=== block 1 ===
block_1/layers.png
Two of the layers only.
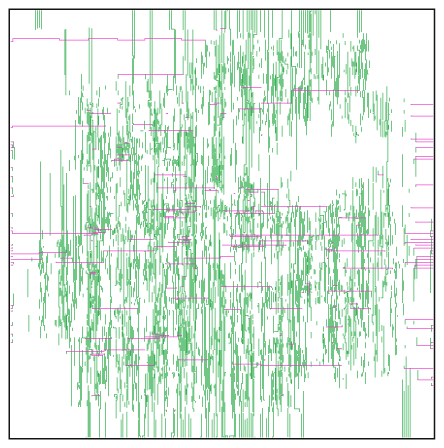
==> src/rtl/sel_stats_window.sv <==
// rtl/sel_stats_window.sv - windowed signed min/max/sum and branch histogram over select-stage results
// Collects WIN samples, then holds one summary record until the consumer takes it.
module sel_stats_window #(
  parameter int DATA_W = 32,
  parameter int WIN    = 10,
  parameter int SUM_W  = 36,
  parameter int HIST_W = 5
) (
  input  logic                  clk,
  input  logic                  rst_n,
  input  logic [DATA_W-1:0]     y_in,
  input  logic [2:0]            branch_id,
  input  logic                  in_valid,
  output logic                  in_ready,
  output logic                  stat_valid,
  input  logic                  stat_ready,
  output logic [DATA_W-1:0]     stat_min,
  output logic [DATA_W-1:0]     stat_max,
  output logic [SUM_W-1:0]      stat_sum,
  output logic [5*HIST_W-1:0]   stat_hist,
  output logic                  err_branch
);

  localparam int CNT_W = 5;

  typedef enum logic {S_ACCUM, S_HOLD} state_t;

  state_t              state_q, state_d;
  logic [CNT_W-1:0]    count_q;
  logic [DATA_W-1:0]   run_min_q, run_max_q;
  logic [SUM_W-1:0]    run_sum_q;
  logic [HIST_W-1:0]   hist_q [5];
  logic [DATA_W-1:0]   stat_min_q, stat_max_q;
  logic [SUM_W-1:0]    stat_sum_q;
  logic [5*HIST_W-1:0] stat_hist_q;
  logic                err_q;

  logic                accept, xfer, last, first;
  logic [DATA_W-1:0]   min_upd, max_upd;
  logic [SUM_W-1:0]    y_sext, sum_upd;
  logic [HIST_W-1:0]   hist_upd [5];
  logic [5*HIST_W-1:0] hist_pack;

  assign accept = in_valid & in_ready;
  assign xfer   = stat_valid & stat_ready;
  assign last   = accept && (count_q == CNT_W'(WIN - 1));
  assign first  = (count_q == '0);

  always_ff @(posedge clk) begin
    if (!rst_n) state_q <= S_ACCUM;
    else        state_q <= state_d;
  end

  always_comb begin
    state_d = state_q;
    case (state_q)
      S_ACCUM: if (last) state_d = S_HOLD;
      S_HOLD:  if (xfer) state_d = S_ACCUM;
      default: state_d = S_ACCUM;
    endcase
  end

  // Handshakes decode only the registered state, so no sample slips in on the transfer cycle.
  always_comb begin
    in_ready   = (state_q == S_ACCUM);
    stat_valid = (state_q == S_HOLD);
  end

  always_comb begin
    y_sext  = {{(SUM_W-DATA_W){y_in[DATA_W-1]}}, y_in};
    min_upd = (first || ($signed(y_in) < $signed(run_min_q))) ? y_in : run_min_q;
    max_upd = (first || ($signed(y_in) > $signed(run_max_q))) ? y_in : run_max_q;
    sum_upd = first ? y_sext : run_sum_q + y_sext;
    hist_pack = '0;
    for (int n = 0; n < 5; n++) begin
      hist_upd[n] = hist_q[n];
      if ((branch_id == 3'(n)) && (hist_q[n] != '1))
        hist_upd[n] = hist_q[n] + HIST_W'(1);
      hist_pack[n*HIST_W +: HIST_W] = hist_upd[n];
    end
  end

  always_ff @(posedge clk) begin
    if (!rst_n) begin
      count_q     <= '0;
      run_min_q   <= '0;
      run_max_q   <= '0;
      run_sum_q   <= '0;
      for (int n = 0; n < 5; n++) hist_q[n] <= '0;
      stat_min_q  <= '0;
      stat_max_q  <= '0;
      stat_sum_q  <= '0;
      stat_hist_q <= '0;
      err_q       <= 1'b0;
    end else begin
      if (xfer) begin
        count_q   <= '0;
        run_min_q <= '0;
        run_max_q <= '0;
        run_sum_q <= '0;
        for (int n = 0; n < 5; n++) hist_q[n] <= '0;
      end else if (accept) begin
        count_q   <= count_q + CNT_W'(1);
        run_min_q <= min_upd;
        run_max_q <= max_upd;
        run_sum_q <= sum_upd;
        for (int n = 0; n < 5; n++) hist_q[n] <= hist_upd[n];
      end
      if (last) begin
        stat_min_q  <= min_upd;
        stat_max_q  <= max_upd;
        stat_sum_q  <= sum_upd;
        stat_hist_q <= hist_pack;
      end
      if (accept && (branch_id > 3'd4)) err_q <= 1'b1;
    end
  end

  assign stat_min   = stat_min_q;
  assign stat_max   = stat_max_q;
  assign stat_sum   = stat_sum_q;
  assign stat_hist  = stat_hist_q;
  assign err_branch = err_q;

endmodule

==> config.mk <==
export PLATFORM = sky130hd
export DESIGN_NAME = sel_stats_window
export DESIGN_NICKNAME = d
export VERILOG_FILES = /design/src/rtl/sel_stats_window.sv
export SDC_FILE = /design/constraint.sdc
export NUM_CORES = 1
export LEC_CHECK = 0
export CAP_MARGIN = 20
export CORE_AREA = 8 8 193 195
export DETAILED_ROUTE_END_ITERATION = 8
export DIE_AREA = 0 0 201 203
export MAX_ROUTING_LAYER = met4
export PLACE_DENSITY = 0.65
export SKIP_CTS_REPAIR_TIMING = 1
export SLEW_MARGIN = 20
export SYNTH_ARGS = -nofsm -noshare
export SYNTH_HDL_FRONTEND = slang
export SYNTH_SLANG_ARGS = --single-unit
==> constraint.sdc <==
create_clock -name clk -period 3.95 [get_ports clk]
set_input_delay 0.79 -clock clk [delete_from_list [all_inputs] [get_ports clk]]
set_output_delay 0.79 -clock clk [all_outputs]
set_load 0.005 [all_outputs]
==> flow_metrics.py <==
# Metrics from the implementation run
metrics = {
    "yosys": {
        "netlist_logic_family_top": "AND-OR/OR-AND gates",
        "synthXorXnorAreaFrac": 0.0292,
        "compound_area_frac": 0.247,
        "edf_count": 25,
        "ys_warn_count": 0,
    },
    "pwr": {
        "pg_seq_mw": 2.85,
    },
    "cts": {
        "cts_tree": "yes",
        "clk_latency_ps": 560,
    },
    "finish": {
        "bufAreaShareNonClock": 0.143,
        "final_common_cell": "dfxtp_1",
        "sh_seq_area": 0.315,
    },
    "routing": {
        "firstDrtPassIters": 5,
    },
    "global_routing": {
        "use_met2": 0.328,
        "overflow": 0,
    },
    "outcome": {
        "status": "complete, no violations",
    },
    "floorplan": {
        "dieArea_um2": 40800,
    },
    "sta": {
        "worstMarginPinSlew_ps": 945,
    },
}
About block_1/layers.png:
Key: M3 = magenta [wire length 1610 µm]; M2 = green [wire length 19400 µm]


=== block 2 ===
**src/rtl/jk_seq_pkg.sv**
```systemverilog
// Shared types and constants for the JK command sequencer.
// The abort/flush feature is enabled with the JK_SEQ_ABORT_EN macro.
package jk_seq_pkg;

    typedef enum logic {
        S_IDLE,
        S_RUN
    } seq_state_e;

    localparam logic [1:0] JK_00 = 2'b00;
    localparam logic [1:0] JK_01 = 2'b01;
    localparam logic [1:0] JK_10 = 2'b10;
    localparam logic [1:0] JK_11 = 2'b11;

    localparam logic [1:0] JK_IDLE_DEFAULT = JK_10;

endpackage

```
**src/rtl/jk_cmd_fifo.sv**
```systemverilog
// Synchronous command FIFO with wrap-bit pointers and an occupancy count.
// The flush_i port exists only when JK_SEQ_ABORT_EN is defined.
module jk_cmd_fifo #(
    parameter int unsigned DEPTH = 4,
    parameter int unsigned WIDTH = 6
) (
    input  logic                     clk,
    input  logic                     rst_n,
`ifdef JK_SEQ_ABORT_EN
    input  logic                     flush_i,
`endif
    input  logic                     push_i,
    input  logic [WIDTH-1:0]         data_i,
    input  logic                     pop_i,
    output logic [WIDTH-1:0]         data_o,
    output logic                     full_o,
    output logic                     empty_o,
    output logic [$clog2(DEPTH):0]   level_o
);

    localparam int unsigned AW = $clog2(DEPTH);

    logic [WIDTH-1:0] mem_q [DEPTH];
    logic [AW:0]      wr_ptr_q, wr_ptr_d;
    logic [AW:0]      rd_ptr_q, rd_ptr_d;
    logic             push_ok;
    logic             pop_ok;
    logic             flush;

`ifdef JK_SEQ_ABORT_EN
    assign flush = flush_i;
`else
    assign flush = 1'b0;
`endif

    assign full_o  = (wr_ptr_q[AW] != rd_ptr_q[AW]) &&
                     (wr_ptr_q[AW-1:0] == rd_ptr_q[AW-1:0]);
    assign empty_o = (wr_ptr_q == rd_ptr_q);
    assign level_o = wr_ptr_q - rd_ptr_q;
    assign data_o  = mem_q[rd_ptr_q[AW-1:0]];

    // No pass-through: a push is refused whenever the FIFO is full, even if
    // a pop happens on the same edge.
    assign push_ok = push_i && !full_o && !flush;
    assign pop_ok  = pop_i && !empty_o && !flush;

    always_comb begin
        wr_ptr_d = wr_ptr_q;
        rd_ptr_d = rd_ptr_q;
        if (flush) begin
            wr_ptr_d = '0;
            rd_ptr_d = '0;
        end else begin
            if (push_ok) wr_ptr_d = wr_ptr_q + 1'b1;
            if (pop_ok)  rd_ptr_d = rd_ptr_q + 1'b1;
        end
    end

    always_ff @(posedge clk or negedge rst_n) begin
        if (!rst_n) begin
            wr_ptr_q <= '0;
            rd_ptr_q <= '0;
        end else begin
            wr_ptr_q <= wr_ptr_d;
            rd_ptr_q <= rd_ptr_d;
        end
    end

    always_ff @(posedge clk) begin
        if (push_ok) mem_q[wr_ptr_q[AW-1:0]] <= data_i;
    end

endmodule

```
**src/rtl/jk_cmd_seq.sv**
```systemverilog
// Buffers {J,K} commands and plays each onto registered J/K for cmd_len+1 cycles.
// Define JK_SEQ_ABORT_EN to add the abort input (flush + force idle).
module jk_cmd_seq
    import jk_seq_pkg::*;
#(
    parameter int unsigned DEPTH   = 4,
    parameter int unsigned CNT_W   = 4,
    parameter logic [1:0]  IDLE_JK = JK_IDLE_DEFAULT
) (
    input  logic                     clk,
    input  logic                     rst_n,
    input  logic                     cmd_valid,
    output logic                     cmd_ready,
    input  logic [1:0]               cmd_jk,
    input  logic [CNT_W-1:0]         cmd_len,
    output logic                     J,
    output logic                     K,
    output logic                     busy,
    output logic                     done,
`ifdef JK_SEQ_ABORT_EN
    input  logic                     abort,
`endif
    output logic [$clog2(DEPTH):0]   level
);

    localparam int unsigned WIDTH = 2 + CNT_W;

    seq_state_e        state_q, state_d;
    logic [CNT_W-1:0]  rem_q, rem_d;
    logic [1:0]        jk_q, jk_d;
    logic              done_q, done_d;

    logic              fifo_full;
    logic              fifo_empty;
    logic [WIDTH-1:0]  fifo_data;
    logic              push;
    logic              pop;
    logic              abort_w;

`ifdef JK_SEQ_ABORT_EN
    assign abort_w = abort;
`else
    assign abort_w = 1'b0;
`endif

    assign cmd_ready = !fifo_full;
    assign push      = cmd_valid && cmd_ready && !abort_w;

    jk_cmd_fifo #(
        .DEPTH (DEPTH),
        .WIDTH (WIDTH)
    ) u_fifo (
        .clk     (clk),
        .rst_n   (rst_n),
`ifdef JK_SEQ_ABORT_EN
        .flush_i (abort),
`endif
        .push_i  (push),
        .data_i  ({cmd_jk, cmd_len}),
        .pop_i   (pop),
        .data_o  (fifo_data),
        .full_o  (fifo_full),
        .empty_o (fifo_empty),
        .level_o (level)
    );

    always_comb begin
        state_d = state_q;
        rem_d   = rem_q;
        jk_d    = jk_q;
        done_d  = 1'b0;
        pop     = 1'b0;
        unique case (state_q)
            S_IDLE: begin
                jk_d = IDLE_JK;
                if (!fifo_empty) begin
                    pop     = 1'b1;
                    jk_d    = fifo_data[CNT_W +: 2];
                    rem_d   = fifo_data[CNT_W-1:0];
                    state_d = S_RUN;
                end
            end
            S_RUN: begin
                if (rem_q != '0) begin
                    rem_d = rem_q - CNT_W'(1);
                end else begin
                    // Last cycle: chain straight into the next command if one waits.
                    done_d = 1'b1;
                    if (!fifo_empty) begin
                        pop   = 1'b1;
                        jk_d  = fifo_data[CNT_W +: 2];
                        rem_d = fifo_data[CNT_W-1:0];
                    end else begin
                        jk_d    = IDLE_JK;
                        state_d = S_IDLE;
                    end
                end
            end
            default: begin
                jk_d    = IDLE_JK;
                state_d = S_IDLE;
            end
        endcase
        if (abort_w) begin
            pop     = 1'b0;
            done_d  = 1'b0;
            jk_d    = IDLE_JK;
            rem_d   = '0;
            state_d = S_IDLE;
        end
    end

    always_ff @(posedge clk or negedge rst_n) begin
        if (!rst_n) begin
            state_q <= S_IDLE;
            rem_q   <= '0;
            jk_q    <= IDLE_JK;
            done_q  <= 1'b0;
        end else begin
            state_q <= state_d;
            rem_q   <= rem_d;
            jk_q    <= jk_d;
            done_q  <= done_d;
        end
    end

    assign J    = jk_q[1];
    assign K    = jk_q[0];
    assign busy = (state_q == S_RUN);
    assign done = done_q;

endmodule

```
**config.mk**
```make
export PLATFORM = sky130hd
export DESIGN_NAME = jk_cmd_seq
export DESIGN_NICKNAME = d
export VERILOG_FILES = /design/src/rtl/jk_seq_pkg.sv /design/src/rtl/jk_cmd_fifo.sv /design/src/rtl/jk_cmd_seq.sv
export SDC_FILE = /design/constraint.sdc
export NUM_CORES = 1
export LEC_CHECK = 0
export CAP_MARGIN = 20
export CORE_MARGIN = 1.5
export CORE_UTILIZATION = 60
export CTS_CLUSTER_DIAMETER = 100
export DETAILED_ROUTE_END_ITERATION = 16
export DONT_BUFFER_PORTS = 1
export MAX_ROUTING_LAYER = met4
export PLACE_DENSITY = 0.85
export SYNTH_ARGS = -nofsm -noshare
export SYNTH_HDL_FRONTEND = slang
export SYNTH_SLANG_ARGS = --single-unit
export TNS_END_PERCENT = 5
```
**constraint.sdc**
```tcl
create_clock -name clk -period 2.8 [get_ports clk]
set_input_delay 0.84 -clock clk [delete_from_list [all_inputs] [get_ports clk]]
set_output_delay 0.84 -clock clk [all_outputs]
set_load 0.02 [all_outputs]
```
block_2/m1.png
Scale bar: 20 µm. Supply wires on this layer in gray. Cells faint in the background.
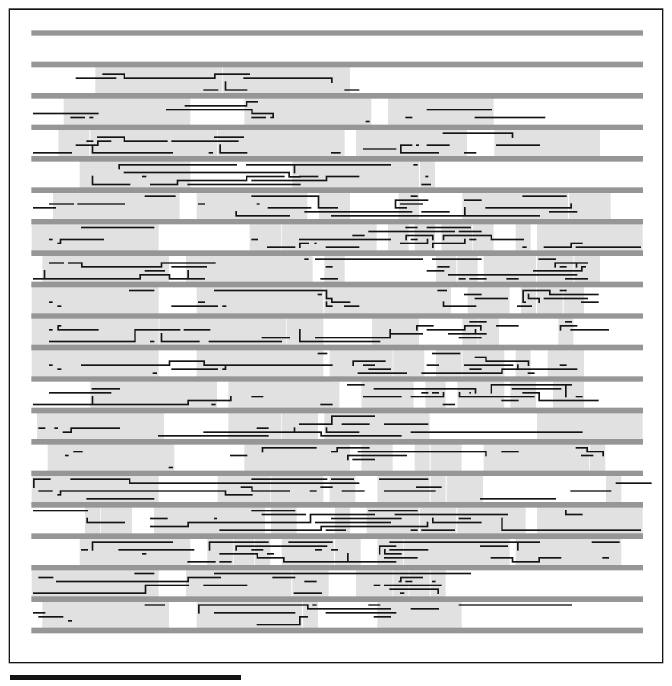
120 nets have wire on it. The layer holds 45% of the routed length. The longest straight run is 22.1 µm. The layer carries 1200 µm of wire. The wires run mostly horizontal.

==> flow_metrics.py <==
# Metrics from the implementation run
metrics = {
    "sta": {
        "max_freq_mhz": 372,
        "slew_violations": 0,
        "clock_skew_ps": 12.8,
    },
    "setup_path": {
        "startpoint": "u_fifo.wr_ptr_q[0]",
        "crit_slowest_cell": "xor2_1",
        "endpoint_kind": "primary output",
    },
    "floorplan": {
        "die_width_um": 56.4,
        "core-area_um2": 2730,
        "tap_cells": 31,
    },
    "routing": {
        "via_per_inst": 5.92,
        "drt_iter0_drc": 36,
    },
    "yosys": {
        "yosys-top-cells-area": "edfxtp_1 42%, dfrtp_1 19%, mux4_1 7.7%",
        "ys_ff": 38,
        "synthMuxAreaShare": 0.116,
        "ys_cells": 109,
    },
    "outcome": {
        "status": "complete, no violations",
    },
    "min_path": {
        "hold_class": "in -> async",
    },
    "pwr": {
        "p_per_area_nw_per_um2": 1150,
        "clkPwrFrac": 0.133,
    },
    "place": {
        "dpl-instance-area_um2": 1730,
    },
    "cts": {
        "cts_max_path_buffers": 2,
    },
}

=== block 3 ===
block_3/m1.png
Scale bar: 20 µm. Supply wires on this layer in gray. Cells faint in the background.
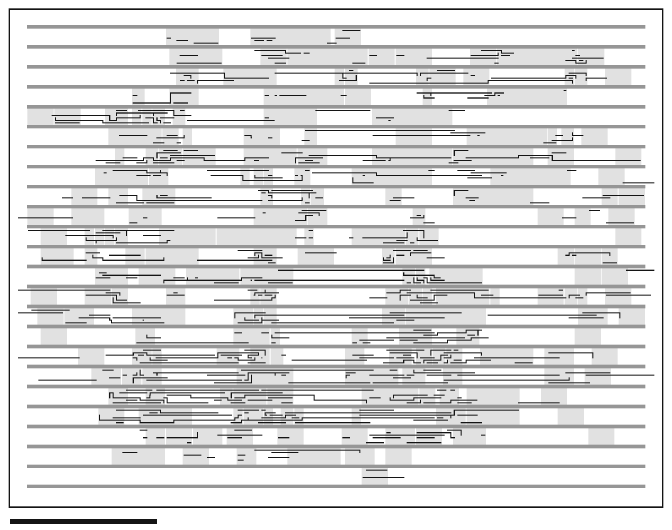
block_3/layers.png
Two of the layers only.
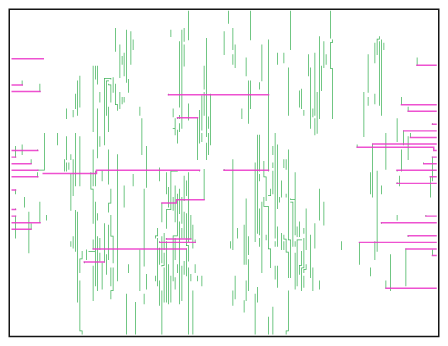
block_3/port_trees.png
Scale bar: 20 µm.
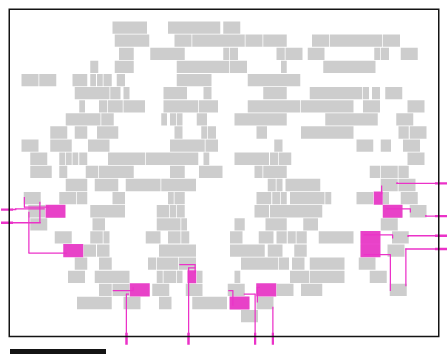
===== src/rtl/ramb4_s4_ctrl.sv =====
// Initiator-side controller for a 1024x4 single-port block RAM: valid/ready request
// port, 3-entry in-order read response FIFO, and a full-array clear engine.
module ramb4_s4_ctrl #(
  parameter int                    ADDR_WIDTH     = 10,
  parameter int                    DATA_WIDTH     = 4,
  parameter bit                    CLEAR_ON_RESET = 1'b1,
  parameter logic [DATA_WIDTH-1:0] CLEAR_VALUE    = '0
) (
  input  logic                  CLK,
  input  logic                  RST,
  input  logic                  REQ_VALID,
  output logic                  REQ_READY,
  input  logic                  REQ_WE,
  input  logic [ADDR_WIDTH-1:0] REQ_ADDR,
  input  logic [DATA_WIDTH-1:0] REQ_DATA,
  output logic                  RSP_VALID,
  input  logic                  RSP_READY,
  output logic [DATA_WIDTH-1:0] RSP_DATA,
  input  logic                  CLR_START,
  output logic                  BUSY,
  output logic                  CLR_DONE,
  output logic                  RAM_EN,
  output logic                  RAM_WE,
  output logic [ADDR_WIDTH-1:0] RAM_ADDR,
  output logic [DATA_WIDTH-1:0] RAM_DI,
  input  logic [DATA_WIDTH-1:0] RAM_DO
);

  localparam int CW = ADDR_WIDTH + 1;
  localparam logic [CW-1:0] LAST_ADDR = {1'b0, {ADDR_WIDTH{1'b1}}};

  typedef enum logic [0:0] {
    S_IDLE  = 1'b0,
    S_CLEAR = 1'b1
  } state_e;

  state_e                state_q;
  logic [CW-1:0]         cnt_q;
  logic [DATA_WIDTH-1:0] fifo_q [0:2];
  logic [1:0]            rd_ptr_q;
  logic [1:0]            wr_ptr_q;
  logic [1:0]            count_q;
  logic                  inflight_q;
  logic                  clr_done_q;

  logic                  req_ready_s;
  logic                  accept_s;
  logic                  rsp_valid_s;
  logic                  pop_s;
  logic                  ram_en_s;
  logic                  ram_we_s;
  logic [ADDR_WIDTH-1:0] ram_addr_s;
  logic [DATA_WIDTH-1:0] ram_di_s;

  function automatic logic [1:0] ptr_inc(input logic [1:0] p);
    return (p == 2'd2) ? 2'd0 : p + 2'd1;
  endfunction

  // Per-cycle decision: RAM pins and handshake, forced idle while RST is high
  always_comb begin
    req_ready_s = 1'b0;
    accept_s    = 1'b0;
    ram_en_s    = 1'b0;
    ram_we_s    = 1'b0;
    ram_addr_s  = REQ_ADDR;
    ram_di_s    = REQ_DATA;
    if (RST) begin
      req_ready_s = 1'b0;
    end else if (state_q == S_CLEAR) begin
      ram_en_s   = 1'b1;
      ram_we_s   = 1'b1;
      ram_addr_s = cnt_q[ADDR_WIDTH-1:0];
      ram_di_s   = CLEAR_VALUE;
    end else begin
      // Inflight read already owns a slot, so it counts toward the limit
      req_ready_s = ({1'b0, count_q} + {2'b00, inflight_q}) < 3'd3;
      accept_s    = REQ_VALID & req_ready_s;
      ram_en_s    = accept_s;
      ram_we_s    = accept_s & REQ_WE;
    end
  end

  assign rsp_valid_s = ~RST & (count_q != 2'd0);
  assign pop_s       = rsp_valid_s & RSP_READY;

  // State machine, clear counter, read pipeline and response FIFO
  always_ff @(posedge CLK) begin
    if (RST) begin
      state_q    <= CLEAR_ON_RESET ? S_CLEAR : S_IDLE;
      cnt_q      <= '0;
      rd_ptr_q   <= 2'd0;
      wr_ptr_q   <= 2'd0;
      count_q    <= 2'd0;
      inflight_q <= 1'b0;
      clr_done_q <= 1'b0;
    end else begin
      clr_done_q <= 1'b0;
      inflight_q <= accept_s & ~REQ_WE;
      case (state_q)
        S_IDLE: begin
          if (CLR_START) begin
            state_q <= S_CLEAR;
            cnt_q   <= '0;
          end else begin
            state_q <= S_IDLE;
          end
        end
        S_CLEAR: begin
          if (cnt_q == LAST_ADDR) begin
            state_q    <= S_IDLE;
            cnt_q      <= '0;
            clr_done_q <= 1'b1;
          end else begin
            cnt_q <= cnt_q + CW'(1);
          end
        end
        default: state_q <= S_IDLE;
      endcase
      if (inflight_q) begin
        fifo_q[wr_ptr_q] <= RAM_DO;
        wr_ptr_q         <= ptr_inc(wr_ptr_q);
      end
      if (pop_s) begin
        rd_ptr_q <= ptr_inc(rd_ptr_q);
      end
      case ({inflight_q, pop_s})
        2'b10:   count_q <= count_q + 2'd1;
        2'b01:   count_q <= count_q - 2'd1;
        default: count_q <= count_q;
      endcase
    end
  end

  assign REQ_READY = req_ready_s;
  assign RSP_VALID = rsp_valid_s;
  assign RSP_DATA  = fifo_q[rd_ptr_q];
  assign BUSY      = (state_q == S_CLEAR);
  assign CLR_DONE  = clr_done_q;
  assign RAM_EN    = ram_en_s;
  assign RAM_WE    = ram_we_s;
  assign RAM_ADDR  = ram_addr_s;
  assign RAM_DI    = ram_di_s;

endmodule


===== config.mk =====
export PLATFORM = sky130hd
export DESIGN_NAME = ramb4_s4_ctrl
export DESIGN_NICKNAME = d
export VERILOG_FILES = /design/src/rtl/ramb4_s4_ctrl.sv
export SDC_FILE = /design/constraint.sdc
export NUM_CORES = 1
export LEC_CHECK = 0
export CAP_MARGIN = 20
export CELL_PAD_IN_SITES_DETAIL_PLACEMENT = 0
export CELL_PAD_IN_SITES_GLOBAL_PLACEMENT = 2
export CORE_ASPECT_RATIO = 0.75
export CORE_MARGIN = 2
export CORE_UTILIZATION = 31
export DETAILED_ROUTE_END_ITERATION = 10
export HOLD_SLACK_MARGIN = 0.08
export PLACE_DENSITY_LB_ADDON = 0.1
export SLEW_MARGIN = 20
export SYNTH_ARGS = -nofsm -noshare
export SYNTH_HDL_FRONTEND = slang
export SYNTH_SLANG_ARGS = --single-unit

===== constraint.sdc =====
create_clock -name CLK -period 2.9 [get_ports CLK]
set_input_delay 0.58 -clock CLK [delete_from_list [all_inputs] [get_ports CLK]]
set_output_delay 0.58 -clock CLK [all_outputs]
set_load 0.01 [all_outputs]

==> flow_metrics.py <==
# Metrics from the implementation run
metrics = {
    "outcome": {
        "status": "complete, no violations",
    },
    "yosys": {
        "ys.flop_type": "dfxtp_1",
        "avgSynthCellArea_um2": 10.5,
        "synthArstFlopShare": 0,
        "synth_top_area_share": 0.264,
    },
    "finish": {
        "flops": 34,
        "largest_registers": "fifo_q x12, cnt_q x11",
    },
    "pwr": {
        "combPwrFrac": 0.094,
    },
    "routing": {
        "met2_length_um": 1700,
        "routed_wl_um": 3980,
    },
    "setup_path": {
        "cp-start-kind": "flip-flop",
    },
    "floorplan": {
        "num_io_pins": 48,
        "tap_cells": 75,
    },
    "sta": {
        "max_freq_mhz": 373,
    },
    "place": {
        "dpl-instance-area_um2": 2220,
    },
}
## Picture notes: block_3/m1.png
202 nets have wire on it. The layer carries 1970 µm of wire.

## Picture notes: block_3/layers.png
Key: M2 = green [wire length 1700 µm]; M3 = magenta [wire length 292 µm]

## Picture notes: block_3/port_trees.png
Key: `RAM_ADDR` = magenta [direction output, end cells 10, buffers 10, wire 155 µm]


=== block 4 ===
<file path="src/rtl/qq_cmd_issuer.sv">
// qq_cmd_issuer: buffers ENQ/DEQ/REPL commands and issues them to qq_top as strobes,
// tracking occupancy, rejecting illegal commands and flagging flag/occupancy mismatch.
package pq_pkg;
  typedef logic [15:0] kv_t;
endpackage

module qq_cmd_issuer
  import pq_pkg::*;
#(
  parameter int W       = 8,
  parameter int DEPTH   = 4,
  parameter int MIN_GAP = 2
) (
  input  logic                   clk,
  input  logic                   rst,
  input  logic                   cmd_valid,
  output logic                   cmd_ready,
  input  logic [1:0]             cmd_op,
  input  kv_t                    cmd_kv,
  output logic                   enq,
  output logic                   deq,
  output logic                   repl,
  output kv_t                    lt_i,
  input  logic                   rdy_t,
  input  logic                   full_t,
  input  logic                   empty_t,
  output logic [$clog2(W+1)-1:0] occ,
  output logic                   rej,
  output logic [1:0]             rej_op,
  output logic                   err
);
  localparam int AW = $clog2(DEPTH);
  localparam int OW = $clog2(W+1);
  localparam int GW = $clog2(MIN_GAP+1);
  typedef enum logic {IDLE, WAIT} state_t;
  state_t          state_q;
  logic [AW:0]     wr_q, rd_q;
  logic [GW-1:0]   gap_q;
  logic [OW-1:0]   occ_q, occ_d;
  logic            enq_q, deq_q, repl_q, rej_q, err_q;
  logic [1:0]      rej_op_q;
  kv_t             lt_q;
  logic [1:0]      op_mem [DEPTH];
  kv_t             kv_mem [DEPTH];
  logic [1:0]      head_op;
  kv_t             head_kv;
  logic            fifo_full, fifo_empty, push, pop, illegal, issue, occ_max, occ_zero;
  assign fifo_full  = (wr_q ^ rd_q) == {1'b1, {AW{1'b0}}};
  assign fifo_empty = wr_q == rd_q;
  assign cmd_ready  = !fifo_full;
  assign push       = cmd_valid && !fifo_full && cmd_op != 2'b00;
  assign head_op    = op_mem[rd_q[AW-1:0]];
  assign head_kv    = kv_mem[rd_q[AW-1:0]];
  assign occ_max    = occ_q == OW'(W);
  assign occ_zero   = occ_q == '0;
  assign illegal    = head_op == 2'b01 ? occ_max : occ_zero;
  // Illegal heads are dropped without waiting for qq_top; legal ones need rdy_t.
  assign pop        = state_q == IDLE && !fifo_empty && (illegal || rdy_t);
  assign issue      = pop && !illegal;
  always_comb
    occ_d = !issue ? occ_q : head_op == 2'b01 ? occ_q + OW'(1) : head_op == 2'b10 ? occ_q - OW'(1) : occ_q;
  always_ff @(posedge clk)
    if (push) begin
      op_mem[wr_q[AW-1:0]] <= cmd_op;
      kv_mem[wr_q[AW-1:0]] <= cmd_kv;
    end
  always_ff @(posedge clk or negedge rst)
    if (!rst) begin
      wr_q <= '0;
      rd_q <= '0;
    end else begin
      wr_q <= wr_q + (AW+1)'(push);
      rd_q <= rd_q + (AW+1)'(pop);
    end
  always_ff @(posedge clk or negedge rst)
    if (!rst) begin
      state_q  <= IDLE;
      gap_q    <= '0;
      enq_q    <= 1'b0;
      deq_q    <= 1'b0;
      repl_q   <= 1'b0;
      rej_q    <= 1'b0;
      rej_op_q <= 2'b00;
      lt_q     <= '0;
      occ_q    <= '0;
      err_q    <= 1'b0;
    end else begin
      enq_q    <= issue && head_op == 2'b01;
      deq_q    <= issue && head_op == 2'b10;
      repl_q   <= issue && head_op == 2'b11;
      rej_q    <= pop && illegal;
      rej_op_q <= (pop && illegal) ? head_op : 2'b00;
      occ_q    <= occ_d;
      if (issue) lt_q <= head_kv;
      if (state_q == IDLE && rdy_t && (full_t != occ_max || empty_t != occ_zero)) err_q <= 1'b1;
      if (state_q == IDLE) begin
        if (issue) begin
          state_q <= WAIT;
          gap_q   <= GW'(MIN_GAP);
        end
      end else if (gap_q != '0) gap_q <= gap_q - GW'(1);
      else if (rdy_t) state_q <= IDLE;
    end
  assign enq    = enq_q;
  assign deq    = deq_q;
  assign repl   = repl_q;
  assign rej    = rej_q;
  assign rej_op = rej_op_q;
  assign lt_i   = lt_q;
  assign occ    = occ_q;
  assign err    = err_q;
endmodule

</file>
<file path="config.mk">
export PLATFORM = sky130hd
export DESIGN_NAME = qq_cmd_issuer
export DESIGN_NICKNAME = d
export VERILOG_FILES = /design/src/rtl/qq_cmd_issuer.sv
export SDC_FILE = /design/constraint.sdc
export NUM_CORES = 1
export LEC_CHECK = 0
export CAP_MARGIN = 25
export CORE_MARGIN = 3
export CORE_UTILIZATION = 40
export DETAILED_ROUTE_END_ITERATION = 8
export HOLD_SLACK_MARGIN = 0.08
export PLACE_DENSITY = 0.62
export SETUP_SLACK_MARGIN = 0.15
export SYNTH_ARGS = -nofsm -noshare
export SYNTH_HDL_FRONTEND = slang
export SYNTH_SLANG_ARGS = --single-unit
</file>
<file path="constraint.sdc">
create_clock -name clk -period 2.8 [get_ports clk]
set_clock_uncertainty 0.1 [all_clocks]
set_input_delay 0.56 -clock clk [delete_from_list [all_inputs] [get_ports clk]]
set_output_delay 0.56 -clock clk [all_outputs]
set_load 0.05 [all_outputs]
</file>
block_4/m1.png
Scale bar: 20 µm. Supply wires on this layer in gray. Cells faint in the background.
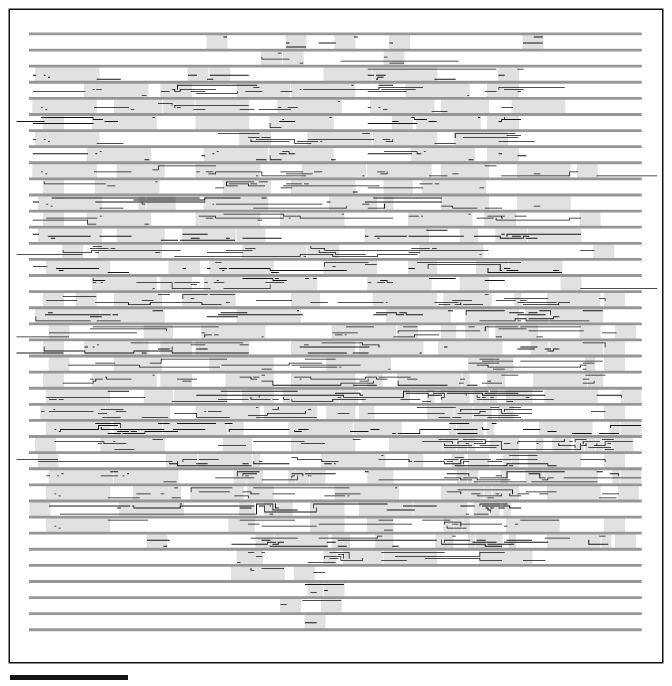
287 nets have wire on it. The layer carries 3170 µm of wire. The layer holds 44% of the routed length.

==> flow_metrics.py <==
# Metrics from the implementation run
metrics = {
    "pwr": {
        "pg_seq_mw": 2.42,
    },
    "setup_path": {
        "crit_slowest_cell": "mux4_2",
        "cpPeakStageDelay_ps": 540,
        "endpoint_kind": "flip-flop",
        "reg2reg_slack_ps": 280,
    },
    "finish": {
        "fill_cells": 904,
        "final_core_util": 0.505,
        "final_cell_mix": "72 x edfxtp_1, 49 x clkdlybuf4s50_1, 35 x dfrtp_1",
        "num-nonclk-buffers": 60,
    },
    "min_path": {
        "hold_class": "in -> async",
    },
    "yosys": {
        "ys_warn_count": 0,
        "synthArstFlopShare": 0.333,
        "netlist-cell-type-count": 32,
    },
    "cts": {
        "postCtsSetupBuffers": 0,
        "numCtsBuffers": 9,
        "ctsResizeCount": 2,
        "clock-sinks": 108,
    },
    "routing": {
        "top_layer_used": "met4",
        "via_per_inst": 4.85,
    },
    "outcome": {
        "status": "complete, no violations",
    },
    "floorplan": {
        "row_count": 37,
        "core-area_um2": 10400,
    },
    "global_routing": {
        "grt_start_max_net_pins": 37,
        "grt_usage": 0.129,
    },
    "place": {
        "pre_cts_slack_ps": 55.9,
    },
    "flow_run": {
        "max-cap-violations": 0,
    },
}

=== block 5 ===
block_5/congestion_map.png
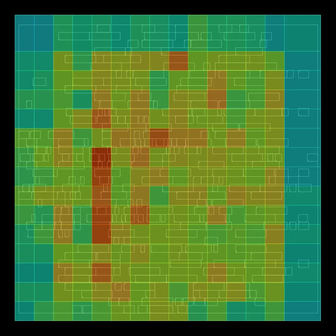
### src/rtl/count_capture_pkg.sv
// Shared types and constants for the count_capture block.
// entry_t is the record held per FIFO slot: sampled count, wrap flag and,
// with COUNT_CAPTURE_TIMESTAMP_EN defined, the capture-cycle timestamp.
package count_capture_pkg;

  localparam int DEFAULT_DEPTH = 4;
  localparam int DEFAULT_WIDTH = 16;
  // Widest count the entry record can carry; WIDTH must not exceed this.
  localparam int MAX_WIDTH     = 64;
  localparam int TS_WIDTH      = 16;

  // Bits of data above the instance WIDTH are always written as zero.
  typedef struct packed {
    logic [MAX_WIDTH-1:0] data;
    logic                 wrap;
`ifdef COUNT_CAPTURE_TIMESTAMP_EN
    logic [TS_WIDTH-1:0]  stamp;
`endif
  } entry_t;

endpackage

### src/rtl/count_capture_if.sv
// Output handshake bundle of count_capture: head entry fields plus valid/ready.
// Ports: out_data, out_wrap, out_valid (producer->consumer), out_ready (consumer->producer),
//        out_time (producer->consumer, only with COUNT_CAPTURE_TIMESTAMP_EN).
interface count_capture_if
  import count_capture_pkg::*;
#(
  parameter int WIDTH = DEFAULT_WIDTH
);

  logic [WIDTH-1:0]    out_data;
  logic                out_wrap;
  logic                out_valid;
  logic                out_ready;
`ifdef COUNT_CAPTURE_TIMESTAMP_EN
  logic [TS_WIDTH-1:0] out_time;
`endif

`ifdef COUNT_CAPTURE_TIMESTAMP_EN
  modport master (output out_data, out_wrap, out_valid, out_time, input out_ready);
  modport slave  (input out_data, out_wrap, out_valid, out_time, output out_ready);
`else
  modport master (output out_data, out_wrap, out_valid, input out_ready);
  modport slave  (input out_data, out_wrap, out_valid, output out_ready);
`endif

endinterface

### src/rtl/count_capture_fifo.sv
// Entry storage for count_capture: DEPTH-slot circular FIFO with flush, full/empty and level.
// Ports: clock, reset (async active-low), flush, push/push_entry, pop, head_entry, full, empty, level.
// Push while full is accepted only with a simultaneous pop; pop while empty is ignored.
module count_capture_fifo
  import count_capture_pkg::*;
#(
  parameter int DEPTH = DEFAULT_DEPTH
) (
  input  logic                     clock,
  input  logic                     reset,
  input  logic                     flush,
  input  logic                     push,
  input  entry_t                   push_entry,
  input  logic                     pop,
  output entry_t                   head_entry,
  output logic                     full,
  output logic                     empty,
  output logic [$clog2(DEPTH):0]   level
);

  localparam int AW = $clog2(DEPTH);
  localparam int LW = AW + 1;

  entry_t          mem [DEPTH];
  logic [AW-1:0]   wr_ptr;
  logic [AW-1:0]   rd_ptr;
  logic [LW-1:0]   count;
  logic            push_ok;
  logic            pop_ok;

  assign empty   = (count == '0);
  assign full    = (count == LW'(DEPTH));
  assign pop_ok  = pop && !empty;
  // A slot frees up on the same edge when popping, so full does not block.
  assign push_ok = push && (!full || pop_ok);

  // DEPTH is a power of two, so the pointers wrap by natural overflow.
  always_ff @(posedge clock or negedge reset) begin
    if (!reset) begin
      wr_ptr <= '0;
      rd_ptr <= '0;
      count  <= '0;
    end else if (flush) begin
      wr_ptr <= '0;
      rd_ptr <= '0;
      count  <= '0;
    end else begin
      if (push_ok) wr_ptr <= wr_ptr + AW'(1);
      if (pop_ok)  rd_ptr <= rd_ptr + AW'(1);
      count <= count + LW'(push_ok) - LW'(pop_ok);
    end
  end

  // Slot contents need no reset: a slot is only read after it has been written.
  always_ff @(posedge clock) begin
    if (push_ok && !flush) mem[wr_ptr] <= push_entry;
  end

  assign head_entry = mem[rd_ptr];
  assign level      = count;

endmodule

### src/rtl/count_capture.sv
// Captures each change of an upstream modulo counter into a FIFO, tagging wraps (new < previous).
// Ports: clock, reset (async active-low), count_in, clear, cap (count_capture_if.master), overflow, level.
// Optional macro COUNT_CAPTURE_TIMESTAMP_EN adds a 16-bit cycle stamp per entry and cap.out_time.
module count_capture
  import count_capture_pkg::*;
#(
  parameter int DEPTH = DEFAULT_DEPTH,
  parameter int WIDTH = DEFAULT_WIDTH
) (
  input  logic                   clock,
  input  logic                   reset,
  input  logic [WIDTH-1:0]       count_in,
  input  logic                   clear,
  count_capture_if.master        cap,
  output logic                   overflow,
  output logic [$clog2(DEPTH):0] level
);

  logic [WIDTH-1:0] prev;
  entry_t           push_entry;
  entry_t           head_entry;
  logic             capture;
  logic             pop;
  logic             full;
  logic             empty;

`ifdef COUNT_CAPTURE_TIMESTAMP_EN
  logic [TS_WIDTH-1:0] cycle;

  // Free-running; an entry stores the value present during its capture cycle.
  always_ff @(posedge clock or negedge reset) begin
    if (!reset) cycle <= '0;
    else        cycle <= cycle + TS_WIDTH'(1);
  end
`endif

  // clear wins over everything on its edge: no capture, no pop.
  assign capture = (count_in != prev) && !clear;
  assign pop     = cap.out_valid && cap.out_ready && !clear;

  always_comb begin
    push_entry                  = '0;
    push_entry.data[WIDTH-1:0]  = count_in;
    push_entry.wrap             = (count_in < prev);
`ifdef COUNT_CAPTURE_TIMESTAMP_EN
    push_entry.stamp            = cycle;
`endif
  end

  // prev tracks count_in every edge, including clear edges.
  always_ff @(posedge clock or negedge reset) begin
    if (!reset) prev <= '0;
    else        prev <= count_in;
  end

  // A capture is dropped only when the FIFO is full and no pop makes room.
  always_ff @(posedge clock or negedge reset) begin
    if (!reset)                        overflow <= 1'b0;
    else if (clear)                    overflow <= 1'b0;
    else if (capture && full && !pop)  overflow <= 1'b1;
  end

  count_capture_fifo #(
    .DEPTH (DEPTH)
  ) u_fifo (
    .clock      (clock),
    .reset      (reset),
    .flush      (clear),
    .push       (capture),
    .push_entry (push_entry),
    .pop        (pop),
    .head_entry (head_entry),
    .full       (full),
    .empty      (empty),
    .level      (level)
  );

  // Head fields are forced to zero while empty so stale slot data never leaks.
  assign cap.out_valid = !empty;
  assign cap.out_data  = empty ? '0   : head_entry.data[WIDTH-1:0];
  assign cap.out_wrap  = empty ? 1'b0 : head_entry.wrap;
`ifdef COUNT_CAPTURE_TIMESTAMP_EN
  assign cap.out_time  = empty ? '0   : head_entry.stamp;
`endif

endmodule

### src/flat_wrapper.sv
// flat-port wrapper written by rule: the top's interface ports become plain ports
module count_capture_flat import count_capture_pkg::*;
#(
  parameter int DEPTH = DEFAULT_DEPTH,
  parameter int WIDTH = DEFAULT_WIDTH
)
  (clock, reset, count_in, clear, overflow, level, cap_out_data, cap_out_wrap, cap_out_valid, cap_out_ready);
  count_capture_if #(.WIDTH(WIDTH)) cap_i ();
  input  logic clock;
  input  logic reset;
  input  logic [WIDTH-1:0] count_in;
  input  logic clear;
  output logic overflow;
  output logic [$clog2(DEPTH):0] level;
  output wire logic [$bits(cap_i.out_data)-1:0] cap_out_data;
  output wire logic [$bits(cap_i.out_wrap)-1:0] cap_out_wrap;
  output wire logic [$bits(cap_i.out_valid)-1:0] cap_out_valid;
  input wire logic [$bits(cap_i.out_ready)-1:0] cap_out_ready;
  assign cap_out_data = cap_i.out_data;
  assign cap_out_wrap = cap_i.out_wrap;
  assign cap_out_valid = cap_i.out_valid;
  assign cap_i.out_ready = cap_out_ready;
  count_capture #(.DEPTH(DEPTH), .WIDTH(WIDTH)) u_core (.clock(clock), .reset(reset), .count_in(count_in), .clear(clear), .cap(cap_i), .overflow(overflow), .level(level));
endmodule
### config.mk
export PLATFORM = sky130hd
export DESIGN_NAME = count_capture_flat
export DESIGN_NICKNAME = d
export VERILOG_FILES = /design/src/rtl/count_capture_pkg.sv /design/src/rtl/count_capture_if.sv /design/src/rtl/count_capture_fifo.sv /design/src/rtl/count_capture.sv /design/src/flat_wrapper.sv
export SDC_FILE = /design/constraint.sdc
export NUM_CORES = 1
export LEC_CHECK = 0
export CORE_UTILIZATION = 34
export DETAILED_ROUTE_END_ITERATION = 16
export GPL_TIMING_DRIVEN = 0
export HOLD_SLACK_MARGIN = 0.03
export PLACE_DENSITY = 0.5
export SLEW_MARGIN = 10
export SYNTH_ARGS = -nofsm -noshare
export SYNTH_HDL_FRONTEND = slang
export SYNTH_SLANG_ARGS = --single-unit
### constraint.sdc
create_clock -name clock -period 3.2 [get_ports clock]
set_clock_uncertainty 0.1 [all_clocks]
set_input_delay 0.48 -clock clock [delete_from_list [all_inputs] [get_ports clock]]
set_output_delay 0.48 -clock clock [all_outputs]
set_load 0.02 [all_outputs]
==> flow_metrics.py <==
# Metrics from the implementation run
metrics = {
    "finish": {
        "bufAreaShareNonClock": 0.102,
        "final_cells": 428,
        "sh_seq_area": 0.546,
    },
    "outcome": {
        "status": "complete, no violations",
    },
    "yosys": {
        "synth_top_area_share": 0.519,
        "ys_sh_adder": 0.0750,
        "top_cell": "edfxtp_1",
    },
    "setup_path": {
        "crit_slowest_cell": "fa_1",
    },
    "routing": {
        "met2_length_um": 3600,
    },
    "pwr": {
        "powerClk_mw": 1.04,
        "p_int_mw": 2.67,
        "total_power_mw": 3.79,
    },
    "place": {
        "portBuffers": 41,
    },
    "floorplan": {
        "die_height_um": 110,
    },
    "cts": {
        "path_clk_slew_ps": 60,
    },
    "sta": {
        "fin_hold_ws_ps": 51.2,
        "fin_ws_ps": 196,
    },
}
Notes on block_5/congestion_map.png above:
GR Layer Usage met3: 0.0285
post-DR wirelength/cell: 17.2 µm
Most Crowded Layer GR: met2
M1 GR Usage: 0.193
GR Layer Usage met2: 0.216


=== block 6 ===
`src/rtl/settle_timer.sv`:
```
// settle_timer: 8-bit loadable down-counter that parks at zero.
//   clk      in  clock
//   rst      in  synchronous active-high reset (count -> 0)
//   load     in  load load_val this cycle (wins over counting)
//   load_val in  8-bit reload value
//   zero     out count is zero
`timescale 1ns/1ps
module settle_timer (
  input  logic       clk,
  input  logic       rst,
  input  logic       load,
  input  logic [7:0] load_val,
  output logic       zero
);

  logic [7:0] cnt_q;

  always_ff @(posedge clk) begin
    if (rst)                cnt_q <= 8'd0;
    else if (load)          cnt_q <= load_val;
    else if (cnt_q != 8'd0) cnt_q <= cnt_q - 8'd1;
  end

  assign zero = (cnt_q == 8'd0);

endmodule

```
`config.mk`:
```
export PLATFORM = sky130hd
export DESIGN_NAME = settle_timer
export DESIGN_NICKNAME = d
export VERILOG_FILES = /design/src/rtl/settle_timer.sv
export SDC_FILE = /design/constraint.sdc
export NUM_CORES = 1
export LEC_CHECK = 0
export CORE_ASPECT_RATIO = 1.1
export CORE_MARGIN = 2
export CORE_UTILIZATION = 30
export CTS_CLUSTER_DIAMETER = 30
export DETAILED_ROUTE_END_ITERATION = 10
export GPL_ROUTABILITY_DRIVEN = 0
export GPL_TIMING_DRIVEN = 0
export PLACE_DENSITY = 0.54
export SYNTH_ARGS = -nofsm -noshare
export SYNTH_HDL_FRONTEND = slang
export SYNTH_SLANG_ARGS = --single-unit
```
`constraint.sdc`:
```
create_clock -name clk -period 1.55 [get_ports clk]
set_clock_uncertainty 0.05 [all_clocks]
set_input_delay 0.31 -clock clk [delete_from_list [all_inputs] [get_ports clk]]
set_output_delay 0.31 -clock clk [all_outputs]
set_load 0.02 [all_outputs]
```
block_6/port_trees.png
Scale bar: 10 µm.
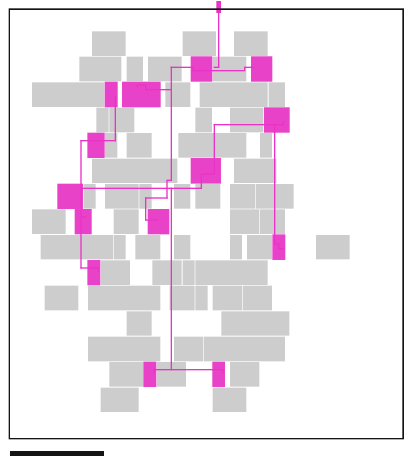
Key: `load` = magenta [direction input, end cells 14, buffers 2, wire 136 µm]

block_6/floorplan.png
Pins as bars on the die edge. Tap cells in gray.
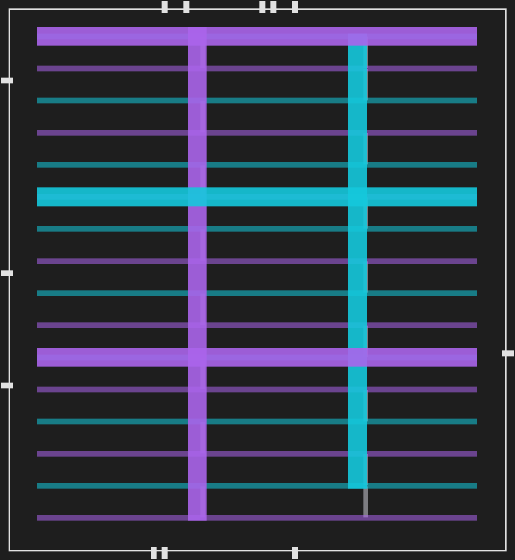
Key: VSS = purple; VDD = cyan
12 signal pins sit on the boundary. 2 straps on met4. 3 straps on met5.

==> flow_metrics.py <==
# Metrics from the implementation run
metrics = {
    "outcome": {
        "status": "finished, violations left",
        "violations": "negative setup slack",
    },
    "pwr": {
        "top_power_group": "sequential cells",
        "pg_seq_mw": 0.260,
        "clkPwrFrac": 0.240,
    },
    "routing": {
        "routed_wl_um": 1110,
        "vias": 468,
    },
    "yosys": {
        "netlist_logic_family_top": "simple AND/OR/NAND/NOR gates",
        "synth_top_area_share": 0.337,
        "synthCells": 53,
        "synthXorXnorAreaFrac": 0.0737,
    },
    "setup_path": {
        "cp.arrival_ps": 1320,
        "worstSetupEndpoint": "zero",
    },
    "finish": {
        "flops": 8,
        "logic_gate_count": 39,
    },
    "floorplan": {
        "dieArea_um2": 1920,
        "initCoreUtil": 0.313,
    },
    "sta": {
        "setup_viol": 2,
        "fin_ws_ps": -126,
    },
    "cts": {
        "ctsResizeCount": 13,
    },
    "min_path": {
        "hold_path_startpoint": "cnt_q[4]",
    },
    "global_routing": {
        "grt_start_max_net_pins": 11,
    },
    "place": {
        "pre_cts_slack_ps": -509,
    },
}

=== block 7 ===
block_7/ff_map.png
Scale bar: 20 µm. Other sequential cells in the stronger gray, the rest of the logic in the fainter gray.
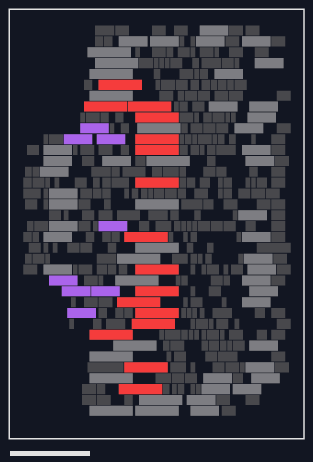
block_7/port_trees.png
Scale bar: 20 µm.
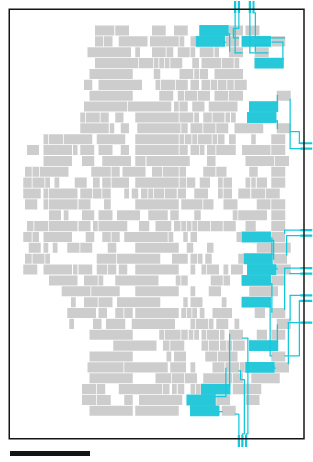
[src/rtl/led_periph_pkg.sv]
// Shared constants for the LED bank controller: register offsets relative to
// BASE_ADDR (as functions of the byte-bank count) and CTRL bit layout.
package led_periph_pkg;

  localparam int unsigned OFF_VALUE = 0;

  function automatic int unsigned OFF_MASK(input int unsigned nb);
    return nb;
  endfunction

  function automatic int unsigned OFF_PERIOD(input int unsigned nb);
    return 2 * nb;
  endfunction

  function automatic int unsigned OFF_CTRL(input int unsigned nb);
    return 2 * nb + 1;
  endfunction

  localparam int unsigned CTRL_EN  = 0;
  localparam int unsigned CTRL_INV = 1;
  localparam logic [7:0]  CTRL_RST = 8'h01;

endpackage

[src/rtl/led_blink_timer.sv]
// Blink prescaler: blink_phase holds each level for PERIOD+1 cycles; a PERIOD
// write restarts the phase at 1, and PERIOD = 0 parks the phase at 1.
module led_blink_timer #(
  parameter int unsigned DATA_W = 8
) (
  input  logic              clk,
  input  logic              rst,
  input  logic [DATA_W-1:0] period,
  input  logic              period_wr,
  output logic              blink_phase
);

  logic [DATA_W-1:0] r_count;
  logic              r_phase;

  // NOTE: sequential state uses non-blocking assignments only, so every
  // register samples pre-edge values regardless of statement order.
  always_ff @(posedge clk) begin
    if (rst || period_wr || period == '0) begin
      r_count <= '0;
      r_phase <= 1'b1;
    end else if (r_count == period) begin
      r_count <= '0;
      r_phase <= ~r_phase;
    end else begin
      r_count <= r_count + 1'b1;
    end
  end

  assign blink_phase = r_phase;

endmodule

[src/rtl/led_bank_ctrl.sv]
// Register-mapped LED bank: VALUE/MASK byte banks, blink PERIOD and CTRL
// (EN/INV), registered read-back with out-of-range flagging.
module led_bank_ctrl
  import led_periph_pkg::*;
#(
  parameter int unsigned       NUM_LEDS  = 16,
  parameter int unsigned       DATA_W    = 8,
  parameter int unsigned       ADDR_W    = 8,
  parameter logic [ADDR_W-1:0] BASE_ADDR = 8'h10
) (
  input  logic                clk,
  input  logic                rst,
  input  logic                wr_en,
  input  logic [ADDR_W-1:0]   data_address,
  input  logic [DATA_W-1:0]   write_data,
  input  logic                rd_en,
  output logic [DATA_W-1:0]   read_data,
  output logic                rd_valid,
  output logic                addr_err,
  output logic [NUM_LEDS-1:0] led,
  output logic                blink_phase
);

  localparam int unsigned NB = NUM_LEDS / DATA_W;
  localparam logic [ADDR_W-1:0] LAST_ADDR = ADDR_W'(BASE_ADDR + OFF_CTRL(NB));
  localparam logic [ADDR_W-1:0] A_PERIOD  = ADDR_W'(OFF_PERIOD(NB));
  localparam logic [ADDR_W-1:0] A_CTRL    = ADDR_W'(OFF_CTRL(NB));

  logic [DATA_W-1:0]   r_value [NB];
  logic [DATA_W-1:0]   r_mask  [NB];
  logic [DATA_W-1:0]   r_period;
  logic                r_en;
  logic                r_inv;
  logic [DATA_W-1:0]   r_read_data;
  logic                r_rd_valid;
  logic                r_addr_err;
  logic [NUM_LEDS-1:0] r_led;

  logic                w_in_range;
  logic [ADDR_W-1:0]   w_offset;
  logic                w_wr;
  logic                w_period_wr;
  logic                w_blink_phase;
  logic [DATA_W-1:0]   w_rd_data;
  logic [NUM_LEDS-1:0] w_value_flat;
  logic [NUM_LEDS-1:0] w_mask_flat;
  logic [NUM_LEDS-1:0] w_raw;

  assign w_in_range  = (data_address >= BASE_ADDR) && (data_address <= LAST_ADDR);
  assign w_offset    = data_address - BASE_ADDR;
  assign w_wr        = wr_en && w_in_range;
  assign w_period_wr = w_wr && (w_offset == A_PERIOD);

  led_blink_timer #(.DATA_W(DATA_W)) u_timer (
    .clk        (clk),
    .rst        (rst),
    .period     (r_period),
    .period_wr  (w_period_wr),
    .blink_phase(w_blink_phase)
  );

  // NOTE: the register banks are a handful of flops, so they are reset
  // explicitly; a true RAM would not be.
  always_ff @(posedge clk) begin
    if (rst) begin
      for (int k = 0; k < NB; k++) begin
        r_value[k] <= '0;
        r_mask[k]  <= '0;
      end
      r_period <= '0;
      r_en     <= CTRL_RST[CTRL_EN];
      r_inv    <= CTRL_RST[CTRL_INV];
    end else if (w_wr) begin
      for (int k = 0; k < NB; k++) begin
        if (w_offset == ADDR_W'(OFF_VALUE + k)) r_value[k] <= write_data;
        if (w_offset == ADDR_W'(OFF_MASK(NB) + k)) r_mask[k] <= write_data;
      end
      if (w_offset == A_PERIOD) r_period <= write_data;
      if (w_offset == A_CTRL) begin
        r_en  <= write_data[CTRL_EN];
        r_inv <= write_data[CTRL_INV];
      end
    end
  end

  // NOTE: every always_comb output gets a default first so no path leaves it
  // unassigned and infers a latch.
  always_comb begin
    w_rd_data = '0;
    if (w_in_range) begin
      for (int k = 0; k < NB; k++) begin
        if (w_offset == ADDR_W'(OFF_VALUE + k)) w_rd_data = r_value[k];
        if (w_offset == ADDR_W'(OFF_MASK(NB) + k)) w_rd_data = r_mask[k];
      end
      if (w_offset == A_PERIOD) w_rd_data = r_period;
      if (w_offset == A_CTRL) begin
        w_rd_data[CTRL_EN]  = r_en;
        w_rd_data[CTRL_INV] = r_inv;
      end
    end
  end

  always_comb begin
    w_value_flat = '0;
    w_mask_flat  = '0;
    for (int k = 0; k < NB; k++) begin
      w_value_flat[k*DATA_W +: DATA_W] = r_value[k];
      w_mask_flat[k*DATA_W +: DATA_W]  = r_mask[k];
    end
  end

  assign w_raw = w_value_flat & (~w_mask_flat | {NUM_LEDS{w_blink_phase}});

  // Reads sample pre-edge register contents, so a colliding write reads old data.
  always_ff @(posedge clk) begin
    if (rst) begin
      r_read_data <= '0;
      r_rd_valid  <= 1'b0;
      r_addr_err  <= 1'b0;
      r_led       <= '0;
    end else begin
      if (rd_en) r_read_data <= w_rd_data;
      r_rd_valid <= rd_en;
      r_addr_err <= (wr_en || rd_en) && !w_in_range;
      r_led      <= r_en ? (w_raw ^ {NUM_LEDS{r_inv}}) : '0;
    end
  end

  assign read_data   = r_read_data;
  assign rd_valid    = r_rd_valid;
  assign addr_err    = r_addr_err;
  assign led         = r_led;
  assign blink_phase = w_blink_phase;

endmodule

[config.mk]
export PLATFORM = sky130hd
export DESIGN_NAME = led_bank_ctrl
export DESIGN_NICKNAME = d
export VERILOG_FILES = /design/src/rtl/led_periph_pkg.sv /design/src/rtl/led_blink_timer.sv /design/src/rtl/led_bank_ctrl.sv
export SDC_FILE = /design/constraint.sdc
export NUM_CORES = 1
export LEC_CHECK = 0
export CORE_ASPECT_RATIO = 1.5
export CORE_MARGIN = 3
export CORE_UTILIZATION = 50
export CTS_BUF_LIST = sky130_fd_sc_hd__clkbuf_4 sky130_fd_sc_hd__clkbuf_8 sky130_fd_sc_hd__clkbuf_16
export DETAILED_ROUTE_END_ITERATION = 10
export HOLD_SLACK_MARGIN = 0.15
export PLACE_DENSITY = 0.83
export SYNTH_ARGS = -nofsm -noshare
export SYNTH_HDL_FRONTEND = slang
export SYNTH_SLANG_ARGS = --single-unit
[constraint.sdc]
create_clock -name clk -period 4.7 [get_ports clk]
set_input_delay 0.94 -clock clk [delete_from_list [all_inputs] [get_ports clk]]
set_output_delay 0.94 -clock clk [all_outputs]
set_load 0.01 [all_outputs]
==> flow_metrics.py <==
# Metrics from the implementation run
metrics = {
    "pwr": {
        "pg_comb_mw": 0.107,
    },
    "outcome": {
        "status": "complete, no violations",
    },
    "yosys": {
        "ys_ff": 77,
        "synthMuxAreaShare": 0.0517,
        "yosys-top-cells-count": "45 x dfxtp_1, 43 x nor2_1, 32 x edfxtp_1",
    },
    "finish": {
        "n_antenna_cell": 0,
        "nNetsFinal": 393,
        "final_cells": 453,
        "bufAreaShareNonClock": 0.120,
        "logic_gate_count": 213,
        "largest_class": "sequential cells",
        "flops": 77,
        "final_cell_mix": "46 x clkdlybuf4s50_1, 45 x dfxtp_1, 43 x nor2_1",
    },
    "global_routing": {
        "grt_pass1_vias": 2492,
        "overflow": 0,
        "gr-usage-met3": 0.0563,
    },
    "cts": {
        "path_clk_slew_ps": 80,
        "clk_latency_ps": 360,
        "h-tree-depth": 3,
    },
    "sta": {
        "slew_violations": 0,
        "fin_hold_ws_ps": 448,
        "clock_skew_ps": 9.11,
    },
    "routing": {
        "wl_per_cell_um": 15.7,
    },
    "place": {
        "gp_congestion": 0.878,
    },
    "min_path": {
        "worstHoldEndpoint": "read_data[6]",
    },
    "setup_path": {
        "crit_family": "simple AND/OR/NAND/NOR gates",
        "crit_path_max_fanout": 12,
    },
}
Notes on block_7/ff_map.png above:
Key: `r_mask` = red [flops 16]; `r_period` = purple [flops 8]

Notes on block_7/port_trees.png above:
Key: `led` = cyan [direction output, end cells 16, buffers 16, wire 282 µm]


=== block 8 ===
## src/rtl/coefficient_decoder.sv

```systemverilog
// Collects a Huffman symbol plus its amplitude bits, applies the JPEG EXTEND rule,
// saturates to a signed coefficient and tracks the DC/AC position within an 8x8 block.
module coefficient_decoder #(
  parameter int COEF_WIDTH  = 8,
  parameter int MAX_DC_SSSS = 11,
  parameter int MAX_AC_SSSS = 10
) (
  input  logic                         clk,
  input  logic                         rst,
  input  logic [7:0]                   symbol,
  input  logic                         symbol_valid,
  output logic                         symbol_ready,
  input  logic                         bit_in,
  input  logic                         bit_valid,
  output logic                         bit_ready,
  output logic [3:0]                   r_value,
  output logic signed [COEF_WIDTH-1:0] coefficient,
  output logic                         is_new_coefficient,
  output logic                         block_done,
  output logic                         error
);

  typedef enum logic [1:0] {WAIT_SYM, GET_BITS, EMIT} state_t;

  localparam logic [3:0] MAX_DC  = 4'(MAX_DC_SSSS);
  localparam logic [3:0] MAX_AC  = 4'(MAX_AC_SSSS);
  localparam int         SAT_MAX = (1 << (COEF_WIDTH - 1)) - 1;
  localparam int         SAT_MIN = -(1 << (COEF_WIDTH - 1));

  state_t      state, state_n;
  logic [5:0]  pos, pos_n;
  logic [3:0]  r_lat, s_lat, cnt;
  logic [14:0] acc;

  logic        sym_acc, bit_acc, go_emit;
  logic [3:0]  cur_r, cur_s, r_emit;
  logic [15:0] fin_acc;
  logic [6:0]  sum;
  logic        done_n, err_n;
  int          v;
  logic signed [COEF_WIDTH-1:0] coef_n;

  always_ff @(posedge clk or negedge rst) begin
    if (!rst) state <= WAIT_SYM;
    else      state <= state_n;
  end

  // The emission is computed on the accepting edge so the strobe is visible
  // throughout the EMIT cycle, giving the T+1 latency.
  always_comb begin
    sym_acc = symbol_ready & symbol_valid;
    bit_acc = bit_ready & bit_valid;
    state_n = state;
    go_emit = 1'b0;
    case (state)
      WAIT_SYM: if (sym_acc) begin
        state_n = (symbol[3:0] == 4'd0) ? EMIT : GET_BITS;
        go_emit = (symbol[3:0] == 4'd0);
      end
      GET_BITS: if (bit_acc && cnt == 4'd1) begin
        state_n = EMIT;
        go_emit = 1'b1;
      end
      EMIT:     state_n = WAIT_SYM;
      default:  state_n = WAIT_SYM;
    endcase

    cur_r   = sym_acc ? symbol[7:4] : r_lat;
    cur_s   = sym_acc ? symbol[3:0] : s_lat;
    fin_acc = sym_acc ? '0 : {acc, bit_in};

    v = int'(fin_acc);
    if (cur_s == 4'd0) v = 0;
    else if (v < (1 << (cur_s - 4'd1))) v = v - (1 << cur_s) + 1;
    if (v > SAT_MAX)      v = SAT_MAX;
    else if (v < SAT_MIN) v = SAT_MIN;
    coef_n = COEF_WIDTH'(v);

    sum    = {1'b0, pos} + {3'b000, cur_r} + 7'd1;
    r_emit = cur_r;
    done_n = 1'b0;
    err_n  = 1'b0;
    pos_n  = pos;
    if (pos == 6'd0) begin
      r_emit = '0;
      pos_n  = 6'd1;
      err_n  = (cur_s > MAX_DC);
    end else if (cur_r == 4'd0 && cur_s == 4'd0) begin
      done_n = 1'b1;
      pos_n  = '0;
    end else begin
      if (cur_s == 4'd0 && cur_r != 4'd15) err_n = 1'b1;
      if (cur_s > MAX_AC)                  err_n = 1'b1;
      if (sum >= 7'd64) begin
        done_n = 1'b1;
        pos_n  = '0;
        if (sum > 7'd64) err_n = 1'b1;
      end else begin
        pos_n = sum[5:0];
      end
    end
  end

  always_ff @(posedge clk or negedge rst) begin
    if (!rst) begin
      symbol_ready       <= 1'b0;
      bit_ready          <= 1'b0;
      pos                <= '0;
      r_lat              <= '0;
      s_lat              <= '0;
      cnt                <= '0;
      acc                <= '0;
      r_value            <= '0;
      coefficient        <= '0;
      is_new_coefficient <= 1'b0;
      block_done         <= 1'b0;
      error              <= 1'b0;
    end else begin
      symbol_ready       <= (state_n == WAIT_SYM);
      bit_ready          <= (state_n == GET_BITS);
      is_new_coefficient <= go_emit;
      block_done         <= go_emit & done_n;
      if (sym_acc) begin
        r_lat <= symbol[7:4];
        s_lat <= symbol[3:0];
        cnt   <= symbol[3:0];
        acc   <= '0;
      end else if (bit_acc) begin
        acc <= fin_acc[14:0];
        cnt <= cnt - 4'd1;
      end
      if (go_emit) begin
        r_value     <= r_emit;
        coefficient <= coef_n;
        pos         <= pos_n;
        error       <= error | err_n;
      end
    end
  end

endmodule
```

## config.mk

```make
export PLATFORM = sky130hd
export DESIGN_NAME = coefficient_decoder
export DESIGN_NICKNAME = d
export VERILOG_FILES = /design/src/rtl/coefficient_decoder.sv
export SDC_FILE = /design/constraint.sdc
export NUM_CORES = 1
export LEC_CHECK = 0
export CAP_MARGIN = 20
export CORE_ASPECT_RATIO = 1.5
export CORE_MARGIN = 2
export CORE_UTILIZATION = 25
export DETAILED_ROUTE_END_ITERATION = 8
export PLACE_DENSITY = 0.39
export SYNTH_ARGS = -nofsm -noshare
export SYNTH_HDL_FRONTEND = slang
export SYNTH_SLANG_ARGS = --single-unit
```

## constraint.sdc

```tcl
create_clock -name clk -period 4.3 [get_ports clk]
set_clock_uncertainty 0.1 [all_clocks]
set_input_delay 1.075 -clock clk [delete_from_list [all_inputs] [get_ports clk]]
set_output_delay 1.075 -clock clk [all_outputs]
set_load 0.01 [all_outputs]
```

block_8/m1.png
Scale bar: 20 µm. Supply wires on this layer in gray. Cells faint in the background.
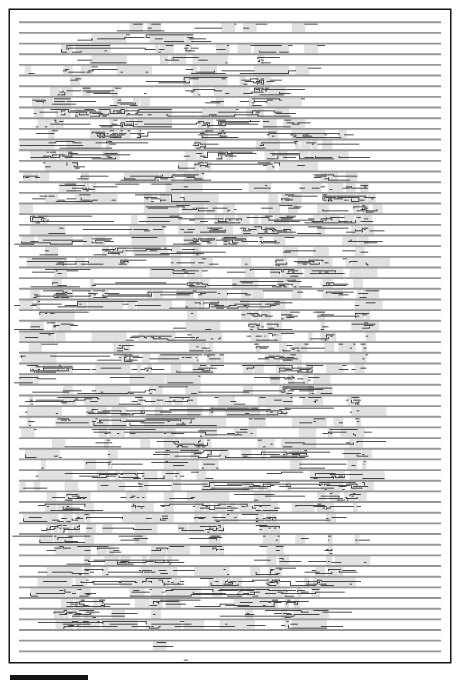
663 nets have wire on it. The layer holds 36% of the routed length. The wires run mostly horizontal. The layer carries 5350 µm of wire.

block_8/congestion_map.png
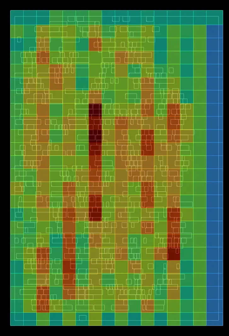
Most Crowded Layer GR: met2
M1 GR Usage: 0.163
GR Layer Usage met3: 0.0135
final core occ: 0.376
post-DR wirelength/cell: 17.1 µm

==> flow_metrics.py <==
# Metrics from the implementation run
metrics = {
    "yosys": {
        "ys_sh_adder": 0.162,
        "syn_nets": 565,
    },
    "outcome": {
        "violations": "negative setup slack",
        "status": "finished, violations left",
    },
    "global_routing": {
        "grt_pass1_wl_um": 23700,
        "grt_start_max_net_pins": 29,
    },
    "setup_path": {
        "crit_chain": "buf_8, and2_4, buf_6, nand2_4, and2_4, buf_12, nor2_4, buf_4, buf_4, nand2_1, ha_1, and4_1, o211ai_1, a311o_1, o211a_1, o21ai_4, a211oi_1, a311o_1, nor4b_4, buf_6, o22ai_1",
        "timing.rr.end": "coefficient[1]",
    },
    "min_path": {
        "worstHoldEndpoint": "bit_ready",
    },
    "sta": {
        "setup_viol": 7,
        "fin_ws_ps": -198,
    },
    "floorplan": {
        "die_height_um": 166,
        "core-area_um2": 17300,
    },
    "finish": {
        "bufAreaShareNonClock": 0.204,
        "inverters": 32,
        "clockNetworkAreaShare": 0.0258,
    },
    "cts": {
        "cts_tree": "yes",
        "postCtsSetupBuffers": 11,
    },
    "routing": {
        "ant_nets": 0,
        "wl_met3_um": 225,
    },
}

=== block 9 ===
block_9/layers.png
Two of the layers only.
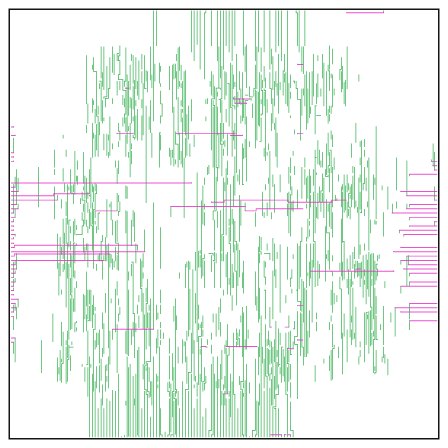
block_9/port_trees.png
Scale bar: 50 µm.
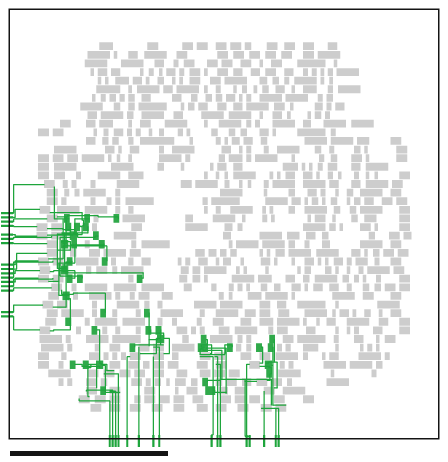
block_9/congestion_map.png
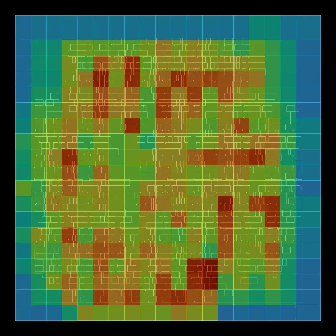
$ cat config.mk
export PLATFORM = sky130hd
export DESIGN_NAME = tohost_monitor
export DESIGN_NICKNAME = d
export VERILOG_FILES = /design/src/rtl/tohost_pkg.sv /design/src/rtl/tohost_uart_tx.sv /design/src/rtl/tohost_monitor.sv
export SDC_FILE = /design/constraint.sdc
export NUM_CORES = 1
export LEC_CHECK = 0
export ABC_CLOCK_PERIOD_IN_PS = 2700
export CELL_PAD_IN_SITES_DETAIL_PLACEMENT = 1
export CELL_PAD_IN_SITES_GLOBAL_PLACEMENT = 1
export CORE_MARGIN = 8
export CORE_UTILIZATION = 32
export DETAILED_ROUTE_END_ITERATION = 10
export GPL_TIMING_DRIVEN = 1
export HOLD_SLACK_MARGIN = 0.05
export MAX_ROUTING_LAYER = met4
export PLACE_DENSITY = 0.77
export SYNTH_ARGS = -nofsm -noshare
export SYNTH_HDL_FRONTEND = slang
export SYNTH_SLANG_ARGS = --single-unit
$ cat constraint.sdc
create_clock -name clk -period 2.7 [get_ports clk]
set_input_delay 0.405 -clock clk [delete_from_list [all_inputs] [get_ports clk]]
set_output_delay 0.405 -clock clk [all_outputs]
set_load 0.005 [all_outputs]
$ cat src/rtl/tohost_pkg.sv
// Shared types and constants for the tohost completion monitor.
// The result characters are only consumed when TOHOST_UART_EN is defined.
package tohost_pkg;

  typedef enum logic [1:0] {
    RUN          = 2'd0,
    DONE_PASS    = 2'd1,
    DONE_FAIL    = 2'd2,
    DONE_TIMEOUT = 2'd3
  } state_t;

  localparam logic [31:0] TOHOST_PASS_VAL = 32'h0000_0001;

  localparam logic [7:0] CHAR_PASS    = 8'h50;
  localparam logic [7:0] CHAR_FAIL    = 8'h46;
  localparam logic [7:0] CHAR_TIMEOUT = 8'h54;

  // Character reported on the UART for a terminal state
  function automatic logic [7:0] result_char(input state_t s);
    logic [7:0] c;
    case (s)
      DONE_PASS: c = CHAR_PASS;
      DONE_FAIL: c = CHAR_FAIL;
      default:   c = CHAR_TIMEOUT;
    endcase
    return c;
  endfunction

endpackage

$ cat src/rtl/tohost_uart_tx.sv
// Minimal 8N1 transmitter that reports the test result character.
// Built only when TOHOST_UART_EN is defined.
`ifdef TOHOST_UART_EN
module tohost_uart_tx #(
  parameter int unsigned CLKS_PER_BIT = 868
) (
  input  logic       clk,
  input  logic       rst,
  input  logic       start,
  input  logic [7:0] data,
  output logic       tx,
  output logic       busy
);

  localparam int unsigned BAUD_W = (CLKS_PER_BIT > 1) ? $clog2(CLKS_PER_BIT) : 1;
  localparam logic [BAUD_W-1:0] BAUD_LAST = BAUD_W'(CLKS_PER_BIT - 1);

  typedef enum logic [1:0] {
    U_IDLE  = 2'd0,
    U_START = 2'd1,
    U_DATA  = 2'd2,
    U_STOP  = 2'd3
  } ustate_t;

  ustate_t           ustate, ustate_next;
  logic [BAUD_W-1:0] baud, baud_next;
  logic [2:0]        bit_idx, bit_idx_next;
  logic [7:0]        shreg, shreg_next;
  logic              tx_next;

  always_ff @(posedge clk) begin
    if (rst) begin
      ustate  <= U_IDLE;
      baud    <= '0;
      bit_idx <= '0;
      shreg   <= '0;
      tx      <= 1'b1;
      busy    <= 1'b0;
    end else begin
      ustate  <= ustate_next;
      baud    <= baud_next;
      bit_idx <= bit_idx_next;
      shreg   <= shreg_next;
      tx      <= tx_next;
      busy    <= (ustate_next != U_IDLE);
    end
  end

  // tx changes on the edge that enters each bit, so every bit spans BAUD_LAST+1 cycles
  always_comb begin
    ustate_next  = ustate;
    baud_next    = baud;
    bit_idx_next = bit_idx;
    shreg_next   = shreg;
    tx_next      = tx;
    case (ustate)
      U_IDLE: begin
        tx_next = 1'b1;
        if (start) begin
          ustate_next = U_START;
          baud_next   = '0;
          shreg_next  = data;
          tx_next     = 1'b0;
        end
      end
      U_START: begin
        if (baud == BAUD_LAST) begin
          ustate_next  = U_DATA;
          baud_next    = '0;
          bit_idx_next = '0;
          tx_next      = shreg[0];
        end else begin
          baud_next = baud + BAUD_W'(1);
        end
      end
      U_DATA: begin
        if (baud == BAUD_LAST) begin
          baud_next = '0;
          if (bit_idx == 3'd7) begin
            ustate_next = U_STOP;
            tx_next     = 1'b1;
          end else begin
            bit_idx_next = bit_idx + 3'd1;
            shreg_next   = shreg >> 1;
            tx_next      = shreg[1];
          end
        end else begin
          baud_next = baud + BAUD_W'(1);
        end
      end
      default: begin
        if (baud == BAUD_LAST) begin
          ustate_next = U_IDLE;
          baud_next   = '0;
          tx_next     = 1'b1;
        end else begin
          baud_next = baud + BAUD_W'(1);
        end
      end
    endcase
  end

endmodule
`endif

$ cat src/rtl/tohost_monitor.sv
// Snoops core stores to tohost, latches pass/fail/test number and runs a cycle watchdog.
// Optional result UART on tx when TOHOST_UART_EN is defined.
module tohost_monitor
  import tohost_pkg::*;
#(
  parameter logic [31:0] TOHOST_ADDR    = 32'h0000_1000,
  parameter int unsigned TIMEOUT_CYCLES = 6000,
  parameter int unsigned CNT_W          = 32
`ifdef TOHOST_UART_EN
  ,
  parameter int unsigned CLKS_PER_BIT   = 868
`endif
) (
  input  logic             clk,
  input  logic             rst,
  input  logic             mem_we,
  input  logic [31:0]      mem_addr,
  input  logic [31:0]      mem_wdata,
  input  logic             retire,
  output logic             done,
  output logic             pass,
  output logic             timeout,
  output logic [30:0]      test_num,
  output logic [CNT_W-1:0] cycle_count,
  output logic [CNT_W-1:0] instret_count
`ifdef TOHOST_UART_EN
  ,
  output logic             tx
`endif
);

  localparam bit              WD_EN   = (TIMEOUT_CYCLES != 0);
  localparam logic [CNT_W-1:0] WD_LAST = CNT_W'(TIMEOUT_CYCLES - 1);

  state_t state, state_next;
  logic   hit_c;
  logic   wd_expire_c;

  assign hit_c       = mem_we && (mem_addr == TOHOST_ADDR) && mem_wdata[0];
  assign wd_expire_c = WD_EN && (cycle_count == WD_LAST);

  always_ff @(posedge clk) begin
    if (rst) state <= RUN;
    else     state <= state_next;
  end

  // A tohost hit takes priority over a watchdog expiry in the same cycle
  always_comb begin
    state_next = state;
    case (state)
      RUN: begin
        if (hit_c)
          state_next = (mem_wdata == TOHOST_PASS_VAL) ? DONE_PASS : DONE_FAIL;
        else if (wd_expire_c)
          state_next = DONE_TIMEOUT;
      end
      default: state_next = state;
    endcase
  end

  // Result flags and counters update only while running; the hit cycle is still counted
  always_ff @(posedge clk) begin
    if (rst) begin
      done          <= 1'b0;
      pass          <= 1'b0;
      timeout       <= 1'b0;
      test_num      <= '0;
      cycle_count   <= '0;
      instret_count <= '0;
    end else if (state == RUN) begin
      done          <= (state_next != RUN);
      pass          <= (state_next == DONE_PASS);
      timeout       <= (state_next == DONE_TIMEOUT);
      cycle_count   <= cycle_count + CNT_W'(1);
      instret_count <= instret_count + CNT_W'(retire);
      if (state_next == DONE_FAIL) test_num <= mem_wdata[31:1];
    end
  end

`ifdef TOHOST_UART_EN
  logic       uart_start;
  logic       uart_busy;
  logic [7:0] uart_data_c;

  always_ff @(posedge clk) begin
    if (rst) uart_start <= 1'b0;
    else     uart_start <= (state == RUN) && (state_next != RUN);
  end

  assign uart_data_c = result_char(state);

  tohost_uart_tx #(
    .CLKS_PER_BIT(CLKS_PER_BIT)
  ) u_uart (
    .clk  (clk),
    .rst  (rst),
    .start(uart_start && !uart_busy),
    .data (uart_data_c),
    .tx   (tx),
    .busy (uart_busy)
  );
`endif

endmodule

==> flow_metrics.py <==
# Metrics from the implementation run
metrics = {
    "routing": {
        "firstDrtPassIters": 4,
    },
    "pwr": {
        "total_power_mw": 3.03,
        "ir_worst_vdd_mv": 0.288,
        "p_leak_nw": 2.07,
    },
    "sta": {
        "clock_skew_ps": 8.33,
        "finalCritPeriodShare": 0.869,
    },
    "setup_path": {
        "crit_chain": "nand4_2, or4_1, nor4_1, xnor2_1, nor2_1",
        "r2r_start": "cycle_count[7]",
    },
    "finish": {
        "num-nonclk-buffers": 176,
        "drive_above_1_share": 0.0605,
        "final_core_util": 0.483,
    },
    "place": {
        "dp.cells": 875,
    },
    "yosys": {
        "ys_cells": 550,
        "syn_nets": 621,
    },
    "global_routing": {
        "antenna_found_initial": 0,
    },
    "outcome": {
        "status": "complete, no violations",
    },
}
## Picture notes: block_9/layers.png
Key: M2 = green [wire length 8260 µm]; M3 = magenta [wire length 722 µm]

## Picture notes: block_9/port_trees.png
Key: `mem_wdata` = green [direction input, end cells 40, buffers 32, wire 1190 µm]

## Picture notes: block_9/congestion_map.png
total track usage: 0.181
GR Layer Usage met2: 0.303
M1 GR Usage: 0.208


=== block 10 ===
$ cat src/rtl/mem_loader_if.sv
// ============================================================================
// Module     : mem_loader_if
// Description: Bundle of the byte-stream input and the memory/CPU-control
//              outputs of mem_loader.
//              master : stream source / observer side (drives in_valid, in_data)
//              slave  : the loader itself (drives everything else)
//              Ports  : in_valid, in_data, in_ready, inst_we, inst_addr,
//                       inst_wdata, mem_we, mem_addr, mem_wdata, cpu_rstn,
//                       done, err
// Revision   : 1.0 - initial release
// ============================================================================
`default_nettype none

interface mem_loader_if #(
  parameter int INST_LEN = 12,
  parameter int INST_CAP = 20,
  parameter int DATA_LEN = 8,
  parameter int ADDR_LEN = 8
);
  localparam int c_ia_w = $clog2(INST_CAP);

  logic                in_valid;
  logic [DATA_LEN-1:0] in_data;
  logic                in_ready;
  logic                inst_we;
  logic [c_ia_w-1:0]   inst_addr;
  logic [INST_LEN-1:0] inst_wdata;
  logic                mem_we;
  logic [ADDR_LEN-1:0] mem_addr;
  logic [DATA_LEN-1:0] mem_wdata;
  logic                cpu_rstn;
  logic                done;
  logic                err;

  modport master (
    output in_valid, in_data,
    input  in_ready, inst_we, inst_addr, inst_wdata,
           mem_we, mem_addr, mem_wdata, cpu_rstn, done, err
  );

  modport slave (
    input  in_valid, in_data,
    output in_ready, inst_we, inst_addr, inst_wdata,
           mem_we, mem_addr, mem_wdata, cpu_rstn, done, err
  );
endinterface

`default_nettype wire

$ cat src/rtl/mem_loader.sv
// ============================================================================
// Module     : mem_loader
// Description: Boot-time loader. Parses framed records from a valid/ready
//              byte stream and writes instruction words and data bytes into
//              the CPU memories; holds the CPU in reset until a GO record.
//              Record: TYPE, START, COUNT, payload
//                0x01 instruction (COUNT words, 2 bytes each, high first)
//                0x02 data        (COUNT bytes)
//                0x03 GO          (no further bytes)
//              Ports  : clk, rst (async, active-high), bus (mem_loader_if.slave)
// Revision   : 1.0 - initial release
// ============================================================================
`default_nettype none

module mem_loader #(
  parameter int INST_LEN = 12,
  parameter int INST_CAP = 20,
  parameter int DATA_LEN = 8,
  parameter int ADDR_LEN = 8,
  parameter int MEM_SIZE = 256
) (
  input  wire logic    clk,
  input  wire logic    rst,
  mem_loader_if.slave  bus
);

  localparam int c_ia_w = $clog2(INST_CAP);
  // Address sum is one bit wider than a byte so START + index never wraps.
  localparam int c_sw   = DATA_LEN + 1;

  localparam logic [DATA_LEN-1:0] c_type_inst = DATA_LEN'(8'h01);
  localparam logic [DATA_LEN-1:0] c_type_data = DATA_LEN'(8'h02);
  localparam logic [DATA_LEN-1:0] c_type_go   = DATA_LEN'(8'h03);

  typedef enum logic [2:0] {
    S_IDLE  = 3'd0,
    S_START = 3'd1,
    S_COUNT = 3'd2,
    S_IHI   = 3'd3,
    S_ILO   = 3'd4,
    S_DATA  = 3'd5,
    S_RUN   = 3'd6
  } state_t;

  // Registered state
  state_t              r_state;
  logic                r_is_inst;
  logic [DATA_LEN-1:0] r_start;
  logic [DATA_LEN-1:0] r_count;
  logic [DATA_LEN-1:0] r_idx;
  logic [DATA_LEN-1:0] r_hi;
  logic                r_ready;
  logic                r_inst_we;
  logic [c_ia_w-1:0]   r_inst_addr;
  logic [INST_LEN-1:0] r_inst_wdata;
  logic                r_mem_we;
  logic [ADDR_LEN-1:0] r_mem_addr;
  logic [DATA_LEN-1:0] r_mem_wdata;
  logic                r_cpu_rstn;
  logic                r_done;
  logic                r_err;

  // Next-state values
  state_t              w_state;
  logic                w_is_inst;
  logic [DATA_LEN-1:0] w_start;
  logic [DATA_LEN-1:0] w_count;
  logic [DATA_LEN-1:0] w_idx;
  logic [DATA_LEN-1:0] w_hi;
  logic                w_ready;
  logic                w_inst_we;
  logic [c_ia_w-1:0]   w_inst_addr;
  logic [INST_LEN-1:0] w_inst_wdata;
  logic                w_mem_we;
  logic [ADDR_LEN-1:0] w_mem_addr;
  logic [DATA_LEN-1:0] w_mem_wdata;
  logic                w_cpu_rstn;
  logic                w_done;
  logic                w_err;

  // Datapath helpers
  logic                w_accept;
  logic [c_sw-1:0]     w_sum;
  logic [c_sw-1:0]     w_idx_inc;
  logic                w_last;
  logic [INST_LEN-1:0] w_word;
  logic                w_inst_ok;
  logic                w_mem_ok;

  assign w_accept  = bus.in_valid && r_ready;
  assign w_sum     = {1'b0, r_start} + {1'b0, r_idx};
  assign w_idx_inc = {1'b0, r_idx} + c_sw'(1);
  assign w_last    = (w_idx_inc == {1'b0, r_count});
  assign w_word    = INST_LEN'({r_hi, bus.in_data});
  assign w_inst_ok = (w_sum < c_sw'(INST_CAP));
  assign w_mem_ok  = (w_sum < c_sw'(MEM_SIZE));

  always_comb begin
    w_state      = r_state;
    w_is_inst    = r_is_inst;
    w_start      = r_start;
    w_count      = r_count;
    w_idx        = r_idx;
    w_hi         = r_hi;
    w_inst_we    = 1'b0;
    w_inst_addr  = r_inst_addr;
    w_inst_wdata = r_inst_wdata;
    w_mem_we     = 1'b0;
    w_mem_addr   = r_mem_addr;
    w_mem_wdata  = r_mem_wdata;
    w_cpu_rstn   = r_cpu_rstn;
    w_done       = r_done;
    w_err        = r_err;

    if (w_accept) begin
      case (r_state)
        S_IDLE: begin
          if (bus.in_data == c_type_inst) begin
            w_is_inst = 1'b1;
            w_state   = S_START;
          end else if (bus.in_data == c_type_data) begin
            w_is_inst = 1'b0;
            w_state   = S_START;
          end else if (bus.in_data == c_type_go) begin
            w_state    = S_RUN;
            w_done     = 1'b1;
            w_cpu_rstn = 1'b1;
          end else begin
            // Unknown type: flag and drop the byte, keep looking for a header.
            w_err = 1'b1;
          end
        end
        S_START: begin
          w_start = bus.in_data;
          w_state = S_COUNT;
        end
        S_COUNT: begin
          w_count = bus.in_data;
          w_idx   = '0;
          if (bus.in_data == '0) begin
            w_state = S_IDLE;
          end else begin
            w_state = r_is_inst ? S_IHI : S_DATA;
          end
        end
        S_IHI: begin
          w_hi    = bus.in_data;
          w_state = S_ILO;
        end
        S_ILO: begin
          // Out-of-range words are consumed but not written.
          if (w_inst_ok) begin
            w_inst_we    = 1'b1;
            w_inst_addr  = w_sum[c_ia_w-1:0];
            w_inst_wdata = w_word;
          end else begin
            w_err = 1'b1;
          end
          w_idx   = w_idx_inc[DATA_LEN-1:0];
          w_state = w_last ? S_IDLE : S_IHI;
        end
        S_DATA: begin
          if (w_mem_ok) begin
            w_mem_we    = 1'b1;
            w_mem_addr  = w_sum[ADDR_LEN-1:0];
            w_mem_wdata = bus.in_data;
          end else begin
            w_err = 1'b1;
          end
          w_idx   = w_idx_inc[DATA_LEN-1:0];
          w_state = w_last ? S_IDLE : S_DATA;
        end
        default: begin
          // S_RUN is absorbing; r_ready is low there so nothing is accepted.
          w_state = r_state;
        end
      endcase
    end

    // Ready is registered from the next state so it drops with the GO edge.
    w_ready = (w_state != S_RUN);
  end

  always_ff @(posedge clk or posedge rst) begin
    if (rst) begin
      r_state      <= S_IDLE;
      r_is_inst    <= 1'b0;
      r_start      <= '0;
      r_count      <= '0;
      r_idx        <= '0;
      r_hi         <= '0;
      r_ready      <= 1'b0;
      r_inst_we    <= 1'b0;
      r_inst_addr  <= '0;
      r_inst_wdata <= '0;
      r_mem_we     <= 1'b0;
      r_mem_addr   <= '0;
      r_mem_wdata  <= '0;
      r_cpu_rstn   <= 1'b0;
      r_done       <= 1'b0;
      r_err        <= 1'b0;
    end else begin
      r_state      <= w_state;
      r_is_inst    <= w_is_inst;
      r_start      <= w_start;
      r_count      <= w_count;
      r_idx        <= w_idx;
      r_hi         <= w_hi;
      r_ready      <= w_ready;
      r_inst_we    <= w_inst_we;
      r_inst_addr  <= w_inst_addr;
      r_inst_wdata <= w_inst_wdata;
      r_mem_we     <= w_mem_we;
      r_mem_addr   <= w_mem_addr;
      r_mem_wdata  <= w_mem_wdata;
      r_cpu_rstn   <= w_cpu_rstn;
      r_done       <= w_done;
      r_err        <= w_err;
    end
  end

  assign bus.in_ready   = r_ready;
  assign bus.inst_we    = r_inst_we;
  assign bus.inst_addr  = r_inst_addr;
  assign bus.inst_wdata = r_inst_wdata;
  assign bus.mem_we     = r_mem_we;
  assign bus.mem_addr   = r_mem_addr;
  assign bus.mem_wdata  = r_mem_wdata;
  assign bus.cpu_rstn   = r_cpu_rstn;
  assign bus.done       = r_done;
  assign bus.err        = r_err;

endmodule

`default_nettype wire

$ cat src/flat_wrapper.sv
// flat-port wrapper written by rule: the top's interface ports become plain ports
module mem_loader_flat 
#(
  parameter int INST_LEN = 12,
  parameter int INST_CAP = 20,
  parameter int DATA_LEN = 8,
  parameter int ADDR_LEN = 8,
  parameter int MEM_SIZE = 256
)
  (clk, rst, bus_in_valid, bus_in_data, bus_in_ready, bus_inst_we, bus_inst_addr, bus_inst_wdata, bus_mem_we, bus_mem_addr, bus_mem_wdata, bus_cpu_rstn, bus_done, bus_err);
  mem_loader_if #(.INST_LEN(INST_LEN), .INST_CAP(INST_CAP), .DATA_LEN(DATA_LEN), .ADDR_LEN(ADDR_LEN)) bus_i ();
  input  wire logic clk;
  input  wire logic rst;
  input wire logic [$bits(bus_i.in_valid)-1:0] bus_in_valid;
  input wire logic [$bits(bus_i.in_data)-1:0] bus_in_data;
  output wire logic [$bits(bus_i.in_ready)-1:0] bus_in_ready;
  output wire logic [$bits(bus_i.inst_we)-1:0] bus_inst_we;
  output wire logic [$bits(bus_i.inst_addr)-1:0] bus_inst_addr;
  output wire logic [$bits(bus_i.inst_wdata)-1:0] bus_inst_wdata;
  output wire logic [$bits(bus_i.mem_we)-1:0] bus_mem_we;
  output wire logic [$bits(bus_i.mem_addr)-1:0] bus_mem_addr;
  output wire logic [$bits(bus_i.mem_wdata)-1:0] bus_mem_wdata;
  output wire logic [$bits(bus_i.cpu_rstn)-1:0] bus_cpu_rstn;
  output wire logic [$bits(bus_i.done)-1:0] bus_done;
  output wire logic [$bits(bus_i.err)-1:0] bus_err;
  assign bus_i.in_valid = bus_in_valid;
  assign bus_i.in_data = bus_in_data;
  assign bus_in_ready = bus_i.in_ready;
  assign bus_inst_we = bus_i.inst_we;
  assign bus_inst_addr = bus_i.inst_addr;
  assign bus_inst_wdata = bus_i.inst_wdata;
  assign bus_mem_we = bus_i.mem_we;
  assign bus_mem_addr = bus_i.mem_addr;
  assign bus_mem_wdata = bus_i.mem_wdata;
  assign bus_cpu_rstn = bus_i.cpu_rstn;
  assign bus_done = bus_i.done;
  assign bus_err = bus_i.err;
  mem_loader #(.INST_LEN(INST_LEN), .INST_CAP(INST_CAP), .DATA_LEN(DATA_LEN), .ADDR_LEN(ADDR_LEN), .MEM_SIZE(MEM_SIZE)) u_core (.clk(clk), .rst(rst), .bus(bus_i));
endmodule
$ cat config.mk
export PLATFORM = sky130hd
export DESIGN_NAME = mem_loader_flat
export DESIGN_NICKNAME = d
export VERILOG_FILES = /design/src/rtl/mem_loader_if.sv /design/src/rtl/mem_loader.sv /design/src/flat_wrapper.sv
export SDC_FILE = /design/constraint.sdc
export NUM_CORES = 1
export LEC_CHECK = 0
export ABC_AREA = 0
export CAP_MARGIN = 20
export CORE_AREA = 2 2 87 89
export DETAILED_ROUTE_END_ITERATION = 10
export DIE_AREA = 0 0 89 91
export MAX_ROUTING_LAYER = met4
export PLACE_DENSITY = 0.72
export SLEW_MARGIN = 20
export SYNTH_ARGS = -nofsm -noshare
export SYNTH_HDL_FRONTEND = slang
export SYNTH_SLANG_ARGS = --single-unit
$ cat constraint.sdc
create_clock -name clk -period 4.45 [get_ports clk]
set_clock_uncertainty 0.1 [all_clocks]
set_input_delay 0.89 -clock clk [delete_from_list [all_inputs] [get_ports clk]]
set_output_delay 0.89 -clock clk [all_outputs]
set_load 0.005 [all_outputs]
==> flow_metrics.py <==
# Metrics from the implementation run
metrics = {
    "yosys": {
        "ys_warn_count": 0,
        "ys_sh_adder": 0.0378,
        "syn_nets": 324,
    },
    "min_path": {
        "hold_class": "reg -> reg",
    },
    "pwr": {
        "pg_comb_mw": 1.11,
    },
    "setup_path": {
        "startpoint": "u_core.r_idx[0]",
        "timing.rr.end": "u_core.bus.inst_wdata[3]",
    },
    "finish": {
        "fill_cells": 619,
        "final_common_cell": "dfrtp_1",
        "final_core_util": 0.604,
    },
    "routing": {
        "wl_per_cell_um": 16.2,
        "vias": 2530,
    },
    "sta": {
        "finalSetupTns_ps": 0,
    },
    "global_routing": {
        "grt_usage": 0.209,
    },
    "cts": {
        "cts_max_path_buffers": 2,
    },
    "outcome": {
        "status": "complete, no violations",
    },
}
block_10/m1.png
Scale bar: 20 µm. Supply wires on this layer in gray. Cells faint in the background.
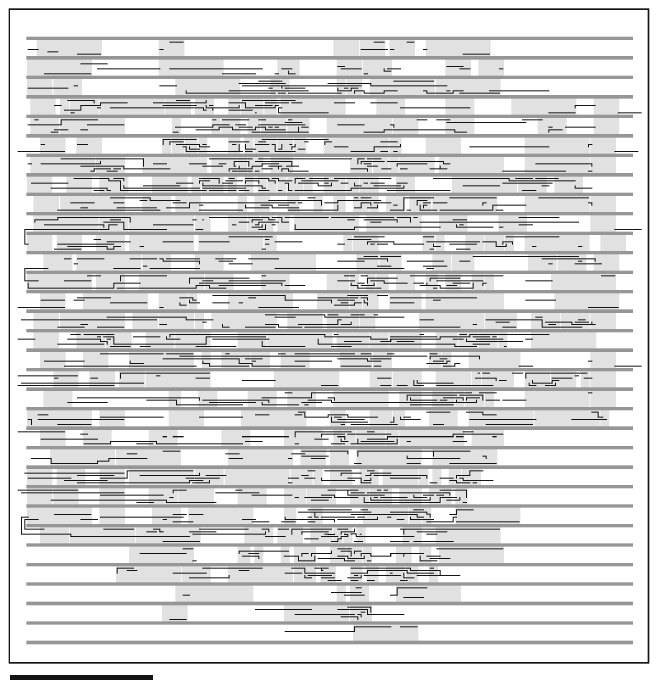
The wires run mostly horizontal. The layer carries 3440 µm of wire.

block_10/ff_map.png
Scale bar: 20 µm. Other sequential cells in the stronger gray, the rest of the logic in the fainter gray.
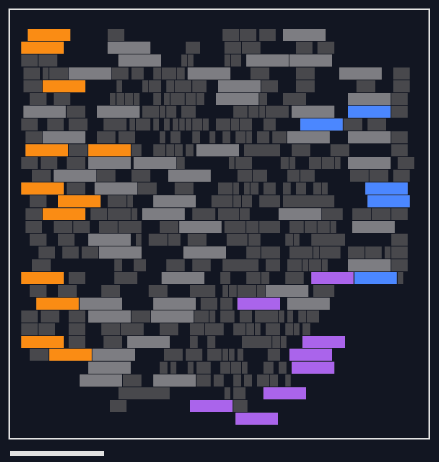
Key: `u_core.bus.inst_wdata` = orange [flops 12]; `u_core.r_idx` = purple [flops 8]; `u_core.bus.inst_addr` = blue [flops 5, where right middle]
Another 45 sequential cells are not colored.

block_10/congestion_map.png
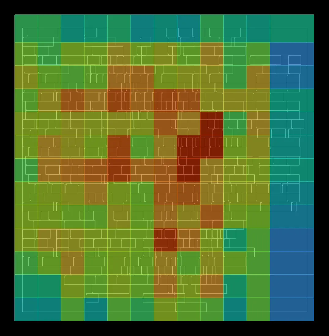
M1 GR Usage: 0.278
GR Layer Usage met2: 0.320


=== block 11 ===
block_11/m1.png
Scale bar: 20 µm. Supply wires on this layer in gray. Cells faint in the background.
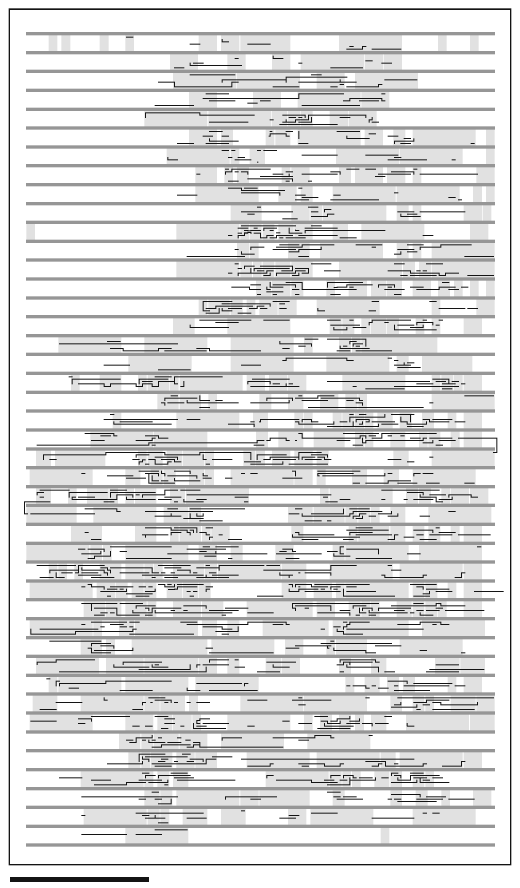
$ cat src/rtl/cpu16_loader_pkg.sv
// Shared types and constants for the switch-driven instruction-memory loader.
// State encoding, nibble width and nibbles-per-word.
package cpu16_loader_pkg;

  localparam int NIB_W = 4;
  localparam int NIB   = 4;

  typedef enum logic [1:0] {
    IDLE,
    COLLECT,
    WRITE,
    FULL
  } state_e;

endpackage

$ cat src/rtl/btn_debouncer.sv
// Push-button conditioner: 2-FF synchroniser, stability counter and
// a one-cycle pulse on each accepted rising level.
module btn_debouncer #(
  parameter int DEBOUNCE_CYCLES = 1_000_000
) (
  input  logic clk_i,
  input  logic rst_i,
  input  logic btn_i,
  output logic rise_o
);

  localparam int CW = $clog2(DEBOUNCE_CYCLES + 1);

  logic          s1_q;
  logic          s2_q;
  logic          level_q;
  logic          rise_q;
  logic [CW-1:0] cnt_q;
  logic          hit;

  // Level flips on the Nth consecutive synced sample that disagrees.
  assign hit = (s2_q != level_q) &&
               (cnt_q == CW'(DEBOUNCE_CYCLES - 1));

  always_ff @(posedge clk_i or posedge rst_i) begin
    if (rst_i) begin
      s1_q    <= 1'b0;
      s2_q    <= 1'b0;
      level_q <= 1'b0;
      rise_q  <= 1'b0;
      cnt_q   <= '0;
    end else begin
      s1_q   <= btn_i;
      s2_q   <= s1_q;
      rise_q <= hit & s2_q;
      if (s2_q == level_q) begin
        cnt_q <= '0;
      end else if (hit) begin
        cnt_q   <= '0;
        level_q <= s2_q;
      end else begin
        cnt_q <= cnt_q + CW'(1);
      end
    end
  end

  assign rise_o = rise_q;

endmodule

$ cat src/rtl/imem_switch_loader.sv
// Assembles switch nibbles into instruction words and writes them to IMEM.
// Optional running XOR checksum: define LOADER_CHECKSUM_EN.
module imem_switch_loader
  import cpu16_loader_pkg::*;
#(
  parameter int DEBOUNCE_CYCLES = 1_000_000,
  parameter int ADDR_W          = 8,
  parameter int DATA_W          = 16
) (
  input  logic              Clk_100MHz,
  input  logic              Reset,
  input  logic [3:0]        Nibble_Sw,
  input  logic              Enter_Btn,
  input  logic              Load_Mode,
  output logic              IMem_WrEn,
  output logic [ADDR_W-1:0] IMem_WrAddr,
  output logic [DATA_W-1:0] IMem_WrData,
  output logic              Cpu_Hold,
  output logic              Cpu_Restart,
  output logic [1:0]        Nib_Idx,
  output logic              Load_Full,
  output logic [DATA_W-1:0] Checksum
);

  localparam int NIBS  = DATA_W / NIB_W;
  localparam int IDX_W = (NIBS > 1) ? $clog2(NIBS) : 1;

  state_e            state_q, state_d;
  logic [ADDR_W-1:0] addr_q, addr_d;
  logic [IDX_W-1:0]  idx_q, idx_d;
  logic [DATA_W-1:0] shreg_q, shreg_d;
  logic [ADDR_W-1:0] wr_addr_q, wr_addr_d;
  logic [DATA_W-1:0] wr_data_q, wr_data_d;
  logic              restart_q, restart_d;
  logic              lm_s1_q, lm_s2_q;
  logic              enter;
  logic              start;

  btn_debouncer #(
    .DEBOUNCE_CYCLES(DEBOUNCE_CYCLES)
  ) u_enter (
    .clk_i (Clk_100MHz),
    .rst_i (Reset),
    .btn_i (Enter_Btn),
    .rise_o(enter)
  );

  assign start = (state_q == IDLE) && lm_s2_q;

  always_comb begin
    state_d   = state_q;
    addr_d    = addr_q;
    idx_d     = idx_q;
    shreg_d   = shreg_q;
    wr_addr_d = wr_addr_q;
    wr_data_d = wr_data_q;
    restart_d = 1'b0;
    unique case (state_q)
      IDLE: begin
        if (lm_s2_q) begin
          addr_d  = '0;
          idx_d   = '0;
          shreg_d = '0;
          state_d = COLLECT;
        end
      end
      COLLECT: begin
        // Leaving wins over a simultaneous final nibble.
        if (!lm_s2_q) begin
          idx_d     = '0;
          restart_d = 1'b1;
          state_d   = IDLE;
        end else if (enter) begin
          shreg_d[DATA_W-1-NIB_W*int'(idx_q) -: NIB_W] = Nibble_Sw;
          if (idx_q == IDX_W'(NIBS - 1)) begin
            idx_d     = '0;
            wr_addr_d = addr_q;
            wr_data_d = shreg_d;
            state_d   = WRITE;
          end else begin
            idx_d = idx_q + IDX_W'(1);
          end
        end
      end
      WRITE: begin
        if (&addr_q) begin
          state_d = FULL;
        end else begin
          addr_d  = addr_q + ADDR_W'(1);
          state_d = COLLECT;
        end
      end
      FULL: begin
        if (!lm_s2_q) begin
          restart_d = 1'b1;
          state_d   = IDLE;
        end
      end
      default: state_d = IDLE;
    endcase
  end

  always_ff @(posedge Clk_100MHz or posedge Reset) begin
    if (Reset) begin
      state_q   <= IDLE;
      addr_q    <= '0;
      idx_q     <= '0;
      shreg_q   <= '0;
      wr_addr_q <= '0;
      wr_data_q <= '0;
      restart_q <= 1'b0;
      lm_s1_q   <= 1'b0;
      lm_s2_q   <= 1'b0;
    end else begin
      state_q   <= state_d;
      addr_q    <= addr_d;
      idx_q     <= idx_d;
      shreg_q   <= shreg_d;
      wr_addr_q <= wr_addr_d;
      wr_data_q <= wr_data_d;
      restart_q <= restart_d;
      lm_s1_q   <= Load_Mode;
      lm_s2_q   <= lm_s1_q;
    end
  end

`ifdef LOADER_CHECKSUM_EN
  logic [DATA_W-1:0] csum_q;

  always_ff @(posedge Clk_100MHz or posedge Reset) begin
    if (Reset) begin
      csum_q <= '0;
    end else if (start) begin
      csum_q <= '0;
    end else if (state_q == WRITE) begin
      csum_q <= csum_q ^ wr_data_q;
    end
  end

  assign Checksum = csum_q;
`else
  logic unused_start;
  assign unused_start = start;
  assign Checksum     = '0;
`endif

  assign IMem_WrEn   = (state_q == WRITE);
  assign IMem_WrAddr = wr_addr_q;
  assign IMem_WrData = wr_data_q;
  assign Cpu_Hold    = (state_q != IDLE);
  assign Cpu_Restart = restart_q;
  assign Nib_Idx     = 2'(idx_q);
  assign Load_Full   = (state_q == FULL);

endmodule

$ cat config.mk
export PLATFORM = sky130hd
export DESIGN_NAME = imem_switch_loader
export DESIGN_NICKNAME = d
export VERILOG_FILES = /design/src/rtl/cpu16_loader_pkg.sv /design/src/rtl/btn_debouncer.sv /design/src/rtl/imem_switch_loader.sv
export SDC_FILE = /design/constraint.sdc
export NUM_CORES = 1
export LEC_CHECK = 0
export CAP_MARGIN = 5
export CORE_ASPECT_RATIO = 1.75
export CORE_MARGIN = 2
export CORE_UTILIZATION = 45
export CTS_CLUSTER_SIZE = 30
export DETAILED_ROUTE_END_ITERATION = 12
export PLACE_DENSITY_LB_ADDON = 0.3
export SYNTH_ARGS = -nofsm -noshare
export SYNTH_HDL_FRONTEND = slang
export SYNTH_SLANG_ARGS = --single-unit
$ cat constraint.sdc
create_clock -name Clk_100MHz -period 1.99 [get_ports Clk_100MHz]
set_input_delay 0.199 -clock Clk_100MHz [delete_from_list [all_inputs] [get_ports Clk_100MHz]]
set_output_delay 0.199 -clock Clk_100MHz [all_outputs]
set_load 0.1 [all_outputs]
==> flow_metrics.py <==
# Metrics from the implementation run
metrics = {
    "finish": {
        "n_antenna_cell": 0,
        "bufAreaShareNonClock": 0.103,
        "stdcell_area_um2": 4430,
        "nNetsFinal": 433,
    },
    "global_routing": {
        "grt_pass1_wl_um": 13200,
    },
    "outcome": {
        "status": "complete, no violations",
    },
    "floorplan": {
        "row_count": 43,
        "dieArea_um2": 8870,
    },
    "routing": {
        "wl_per_cell_um": 14.8,
    },
    "setup_path": {
        "crit_family": "simple AND/OR/NAND/NOR gates",
        "crit_path_max_fanout": 7,
    },
    "flow_run": {
        "max-cap-violations": 0,
    },
    "place": {
        "dpl-instance-area_um2": 4100,
    },
    "yosys": {
        "yosys.area_share.simple": 0.216,
        "ys_ff": 75,
    },
    "pwr": {
        "p_sw_mw": 0.869,
    },
    "cts": {
        "cts_tree": "yes",
    },
}
About block_11/m1.png:
The layer holds 38% of the routed length. 367 nets have wire on it. The wires run mostly horizontal. The layer carries 2910 µm of wire.


=== block 12 ===
--- src/rtl/uart_fifo_pkg.sv ---
// Shared types for the UART transmit buffer: drain FSM states and byte width.
package uart_fifo_pkg;

  localparam int DATA_W = 8;

  typedef enum logic [1:0] {
    IDLE  = 2'd0,
    GUARD = 2'd1,
    WAIT  = 2'd2
  } drain_state_t;

endpackage

--- src/rtl/sync_fifo.sv ---
// Single-clock circular buffer with a separate occupancy counter, registered
// full/empty flags and a synchronous flush that empties it in one edge.
module sync_fifo
  import uart_fifo_pkg::*;
#(
  parameter  int WIDTH  = DATA_W,
  parameter  int DEPTH  = 16,
  localparam int ADDR_W = $clog2(DEPTH)
) (
  input  logic              clk,
  input  logic              reset,
  input  logic              flush,
  input  logic              push,
  input  logic              pop,
  input  logic [WIDTH-1:0]  wr_data,
  output logic [WIDTH-1:0]  rd_data,
  output logic              full,
  output logic              empty,
  output logic [ADDR_W:0]   level
);

  localparam logic [ADDR_W:0] FULL_LEVEL = (ADDR_W+1)'(DEPTH);

  logic [WIDTH-1:0]  mem [DEPTH];
  logic [ADDR_W-1:0] wr_ptr_q, wr_ptr_d;
  logic [ADDR_W-1:0] rd_ptr_q, rd_ptr_d;
  logic [ADDR_W:0]   level_q, level_d;
  logic              full_q, full_d;
  logic              empty_q, empty_d;
  logic              do_push;
  logic              do_pop;

  // Flush outranks both a push and a pop presented on the same edge.
  always_comb begin
    do_push  = push && !full_q && !flush;
    do_pop   = pop && !empty_q && !flush;
    wr_ptr_d = wr_ptr_q;
    rd_ptr_d = rd_ptr_q;
    level_d  = level_q;
    if (flush) begin
      wr_ptr_d = '0;
      rd_ptr_d = '0;
      level_d  = '0;
    end else begin
      if (do_push) wr_ptr_d = wr_ptr_q + ADDR_W'(1);
      if (do_pop)  rd_ptr_d = rd_ptr_q + ADDR_W'(1);
      case ({do_push, do_pop})
        2'b10:   level_d = level_q + (ADDR_W+1)'(1);
        2'b01:   level_d = level_q - (ADDR_W+1)'(1);
        default: level_d = level_q;
      endcase
    end
    full_d  = (level_d == FULL_LEVEL);
    empty_d = (level_d == '0);
  end

  always_ff @(posedge clk or posedge reset) begin
    if (reset) begin
      wr_ptr_q <= '0;
      rd_ptr_q <= '0;
      level_q  <= '0;
      full_q   <= 1'b0;
      empty_q  <= 1'b1;
    end else begin
      wr_ptr_q <= wr_ptr_d;
      rd_ptr_q <= rd_ptr_d;
      level_q  <= level_d;
      full_q   <= full_d;
      empty_q  <= empty_d;
    end
  end

  // Storage carries no reset; only the pointers define what is valid.
  always_ff @(posedge clk) begin
    if (do_push) mem[wr_ptr_q] <= wr_data;
  end

  assign rd_data = mem[rd_ptr_q];
  assign full    = full_q;
  assign empty   = empty_q;
  assign level   = level_q;

endmodule

--- src/rtl/uart_tx_fifo.sv ---
// Byte buffer between the CPU-side UART data register and the transmitter:
// buffers pushes and drains them one frame at a time over tx_req/tx_busy.
module uart_tx_fifo
  import uart_fifo_pkg::*;
#(
  parameter  int DEPTH  = 16,
  localparam int ADDR_W = $clog2(DEPTH)
) (
  input  logic              clk,
  input  logic              reset,
  input  logic [DATA_W-1:0] wr_data,
  input  logic              wr_req,
  input  logic              flush,
  input  logic              ovf_clear,
  output logic              full,
  output logic              empty,
  output logic [ADDR_W:0]   level,
  output logic              overflow,
  output logic [DATA_W-1:0] tx_data,
  output logic              tx_req,
  input  logic              tx_busy
);

  drain_state_t      state_q, state_d;
  logic              tx_req_q, tx_req_d;
  logic [DATA_W-1:0] tx_data_q, tx_data_d;
  logic              overflow_q, overflow_d;
  logic              fifo_pop;
  logic [DATA_W-1:0] fifo_rd_data;

  sync_fifo #(
    .WIDTH (DATA_W),
    .DEPTH (DEPTH)
  ) u_fifo (
    .clk     (clk),
    .reset   (reset),
    .flush   (flush),
    .push    (wr_req),
    .pop     (fifo_pop),
    .wr_data (wr_data),
    .rd_data (fifo_rd_data),
    .full    (full),
    .empty   (empty),
    .level   (level)
  );

  always_comb begin
    state_d    = state_q;
    tx_req_d   = 1'b0;
    tx_data_d  = tx_data_q;
    fifo_pop   = 1'b0;
    overflow_d = overflow_q;

    // A drop is judged on the pre-edge full flag; a flushed push is not a drop.
    if (wr_req && full && !flush) begin
      overflow_d = 1'b1;
    end else if (ovf_clear) begin
      overflow_d = 1'b0;
    end

    case (state_q)
      IDLE: begin
        if (!empty && !flush) begin
          fifo_pop  = 1'b1;
          tx_req_d  = 1'b1;
          tx_data_d = fifo_rd_data;
          state_d   = GUARD;
        end
      end
      // The uart raises busy a cycle after the request, so busy is not trusted here.
      GUARD:   state_d = WAIT;
      WAIT:    if (!tx_busy) state_d = IDLE;
      default: state_d = IDLE;
    endcase
  end

  always_ff @(posedge clk or posedge reset) begin
    if (reset) begin
      state_q    <= IDLE;
      tx_req_q   <= 1'b0;
      tx_data_q  <= '0;
      overflow_q <= 1'b0;
    end else begin
      state_q    <= state_d;
      tx_req_q   <= tx_req_d;
      tx_data_q  <= tx_data_d;
      overflow_q <= overflow_d;
    end
  end

  assign tx_req   = tx_req_q;
  assign tx_data  = tx_data_q;
  assign overflow = overflow_q;

endmodule
--- config.mk ---
export PLATFORM = sky130hd
export DESIGN_NAME = uart_tx_fifo
export DESIGN_NICKNAME = d
export VERILOG_FILES = /design/src/rtl/uart_fifo_pkg.sv /design/src/rtl/sync_fifo.sv /design/src/rtl/uart_tx_fifo.sv
export SDC_FILE = /design/constraint.sdc
export NUM_CORES = 1
export LEC_CHECK = 0
export ABC_AREA = 1
export CORE_ASPECT_RATIO = 0.9
export CORE_MARGIN = 1
export CORE_UTILIZATION = 54
export DETAILED_ROUTE_END_ITERATION = 8
export GPL_TIMING_DRIVEN = 0
export PLACE_DENSITY_LB_ADDON = 0.15
export SYNTH_ARGS = -nofsm -noshare
export SYNTH_HDL_FRONTEND = slang
export SYNTH_SLANG_ARGS = --single-unit
--- constraint.sdc ---
create_clock -name clk -period 2.49 [get_ports clk]
set_clock_uncertainty 0.2 [all_clocks]
set_input_delay 0.498 -clock clk [delete_from_list [all_inputs] [get_ports clk]]
set_output_delay 0.498 -clock clk [all_outputs]
set_load 0.03 [all_outputs]
block_12/port_trees.png
Scale bar: 20 µm.
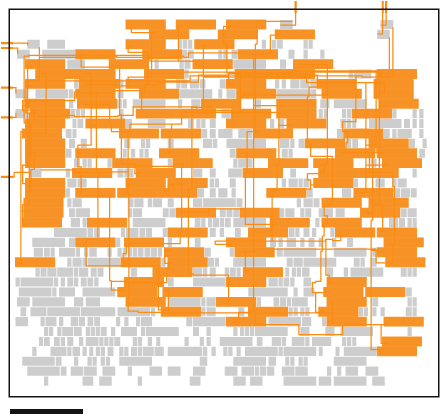
Key: `wr_data` = orange [direction input, end cells 128, buffers 8, wire 2410 µm]

block_12/layers.png
Two of the layers only.
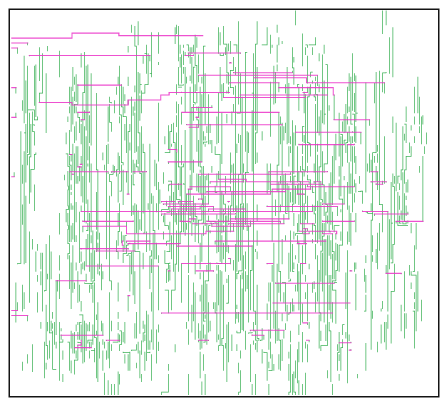
Key: M2 = green [wire length 7200 µm]; M3 = magenta [wire length 1300 µm]

==> flow_metrics.py <==
# Metrics from the implementation run
metrics = {
    "sta": {
        "fin_ws_ps": -23.5,
        "fin_hold_ws_ps": 274,
        "setup_viol": 8,
        "slew_violations": 0,
    },
    "routing": {
        "firstDrtPassIters": 6,
        "drt-met1-wl_um": 6880,
    },
    "setup_path": {
        "crit_path_max_fanout": 8,
        "cpPeakStageDelay_ps": 1110,
    },
    "global_routing": {
        "busiest_layer": "met2",
        "grt_pass1_wl_um": 24000,
        "grt_use_met1": 0.383,
    },
    "finish": {
        "clockNetworkAreaShare": 0.0758,
        "regArea_um2": 4520,
        "nNetsFinal": 641,
        "bufAreaShareNonClock": 0.0711,
    },
    "outcome": {
        "status": "finished, violations left",
        "violations": "negative setup slack",
    },
    "pwr": {
        "p_leak_nw": 2.84,
        "clkPwrFrac": 0.327,
        "combPwrFrac": 0.279,
    },
    "cts": {
        "ctsResizeCount": 20,
        "numCtsBuffers": 17,
        "clock-sinks": 155,
        "cts-root-buf": "clkbuf_16",
    },
    "yosys": {
        "syn_nets": 585,
        "synthMuxAreaShare": 0,
    },
    "floorplan": {
        "die_width_um": 118,
    },
}

=== block 13 ===
block_13/m1.png
Scale bar: 20 µm. Supply wires on this layer in gray. Cells faint in the background.
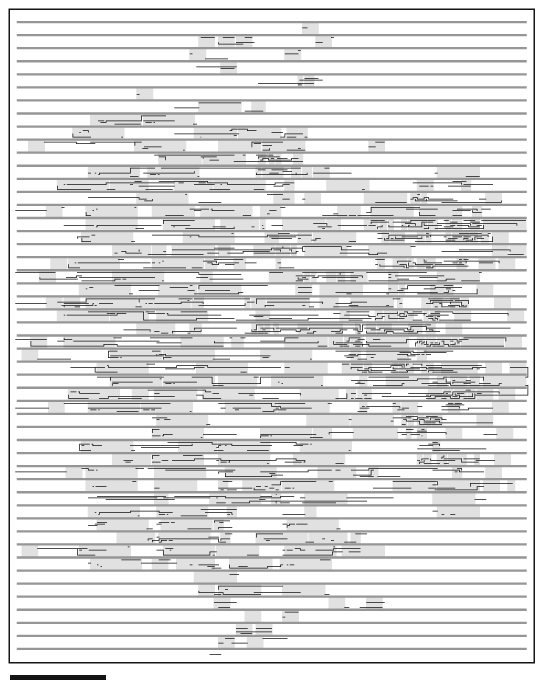
block_13/layers.png
Two of the layers only.
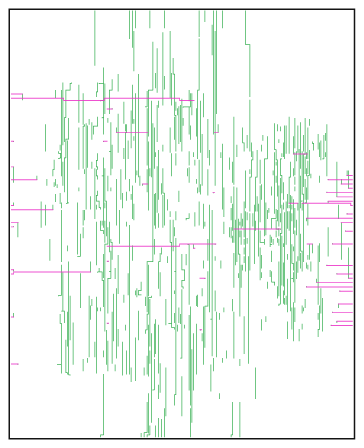
block_13/ff_map.png
Scale bar: 20 µm. Other sequential cells in the stronger gray, the rest of the logic in the fainter gray.
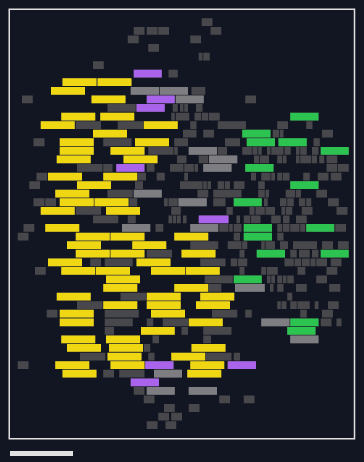
File: src/rtl/dac_oddr_tx_if.sv
// Parallel sample-word handshake between the DSP output stage and the
// DAC transmit block. The master drives words; the slave returns ready.
interface dac_oddr_tx_if #(
    parameter int PARALLEL_PATH_NUM = 2,
    parameter int ADC_DATA_WIDTH    = 8
);
    logic [PARALLEL_PATH_NUM*ADC_DATA_WIDTH-1:0] s_data;
    logic                                        s_valid;
    logic                                        s_ready;

    modport master (output s_data, output s_valid, input s_ready);
    modport slave  (input s_data, input s_valid, output s_ready);
endinterface

File: src/rtl/dac_oddr_tx.sv
// DAC transmit word splitter: buffers parallel sample words in a small FIFO
// and emits them as rise/fall sample pairs for the pin-level ODDR primitives.
// Supports training-pattern insertion and sticky, saturating underflow status.
module dac_oddr_tx #(
    parameter int                          PARALLEL_PATH_NUM = 2,
    parameter int                          ADC_DATA_WIDTH    = 8,
    parameter int                          FIFO_DEPTH        = 4,
    parameter logic [ADC_DATA_WIDTH-1:0]   IDLE_CODE         = 8'h80,
    parameter logic [ADC_DATA_WIDTH-1:0]   TRAIN_PATTERN     = 8'hA5
) (
    input  logic                               dac_clk_bufr,
    input  logic                               rst_dac_n,
    dac_oddr_tx_if.slave                       sample_bus,
    input  logic                               tx_en,
    input  logic                               train_en,
    input  logic                               clr_status,
    output logic [ADC_DATA_WIDTH-1:0]          dac_d_rise,
    output logic [ADC_DATA_WIDTH-1:0]          dac_d_fall,
    output logic [$clog2(FIFO_DEPTH):0]        fifo_level,
    output logic                               underflow,
    output logic [15:0]                        underflow_cnt
);
    localparam int W       = ADC_DATA_WIDTH;
    localparam int WORD_W  = PARALLEL_PATH_NUM * W;
    localparam int PH_LAST = PARALLEL_PATH_NUM / 2 - 1;
    localparam int PTR_W   = $clog2(FIFO_DEPTH);
    localparam int LVL_W   = PTR_W + 1;

    logic [WORD_W-1:0] mem [FIFO_DEPTH];
    logic [PTR_W-1:0]  wr_ptr;
    logic [PTR_W-1:0]  rd_ptr;
    logic [LVL_W-1:0]  level;
    logic [WORD_W-1:0] cur_word;
    logic              ph;
    logic              boundary;
    logic              empty;
    logic              push;
    logic              pop;
    logic              uf_evt;

    // Extract sample lane idx (lane 0 is the earliest sample) from a word.
    function automatic logic [W-1:0] lane(input logic [WORD_W-1:0] word, input int idx);
        return word[idx*W +: W];
    endfunction

    // Mode decisions are only taken at a word boundary so a word is never split.
    assign boundary          = (ph == 1'b0);
    assign empty             = (level == '0);
    assign sample_bus.s_ready = (level < LVL_W'(FIFO_DEPTH));
    assign push              = sample_bus.s_valid && sample_bus.s_ready;
    assign pop               = boundary && !train_en && tx_en && !empty;
    assign uf_evt            = boundary && !train_en && tx_en && empty;
    assign fifo_level        = level;

    // FIFO storage; contents need no reset because the pointers define validity.
    always_ff @(posedge dac_clk_bufr) begin
        if (push) begin
            mem[wr_ptr] <= sample_bus.s_data;
        end
    end

    // FIFO pointers and occupancy; simultaneous push and pop leave the level unchanged.
    always_ff @(posedge dac_clk_bufr or negedge rst_dac_n) begin
        if (!rst_dac_n) begin
            wr_ptr <= '0;
            rd_ptr <= '0;
            level  <= '0;
        end else begin
            if (push) wr_ptr <= wr_ptr + PTR_W'(1);
            if (pop)  rd_ptr <= rd_ptr + PTR_W'(1);
            case ({push, pop})
                2'b10:   level <= level + LVL_W'(1);
                2'b01:   level <= level - LVL_W'(1);
                default: level <= level;
            endcase
        end
    end

    // Lane sequencing and registered ODDR sample outputs.
    always_ff @(posedge dac_clk_bufr or negedge rst_dac_n) begin
        if (!rst_dac_n) begin
            ph         <= 1'b0;
            cur_word   <= '0;
            dac_d_rise <= IDLE_CODE;
            dac_d_fall <= IDLE_CODE;
        end else if (!boundary) begin
            // Second lane pair of a four-lane word comes from the latched copy.
            dac_d_rise <= lane(cur_word, 2);
            dac_d_fall <= lane(cur_word, 3);
            ph         <= 1'b0;
        end else if (train_en) begin
            dac_d_rise <= TRAIN_PATTERN;
            dac_d_fall <= ~TRAIN_PATTERN;
        end else if (pop) begin
            cur_word   <= mem[rd_ptr];
            dac_d_rise <= lane(mem[rd_ptr], 0);
            dac_d_fall <= lane(mem[rd_ptr], 1);
            ph         <= (PH_LAST > 0);
        end else begin
            // Idle and underflow both park the DAC at midscale.
            dac_d_rise <= IDLE_CODE;
            dac_d_fall <= IDLE_CODE;
        end
    end

    // Sticky underflow flag and saturating counter; a same-edge underflow wins over clear.
    always_ff @(posedge dac_clk_bufr or negedge rst_dac_n) begin
        if (!rst_dac_n) begin
            underflow     <= 1'b0;
            underflow_cnt <= 16'd0;
        end else if (clr_status) begin
            underflow     <= uf_evt;
            underflow_cnt <= uf_evt ? 16'd1 : 16'd0;
        end else if (uf_evt) begin
            underflow <= 1'b1;
            if (underflow_cnt != 16'hFFFF) begin
                underflow_cnt <= underflow_cnt + 16'd1;
            end
        end
    end
endmodule

File: src/flat_wrapper.sv
// flat-port wrapper written by rule: the top's interface ports become plain ports
module dac_oddr_tx_flat 
#(
    parameter int                          PARALLEL_PATH_NUM = 2,
    parameter int                          ADC_DATA_WIDTH    = 8,
    parameter int                          FIFO_DEPTH        = 4,
    parameter logic [ADC_DATA_WIDTH-1:0]   IDLE_CODE         = 8'h80,
    parameter logic [ADC_DATA_WIDTH-1:0]   TRAIN_PATTERN     = 8'hA5
)
  (dac_clk_bufr, rst_dac_n, tx_en, train_en, clr_status, dac_d_rise, dac_d_fall, fifo_level, underflow, underflow_cnt, sample_bus_s_data, sample_bus_s_valid, sample_bus_s_ready);
  dac_oddr_tx_if #(.PARALLEL_PATH_NUM(PARALLEL_PATH_NUM), .ADC_DATA_WIDTH(ADC_DATA_WIDTH)) sample_bus_i ();
  input  logic dac_clk_bufr;
  input  logic rst_dac_n;
  input  logic tx_en;
  input  logic train_en;
  input  logic clr_status;
  output logic [ADC_DATA_WIDTH-1:0] dac_d_rise;
  output logic [ADC_DATA_WIDTH-1:0] dac_d_fall;
  output logic [$clog2(FIFO_DEPTH):0] fifo_level;
  output logic underflow;
  output logic [15:0] underflow_cnt;
  input wire logic [$bits(sample_bus_i.s_data)-1:0] sample_bus_s_data;
  input wire logic [$bits(sample_bus_i.s_valid)-1:0] sample_bus_s_valid;
  output wire logic [$bits(sample_bus_i.s_ready)-1:0] sample_bus_s_ready;
  assign sample_bus_i.s_data = sample_bus_s_data;
  assign sample_bus_i.s_valid = sample_bus_s_valid;
  assign sample_bus_s_ready = sample_bus_i.s_ready;
  dac_oddr_tx #(.PARALLEL_PATH_NUM(PARALLEL_PATH_NUM), .ADC_DATA_WIDTH(ADC_DATA_WIDTH), .FIFO_DEPTH(FIFO_DEPTH), .IDLE_CODE(IDLE_CODE), .TRAIN_PATTERN(TRAIN_PATTERN)) u_core (.dac_clk_bufr(dac_clk_bufr), .rst_dac_n(rst_dac_n), .sample_bus(sample_bus_i), .tx_en(tx_en), .train_en(train_en), .clr_status(clr_status), .dac_d_rise(dac_d_rise), .dac_d_fall(dac_d_fall), .fifo_level(fifo_level), .underflow(underflow), .underflow_cnt(underflow_cnt));
endmodule
File: config.mk
export PLATFORM = sky130hd
export DESIGN_NAME = dac_oddr_tx_flat
export DESIGN_NICKNAME = d
export VERILOG_FILES = /design/src/rtl/dac_oddr_tx_if.sv /design/src/rtl/dac_oddr_tx.sv /design/src/flat_wrapper.sv
export SDC_FILE = /design/constraint.sdc
export NUM_CORES = 1
export LEC_CHECK = 0
export CORE_ASPECT_RATIO = 1.25
export CORE_UTILIZATION = 30
export CTS_CLUSTER_SIZE = 20
export DETAILED_ROUTE_END_ITERATION = 10
export SETUP_SLACK_MARGIN = 0.1
export SYNTH_ARGS = -nofsm -noshare
export SYNTH_HDL_FRONTEND = slang
export SYNTH_SLANG_ARGS = --single-unit
File: constraint.sdc
create_clock -name dac_clk_bufr -period 6.6 [get_ports dac_clk_bufr]
set_clock_uncertainty 0.2 [all_clocks]
set_input_delay 1.98 -clock dac_clk_bufr [delete_from_list [all_inputs] [get_ports dac_clk_bufr]]
set_output_delay 1.98 -clock dac_clk_bufr [all_outputs]
set_load 0.03 [all_outputs]
==> flow_metrics.py <==
# Metrics from the implementation run
metrics = {
    "outcome": {
        "status": "complete, no violations",
    },
    "setup_path": {
        "required_ps": 6670,
        "worstSetupEndpoint": "u_core.fifo_level[2]",
        "rr_worst_depth": 9,
    },
    "pwr": {
        "pg_seq_mw": 0.894,
        "ir_worst_vdd_mv": 0.154,
        "total_power_mw": 1.88,
        "pg_comb_mw": 0.434,
    },
    "finish": {
        "nNetsFinal": 362,
        "drive_above_1_share": 0.118,
        "fill_cells": 1294,
        "final_cells": 513,
        "sh_seq_area": 0.546,
        "n_antenna_cell": 0,
        "regArea_um2": 2930,
        "regMostFlops": "u_core.mem",
    },
    "yosys": {
        "ys_sh_adder": 0.0221,
        "synthXorXnorAreaFrac": 0.0285,
    },
    "routing": {
        "routed_wl_um": 8870,
        "drt-met1-wl_um": 3780,
    },
    "cts": {
        "postCtsHoldBufs": 0,
    },
    "floorplan": {
        "core-area_um2": 13900,
    },
    "global_routing": {
        "use_met2": 0.223,
    },
    "sta": {
        "max_freq_mhz": 216,
    },
}
Notes on block_13/m1.png above:
The wires run mostly horizontal. The longest straight run is 29.0 µm. The layer holds 43% of the routed length.

Notes on block_13/layers.png above:
Key: M2 = green [wire length 4530 µm]; M3 = magenta [wire length 342 µm]

Notes on block_13/ff_map.png above:
Key: `u_core.mem` = yellow [flops 64]; `u_core.dac_d_fall` = purple [flops 8]; `u_core.underflow_cnt` = green [flops 16, where right middle]



==> gallery <==
Sequential cells colored by netlist name.
Plate I
Scale bar: 20 µm. Other sequential cells in the stronger gray, the rest of the logic in the fainter gray.
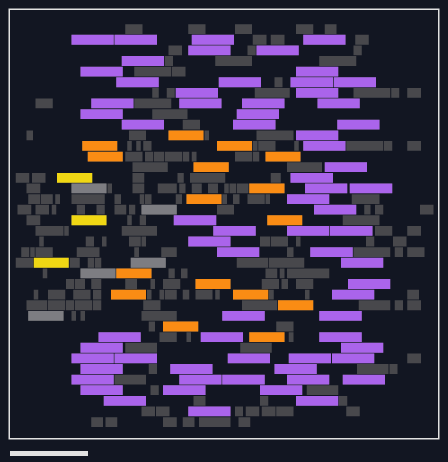
Plate II
Scale bar: 20 µm. Other sequential cells in the stronger gray, the rest of the logic in the fainter gray.
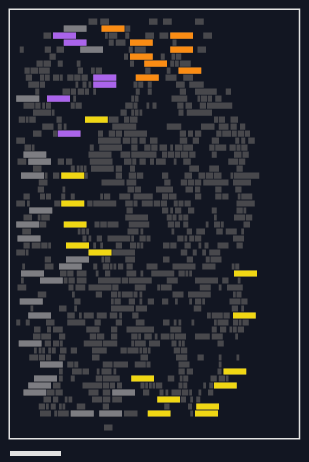
Plate III
Scale bar: 20 µm. Other sequential cells in the stronger gray, the rest of the logic in the fainter gray.
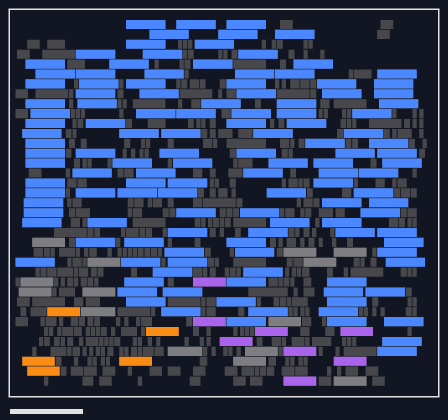
Plate IV
Scale bar: 50 µm. Other sequential cells in the stronger gray, the rest of the logic in the fainter gray.
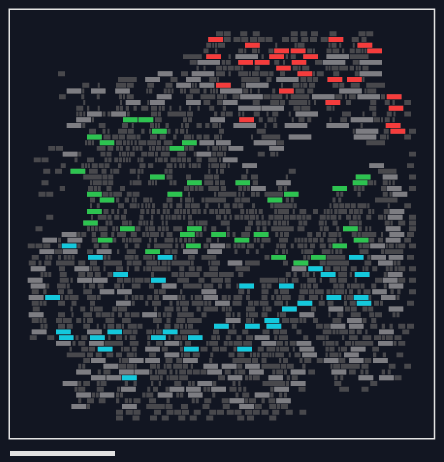
Plate V
Scale bar: 20 µm. Other sequential cells in the stronger gray, the rest of the logic in the fainter gray.
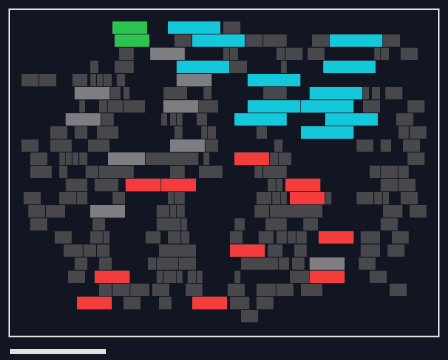
Plate VI
Scale bar: 20 µm. Other sequential cells in the stronger gray, the rest of the logic in the fainter gray.
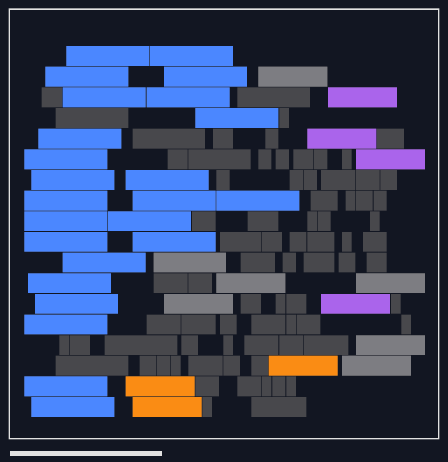
The one with the fewest cells is Plate VI.
block 12 -> Plate III
block 2 -> Plate VI
block 1 -> Plate IV
block 3 -> Plate V
block 8 -> Plate II
block 5 -> Plate I


## Gallery

The metal 1 layer.
(a)
Scale bar: 50 µm. Supply wires on this layer in gray. Cells faint in the background.
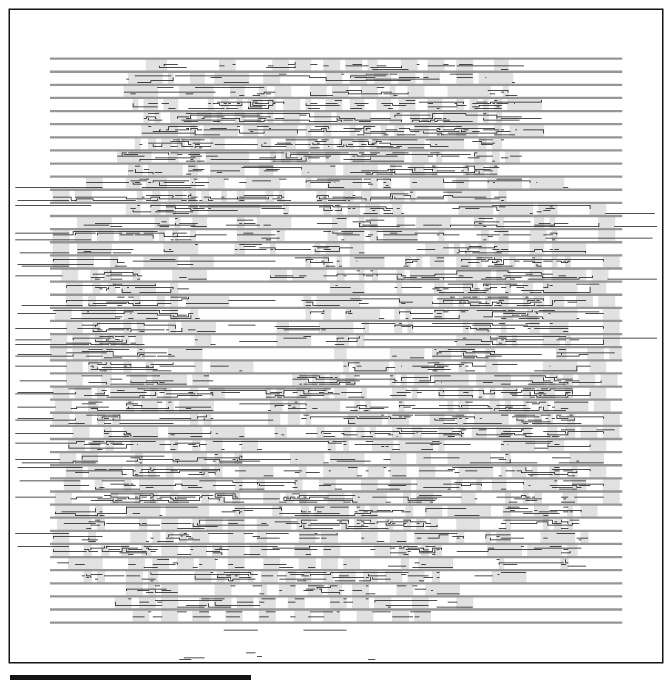
(b)
Scale bar: 10 µm. Supply wires on this layer in gray. Cells faint in the background.
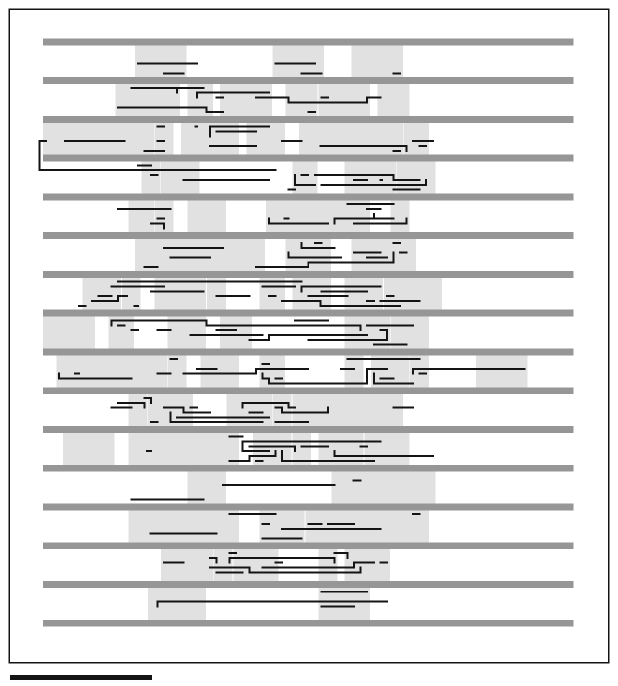
(c)
Scale bar: 50 µm. Supply wires on this layer in gray. Cells faint in the background.
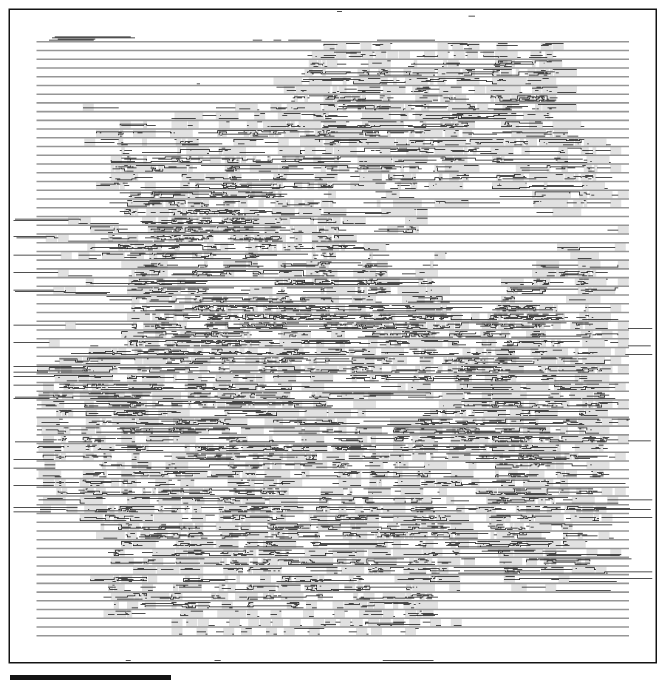
(d)
Scale bar: 20 µm. Supply wires on this layer in gray. Cells faint in the background.
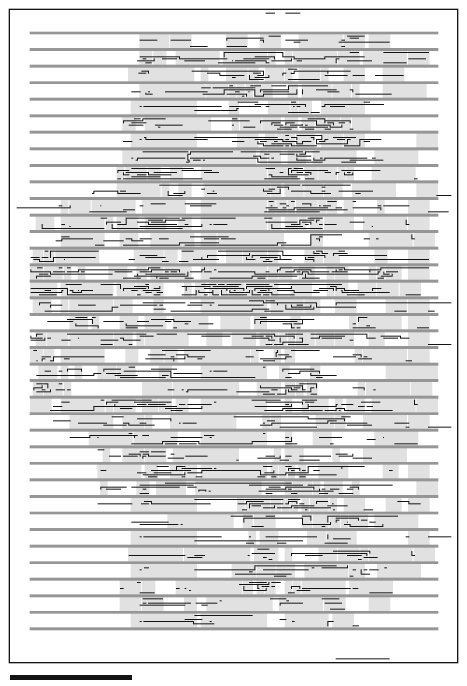
(e)
Scale bar: 20 µm. Supply wires on this layer in gray. Cells faint in the background.
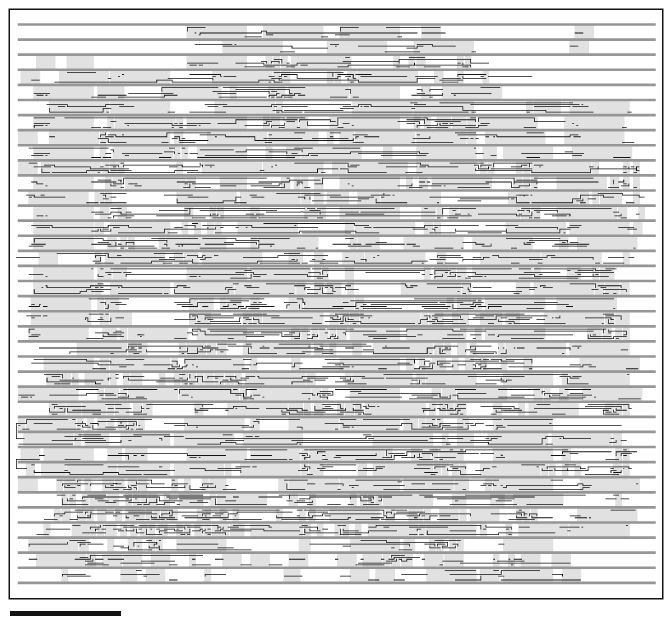
(f)
Scale bar: 20 µm. Supply wires on this layer in gray. Cells faint in the background.
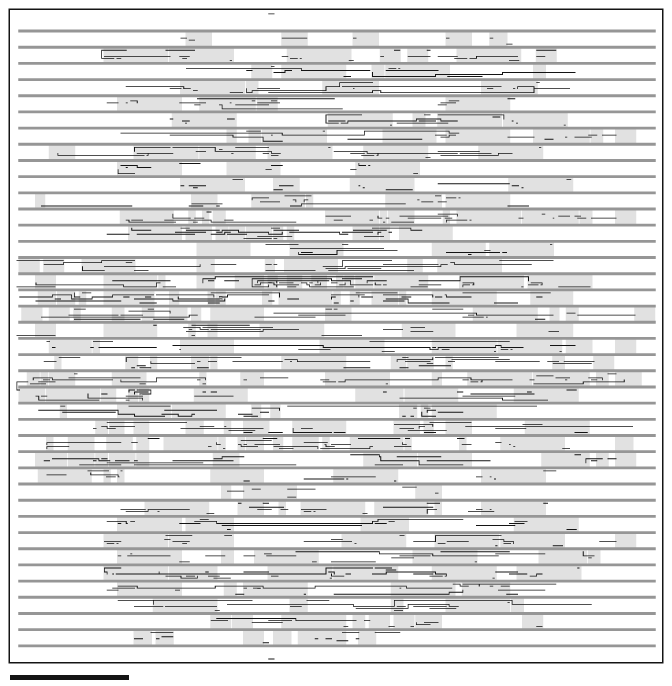
block 5: (f)
block 9: (a)
block 12: (e)
block 1: (c)
block 7: (d)
block 6: (b)
The one with the largest die is (c).
The one with the smallest die is (b).

Key to (f):
The wires run mostly horizontal. The layer carries 3390 µm of wire. 293 nets have wire on it. The longest straight run is 41.9 µm.

Power figures rest on the tool's default switching activity, not on a simulated workload.
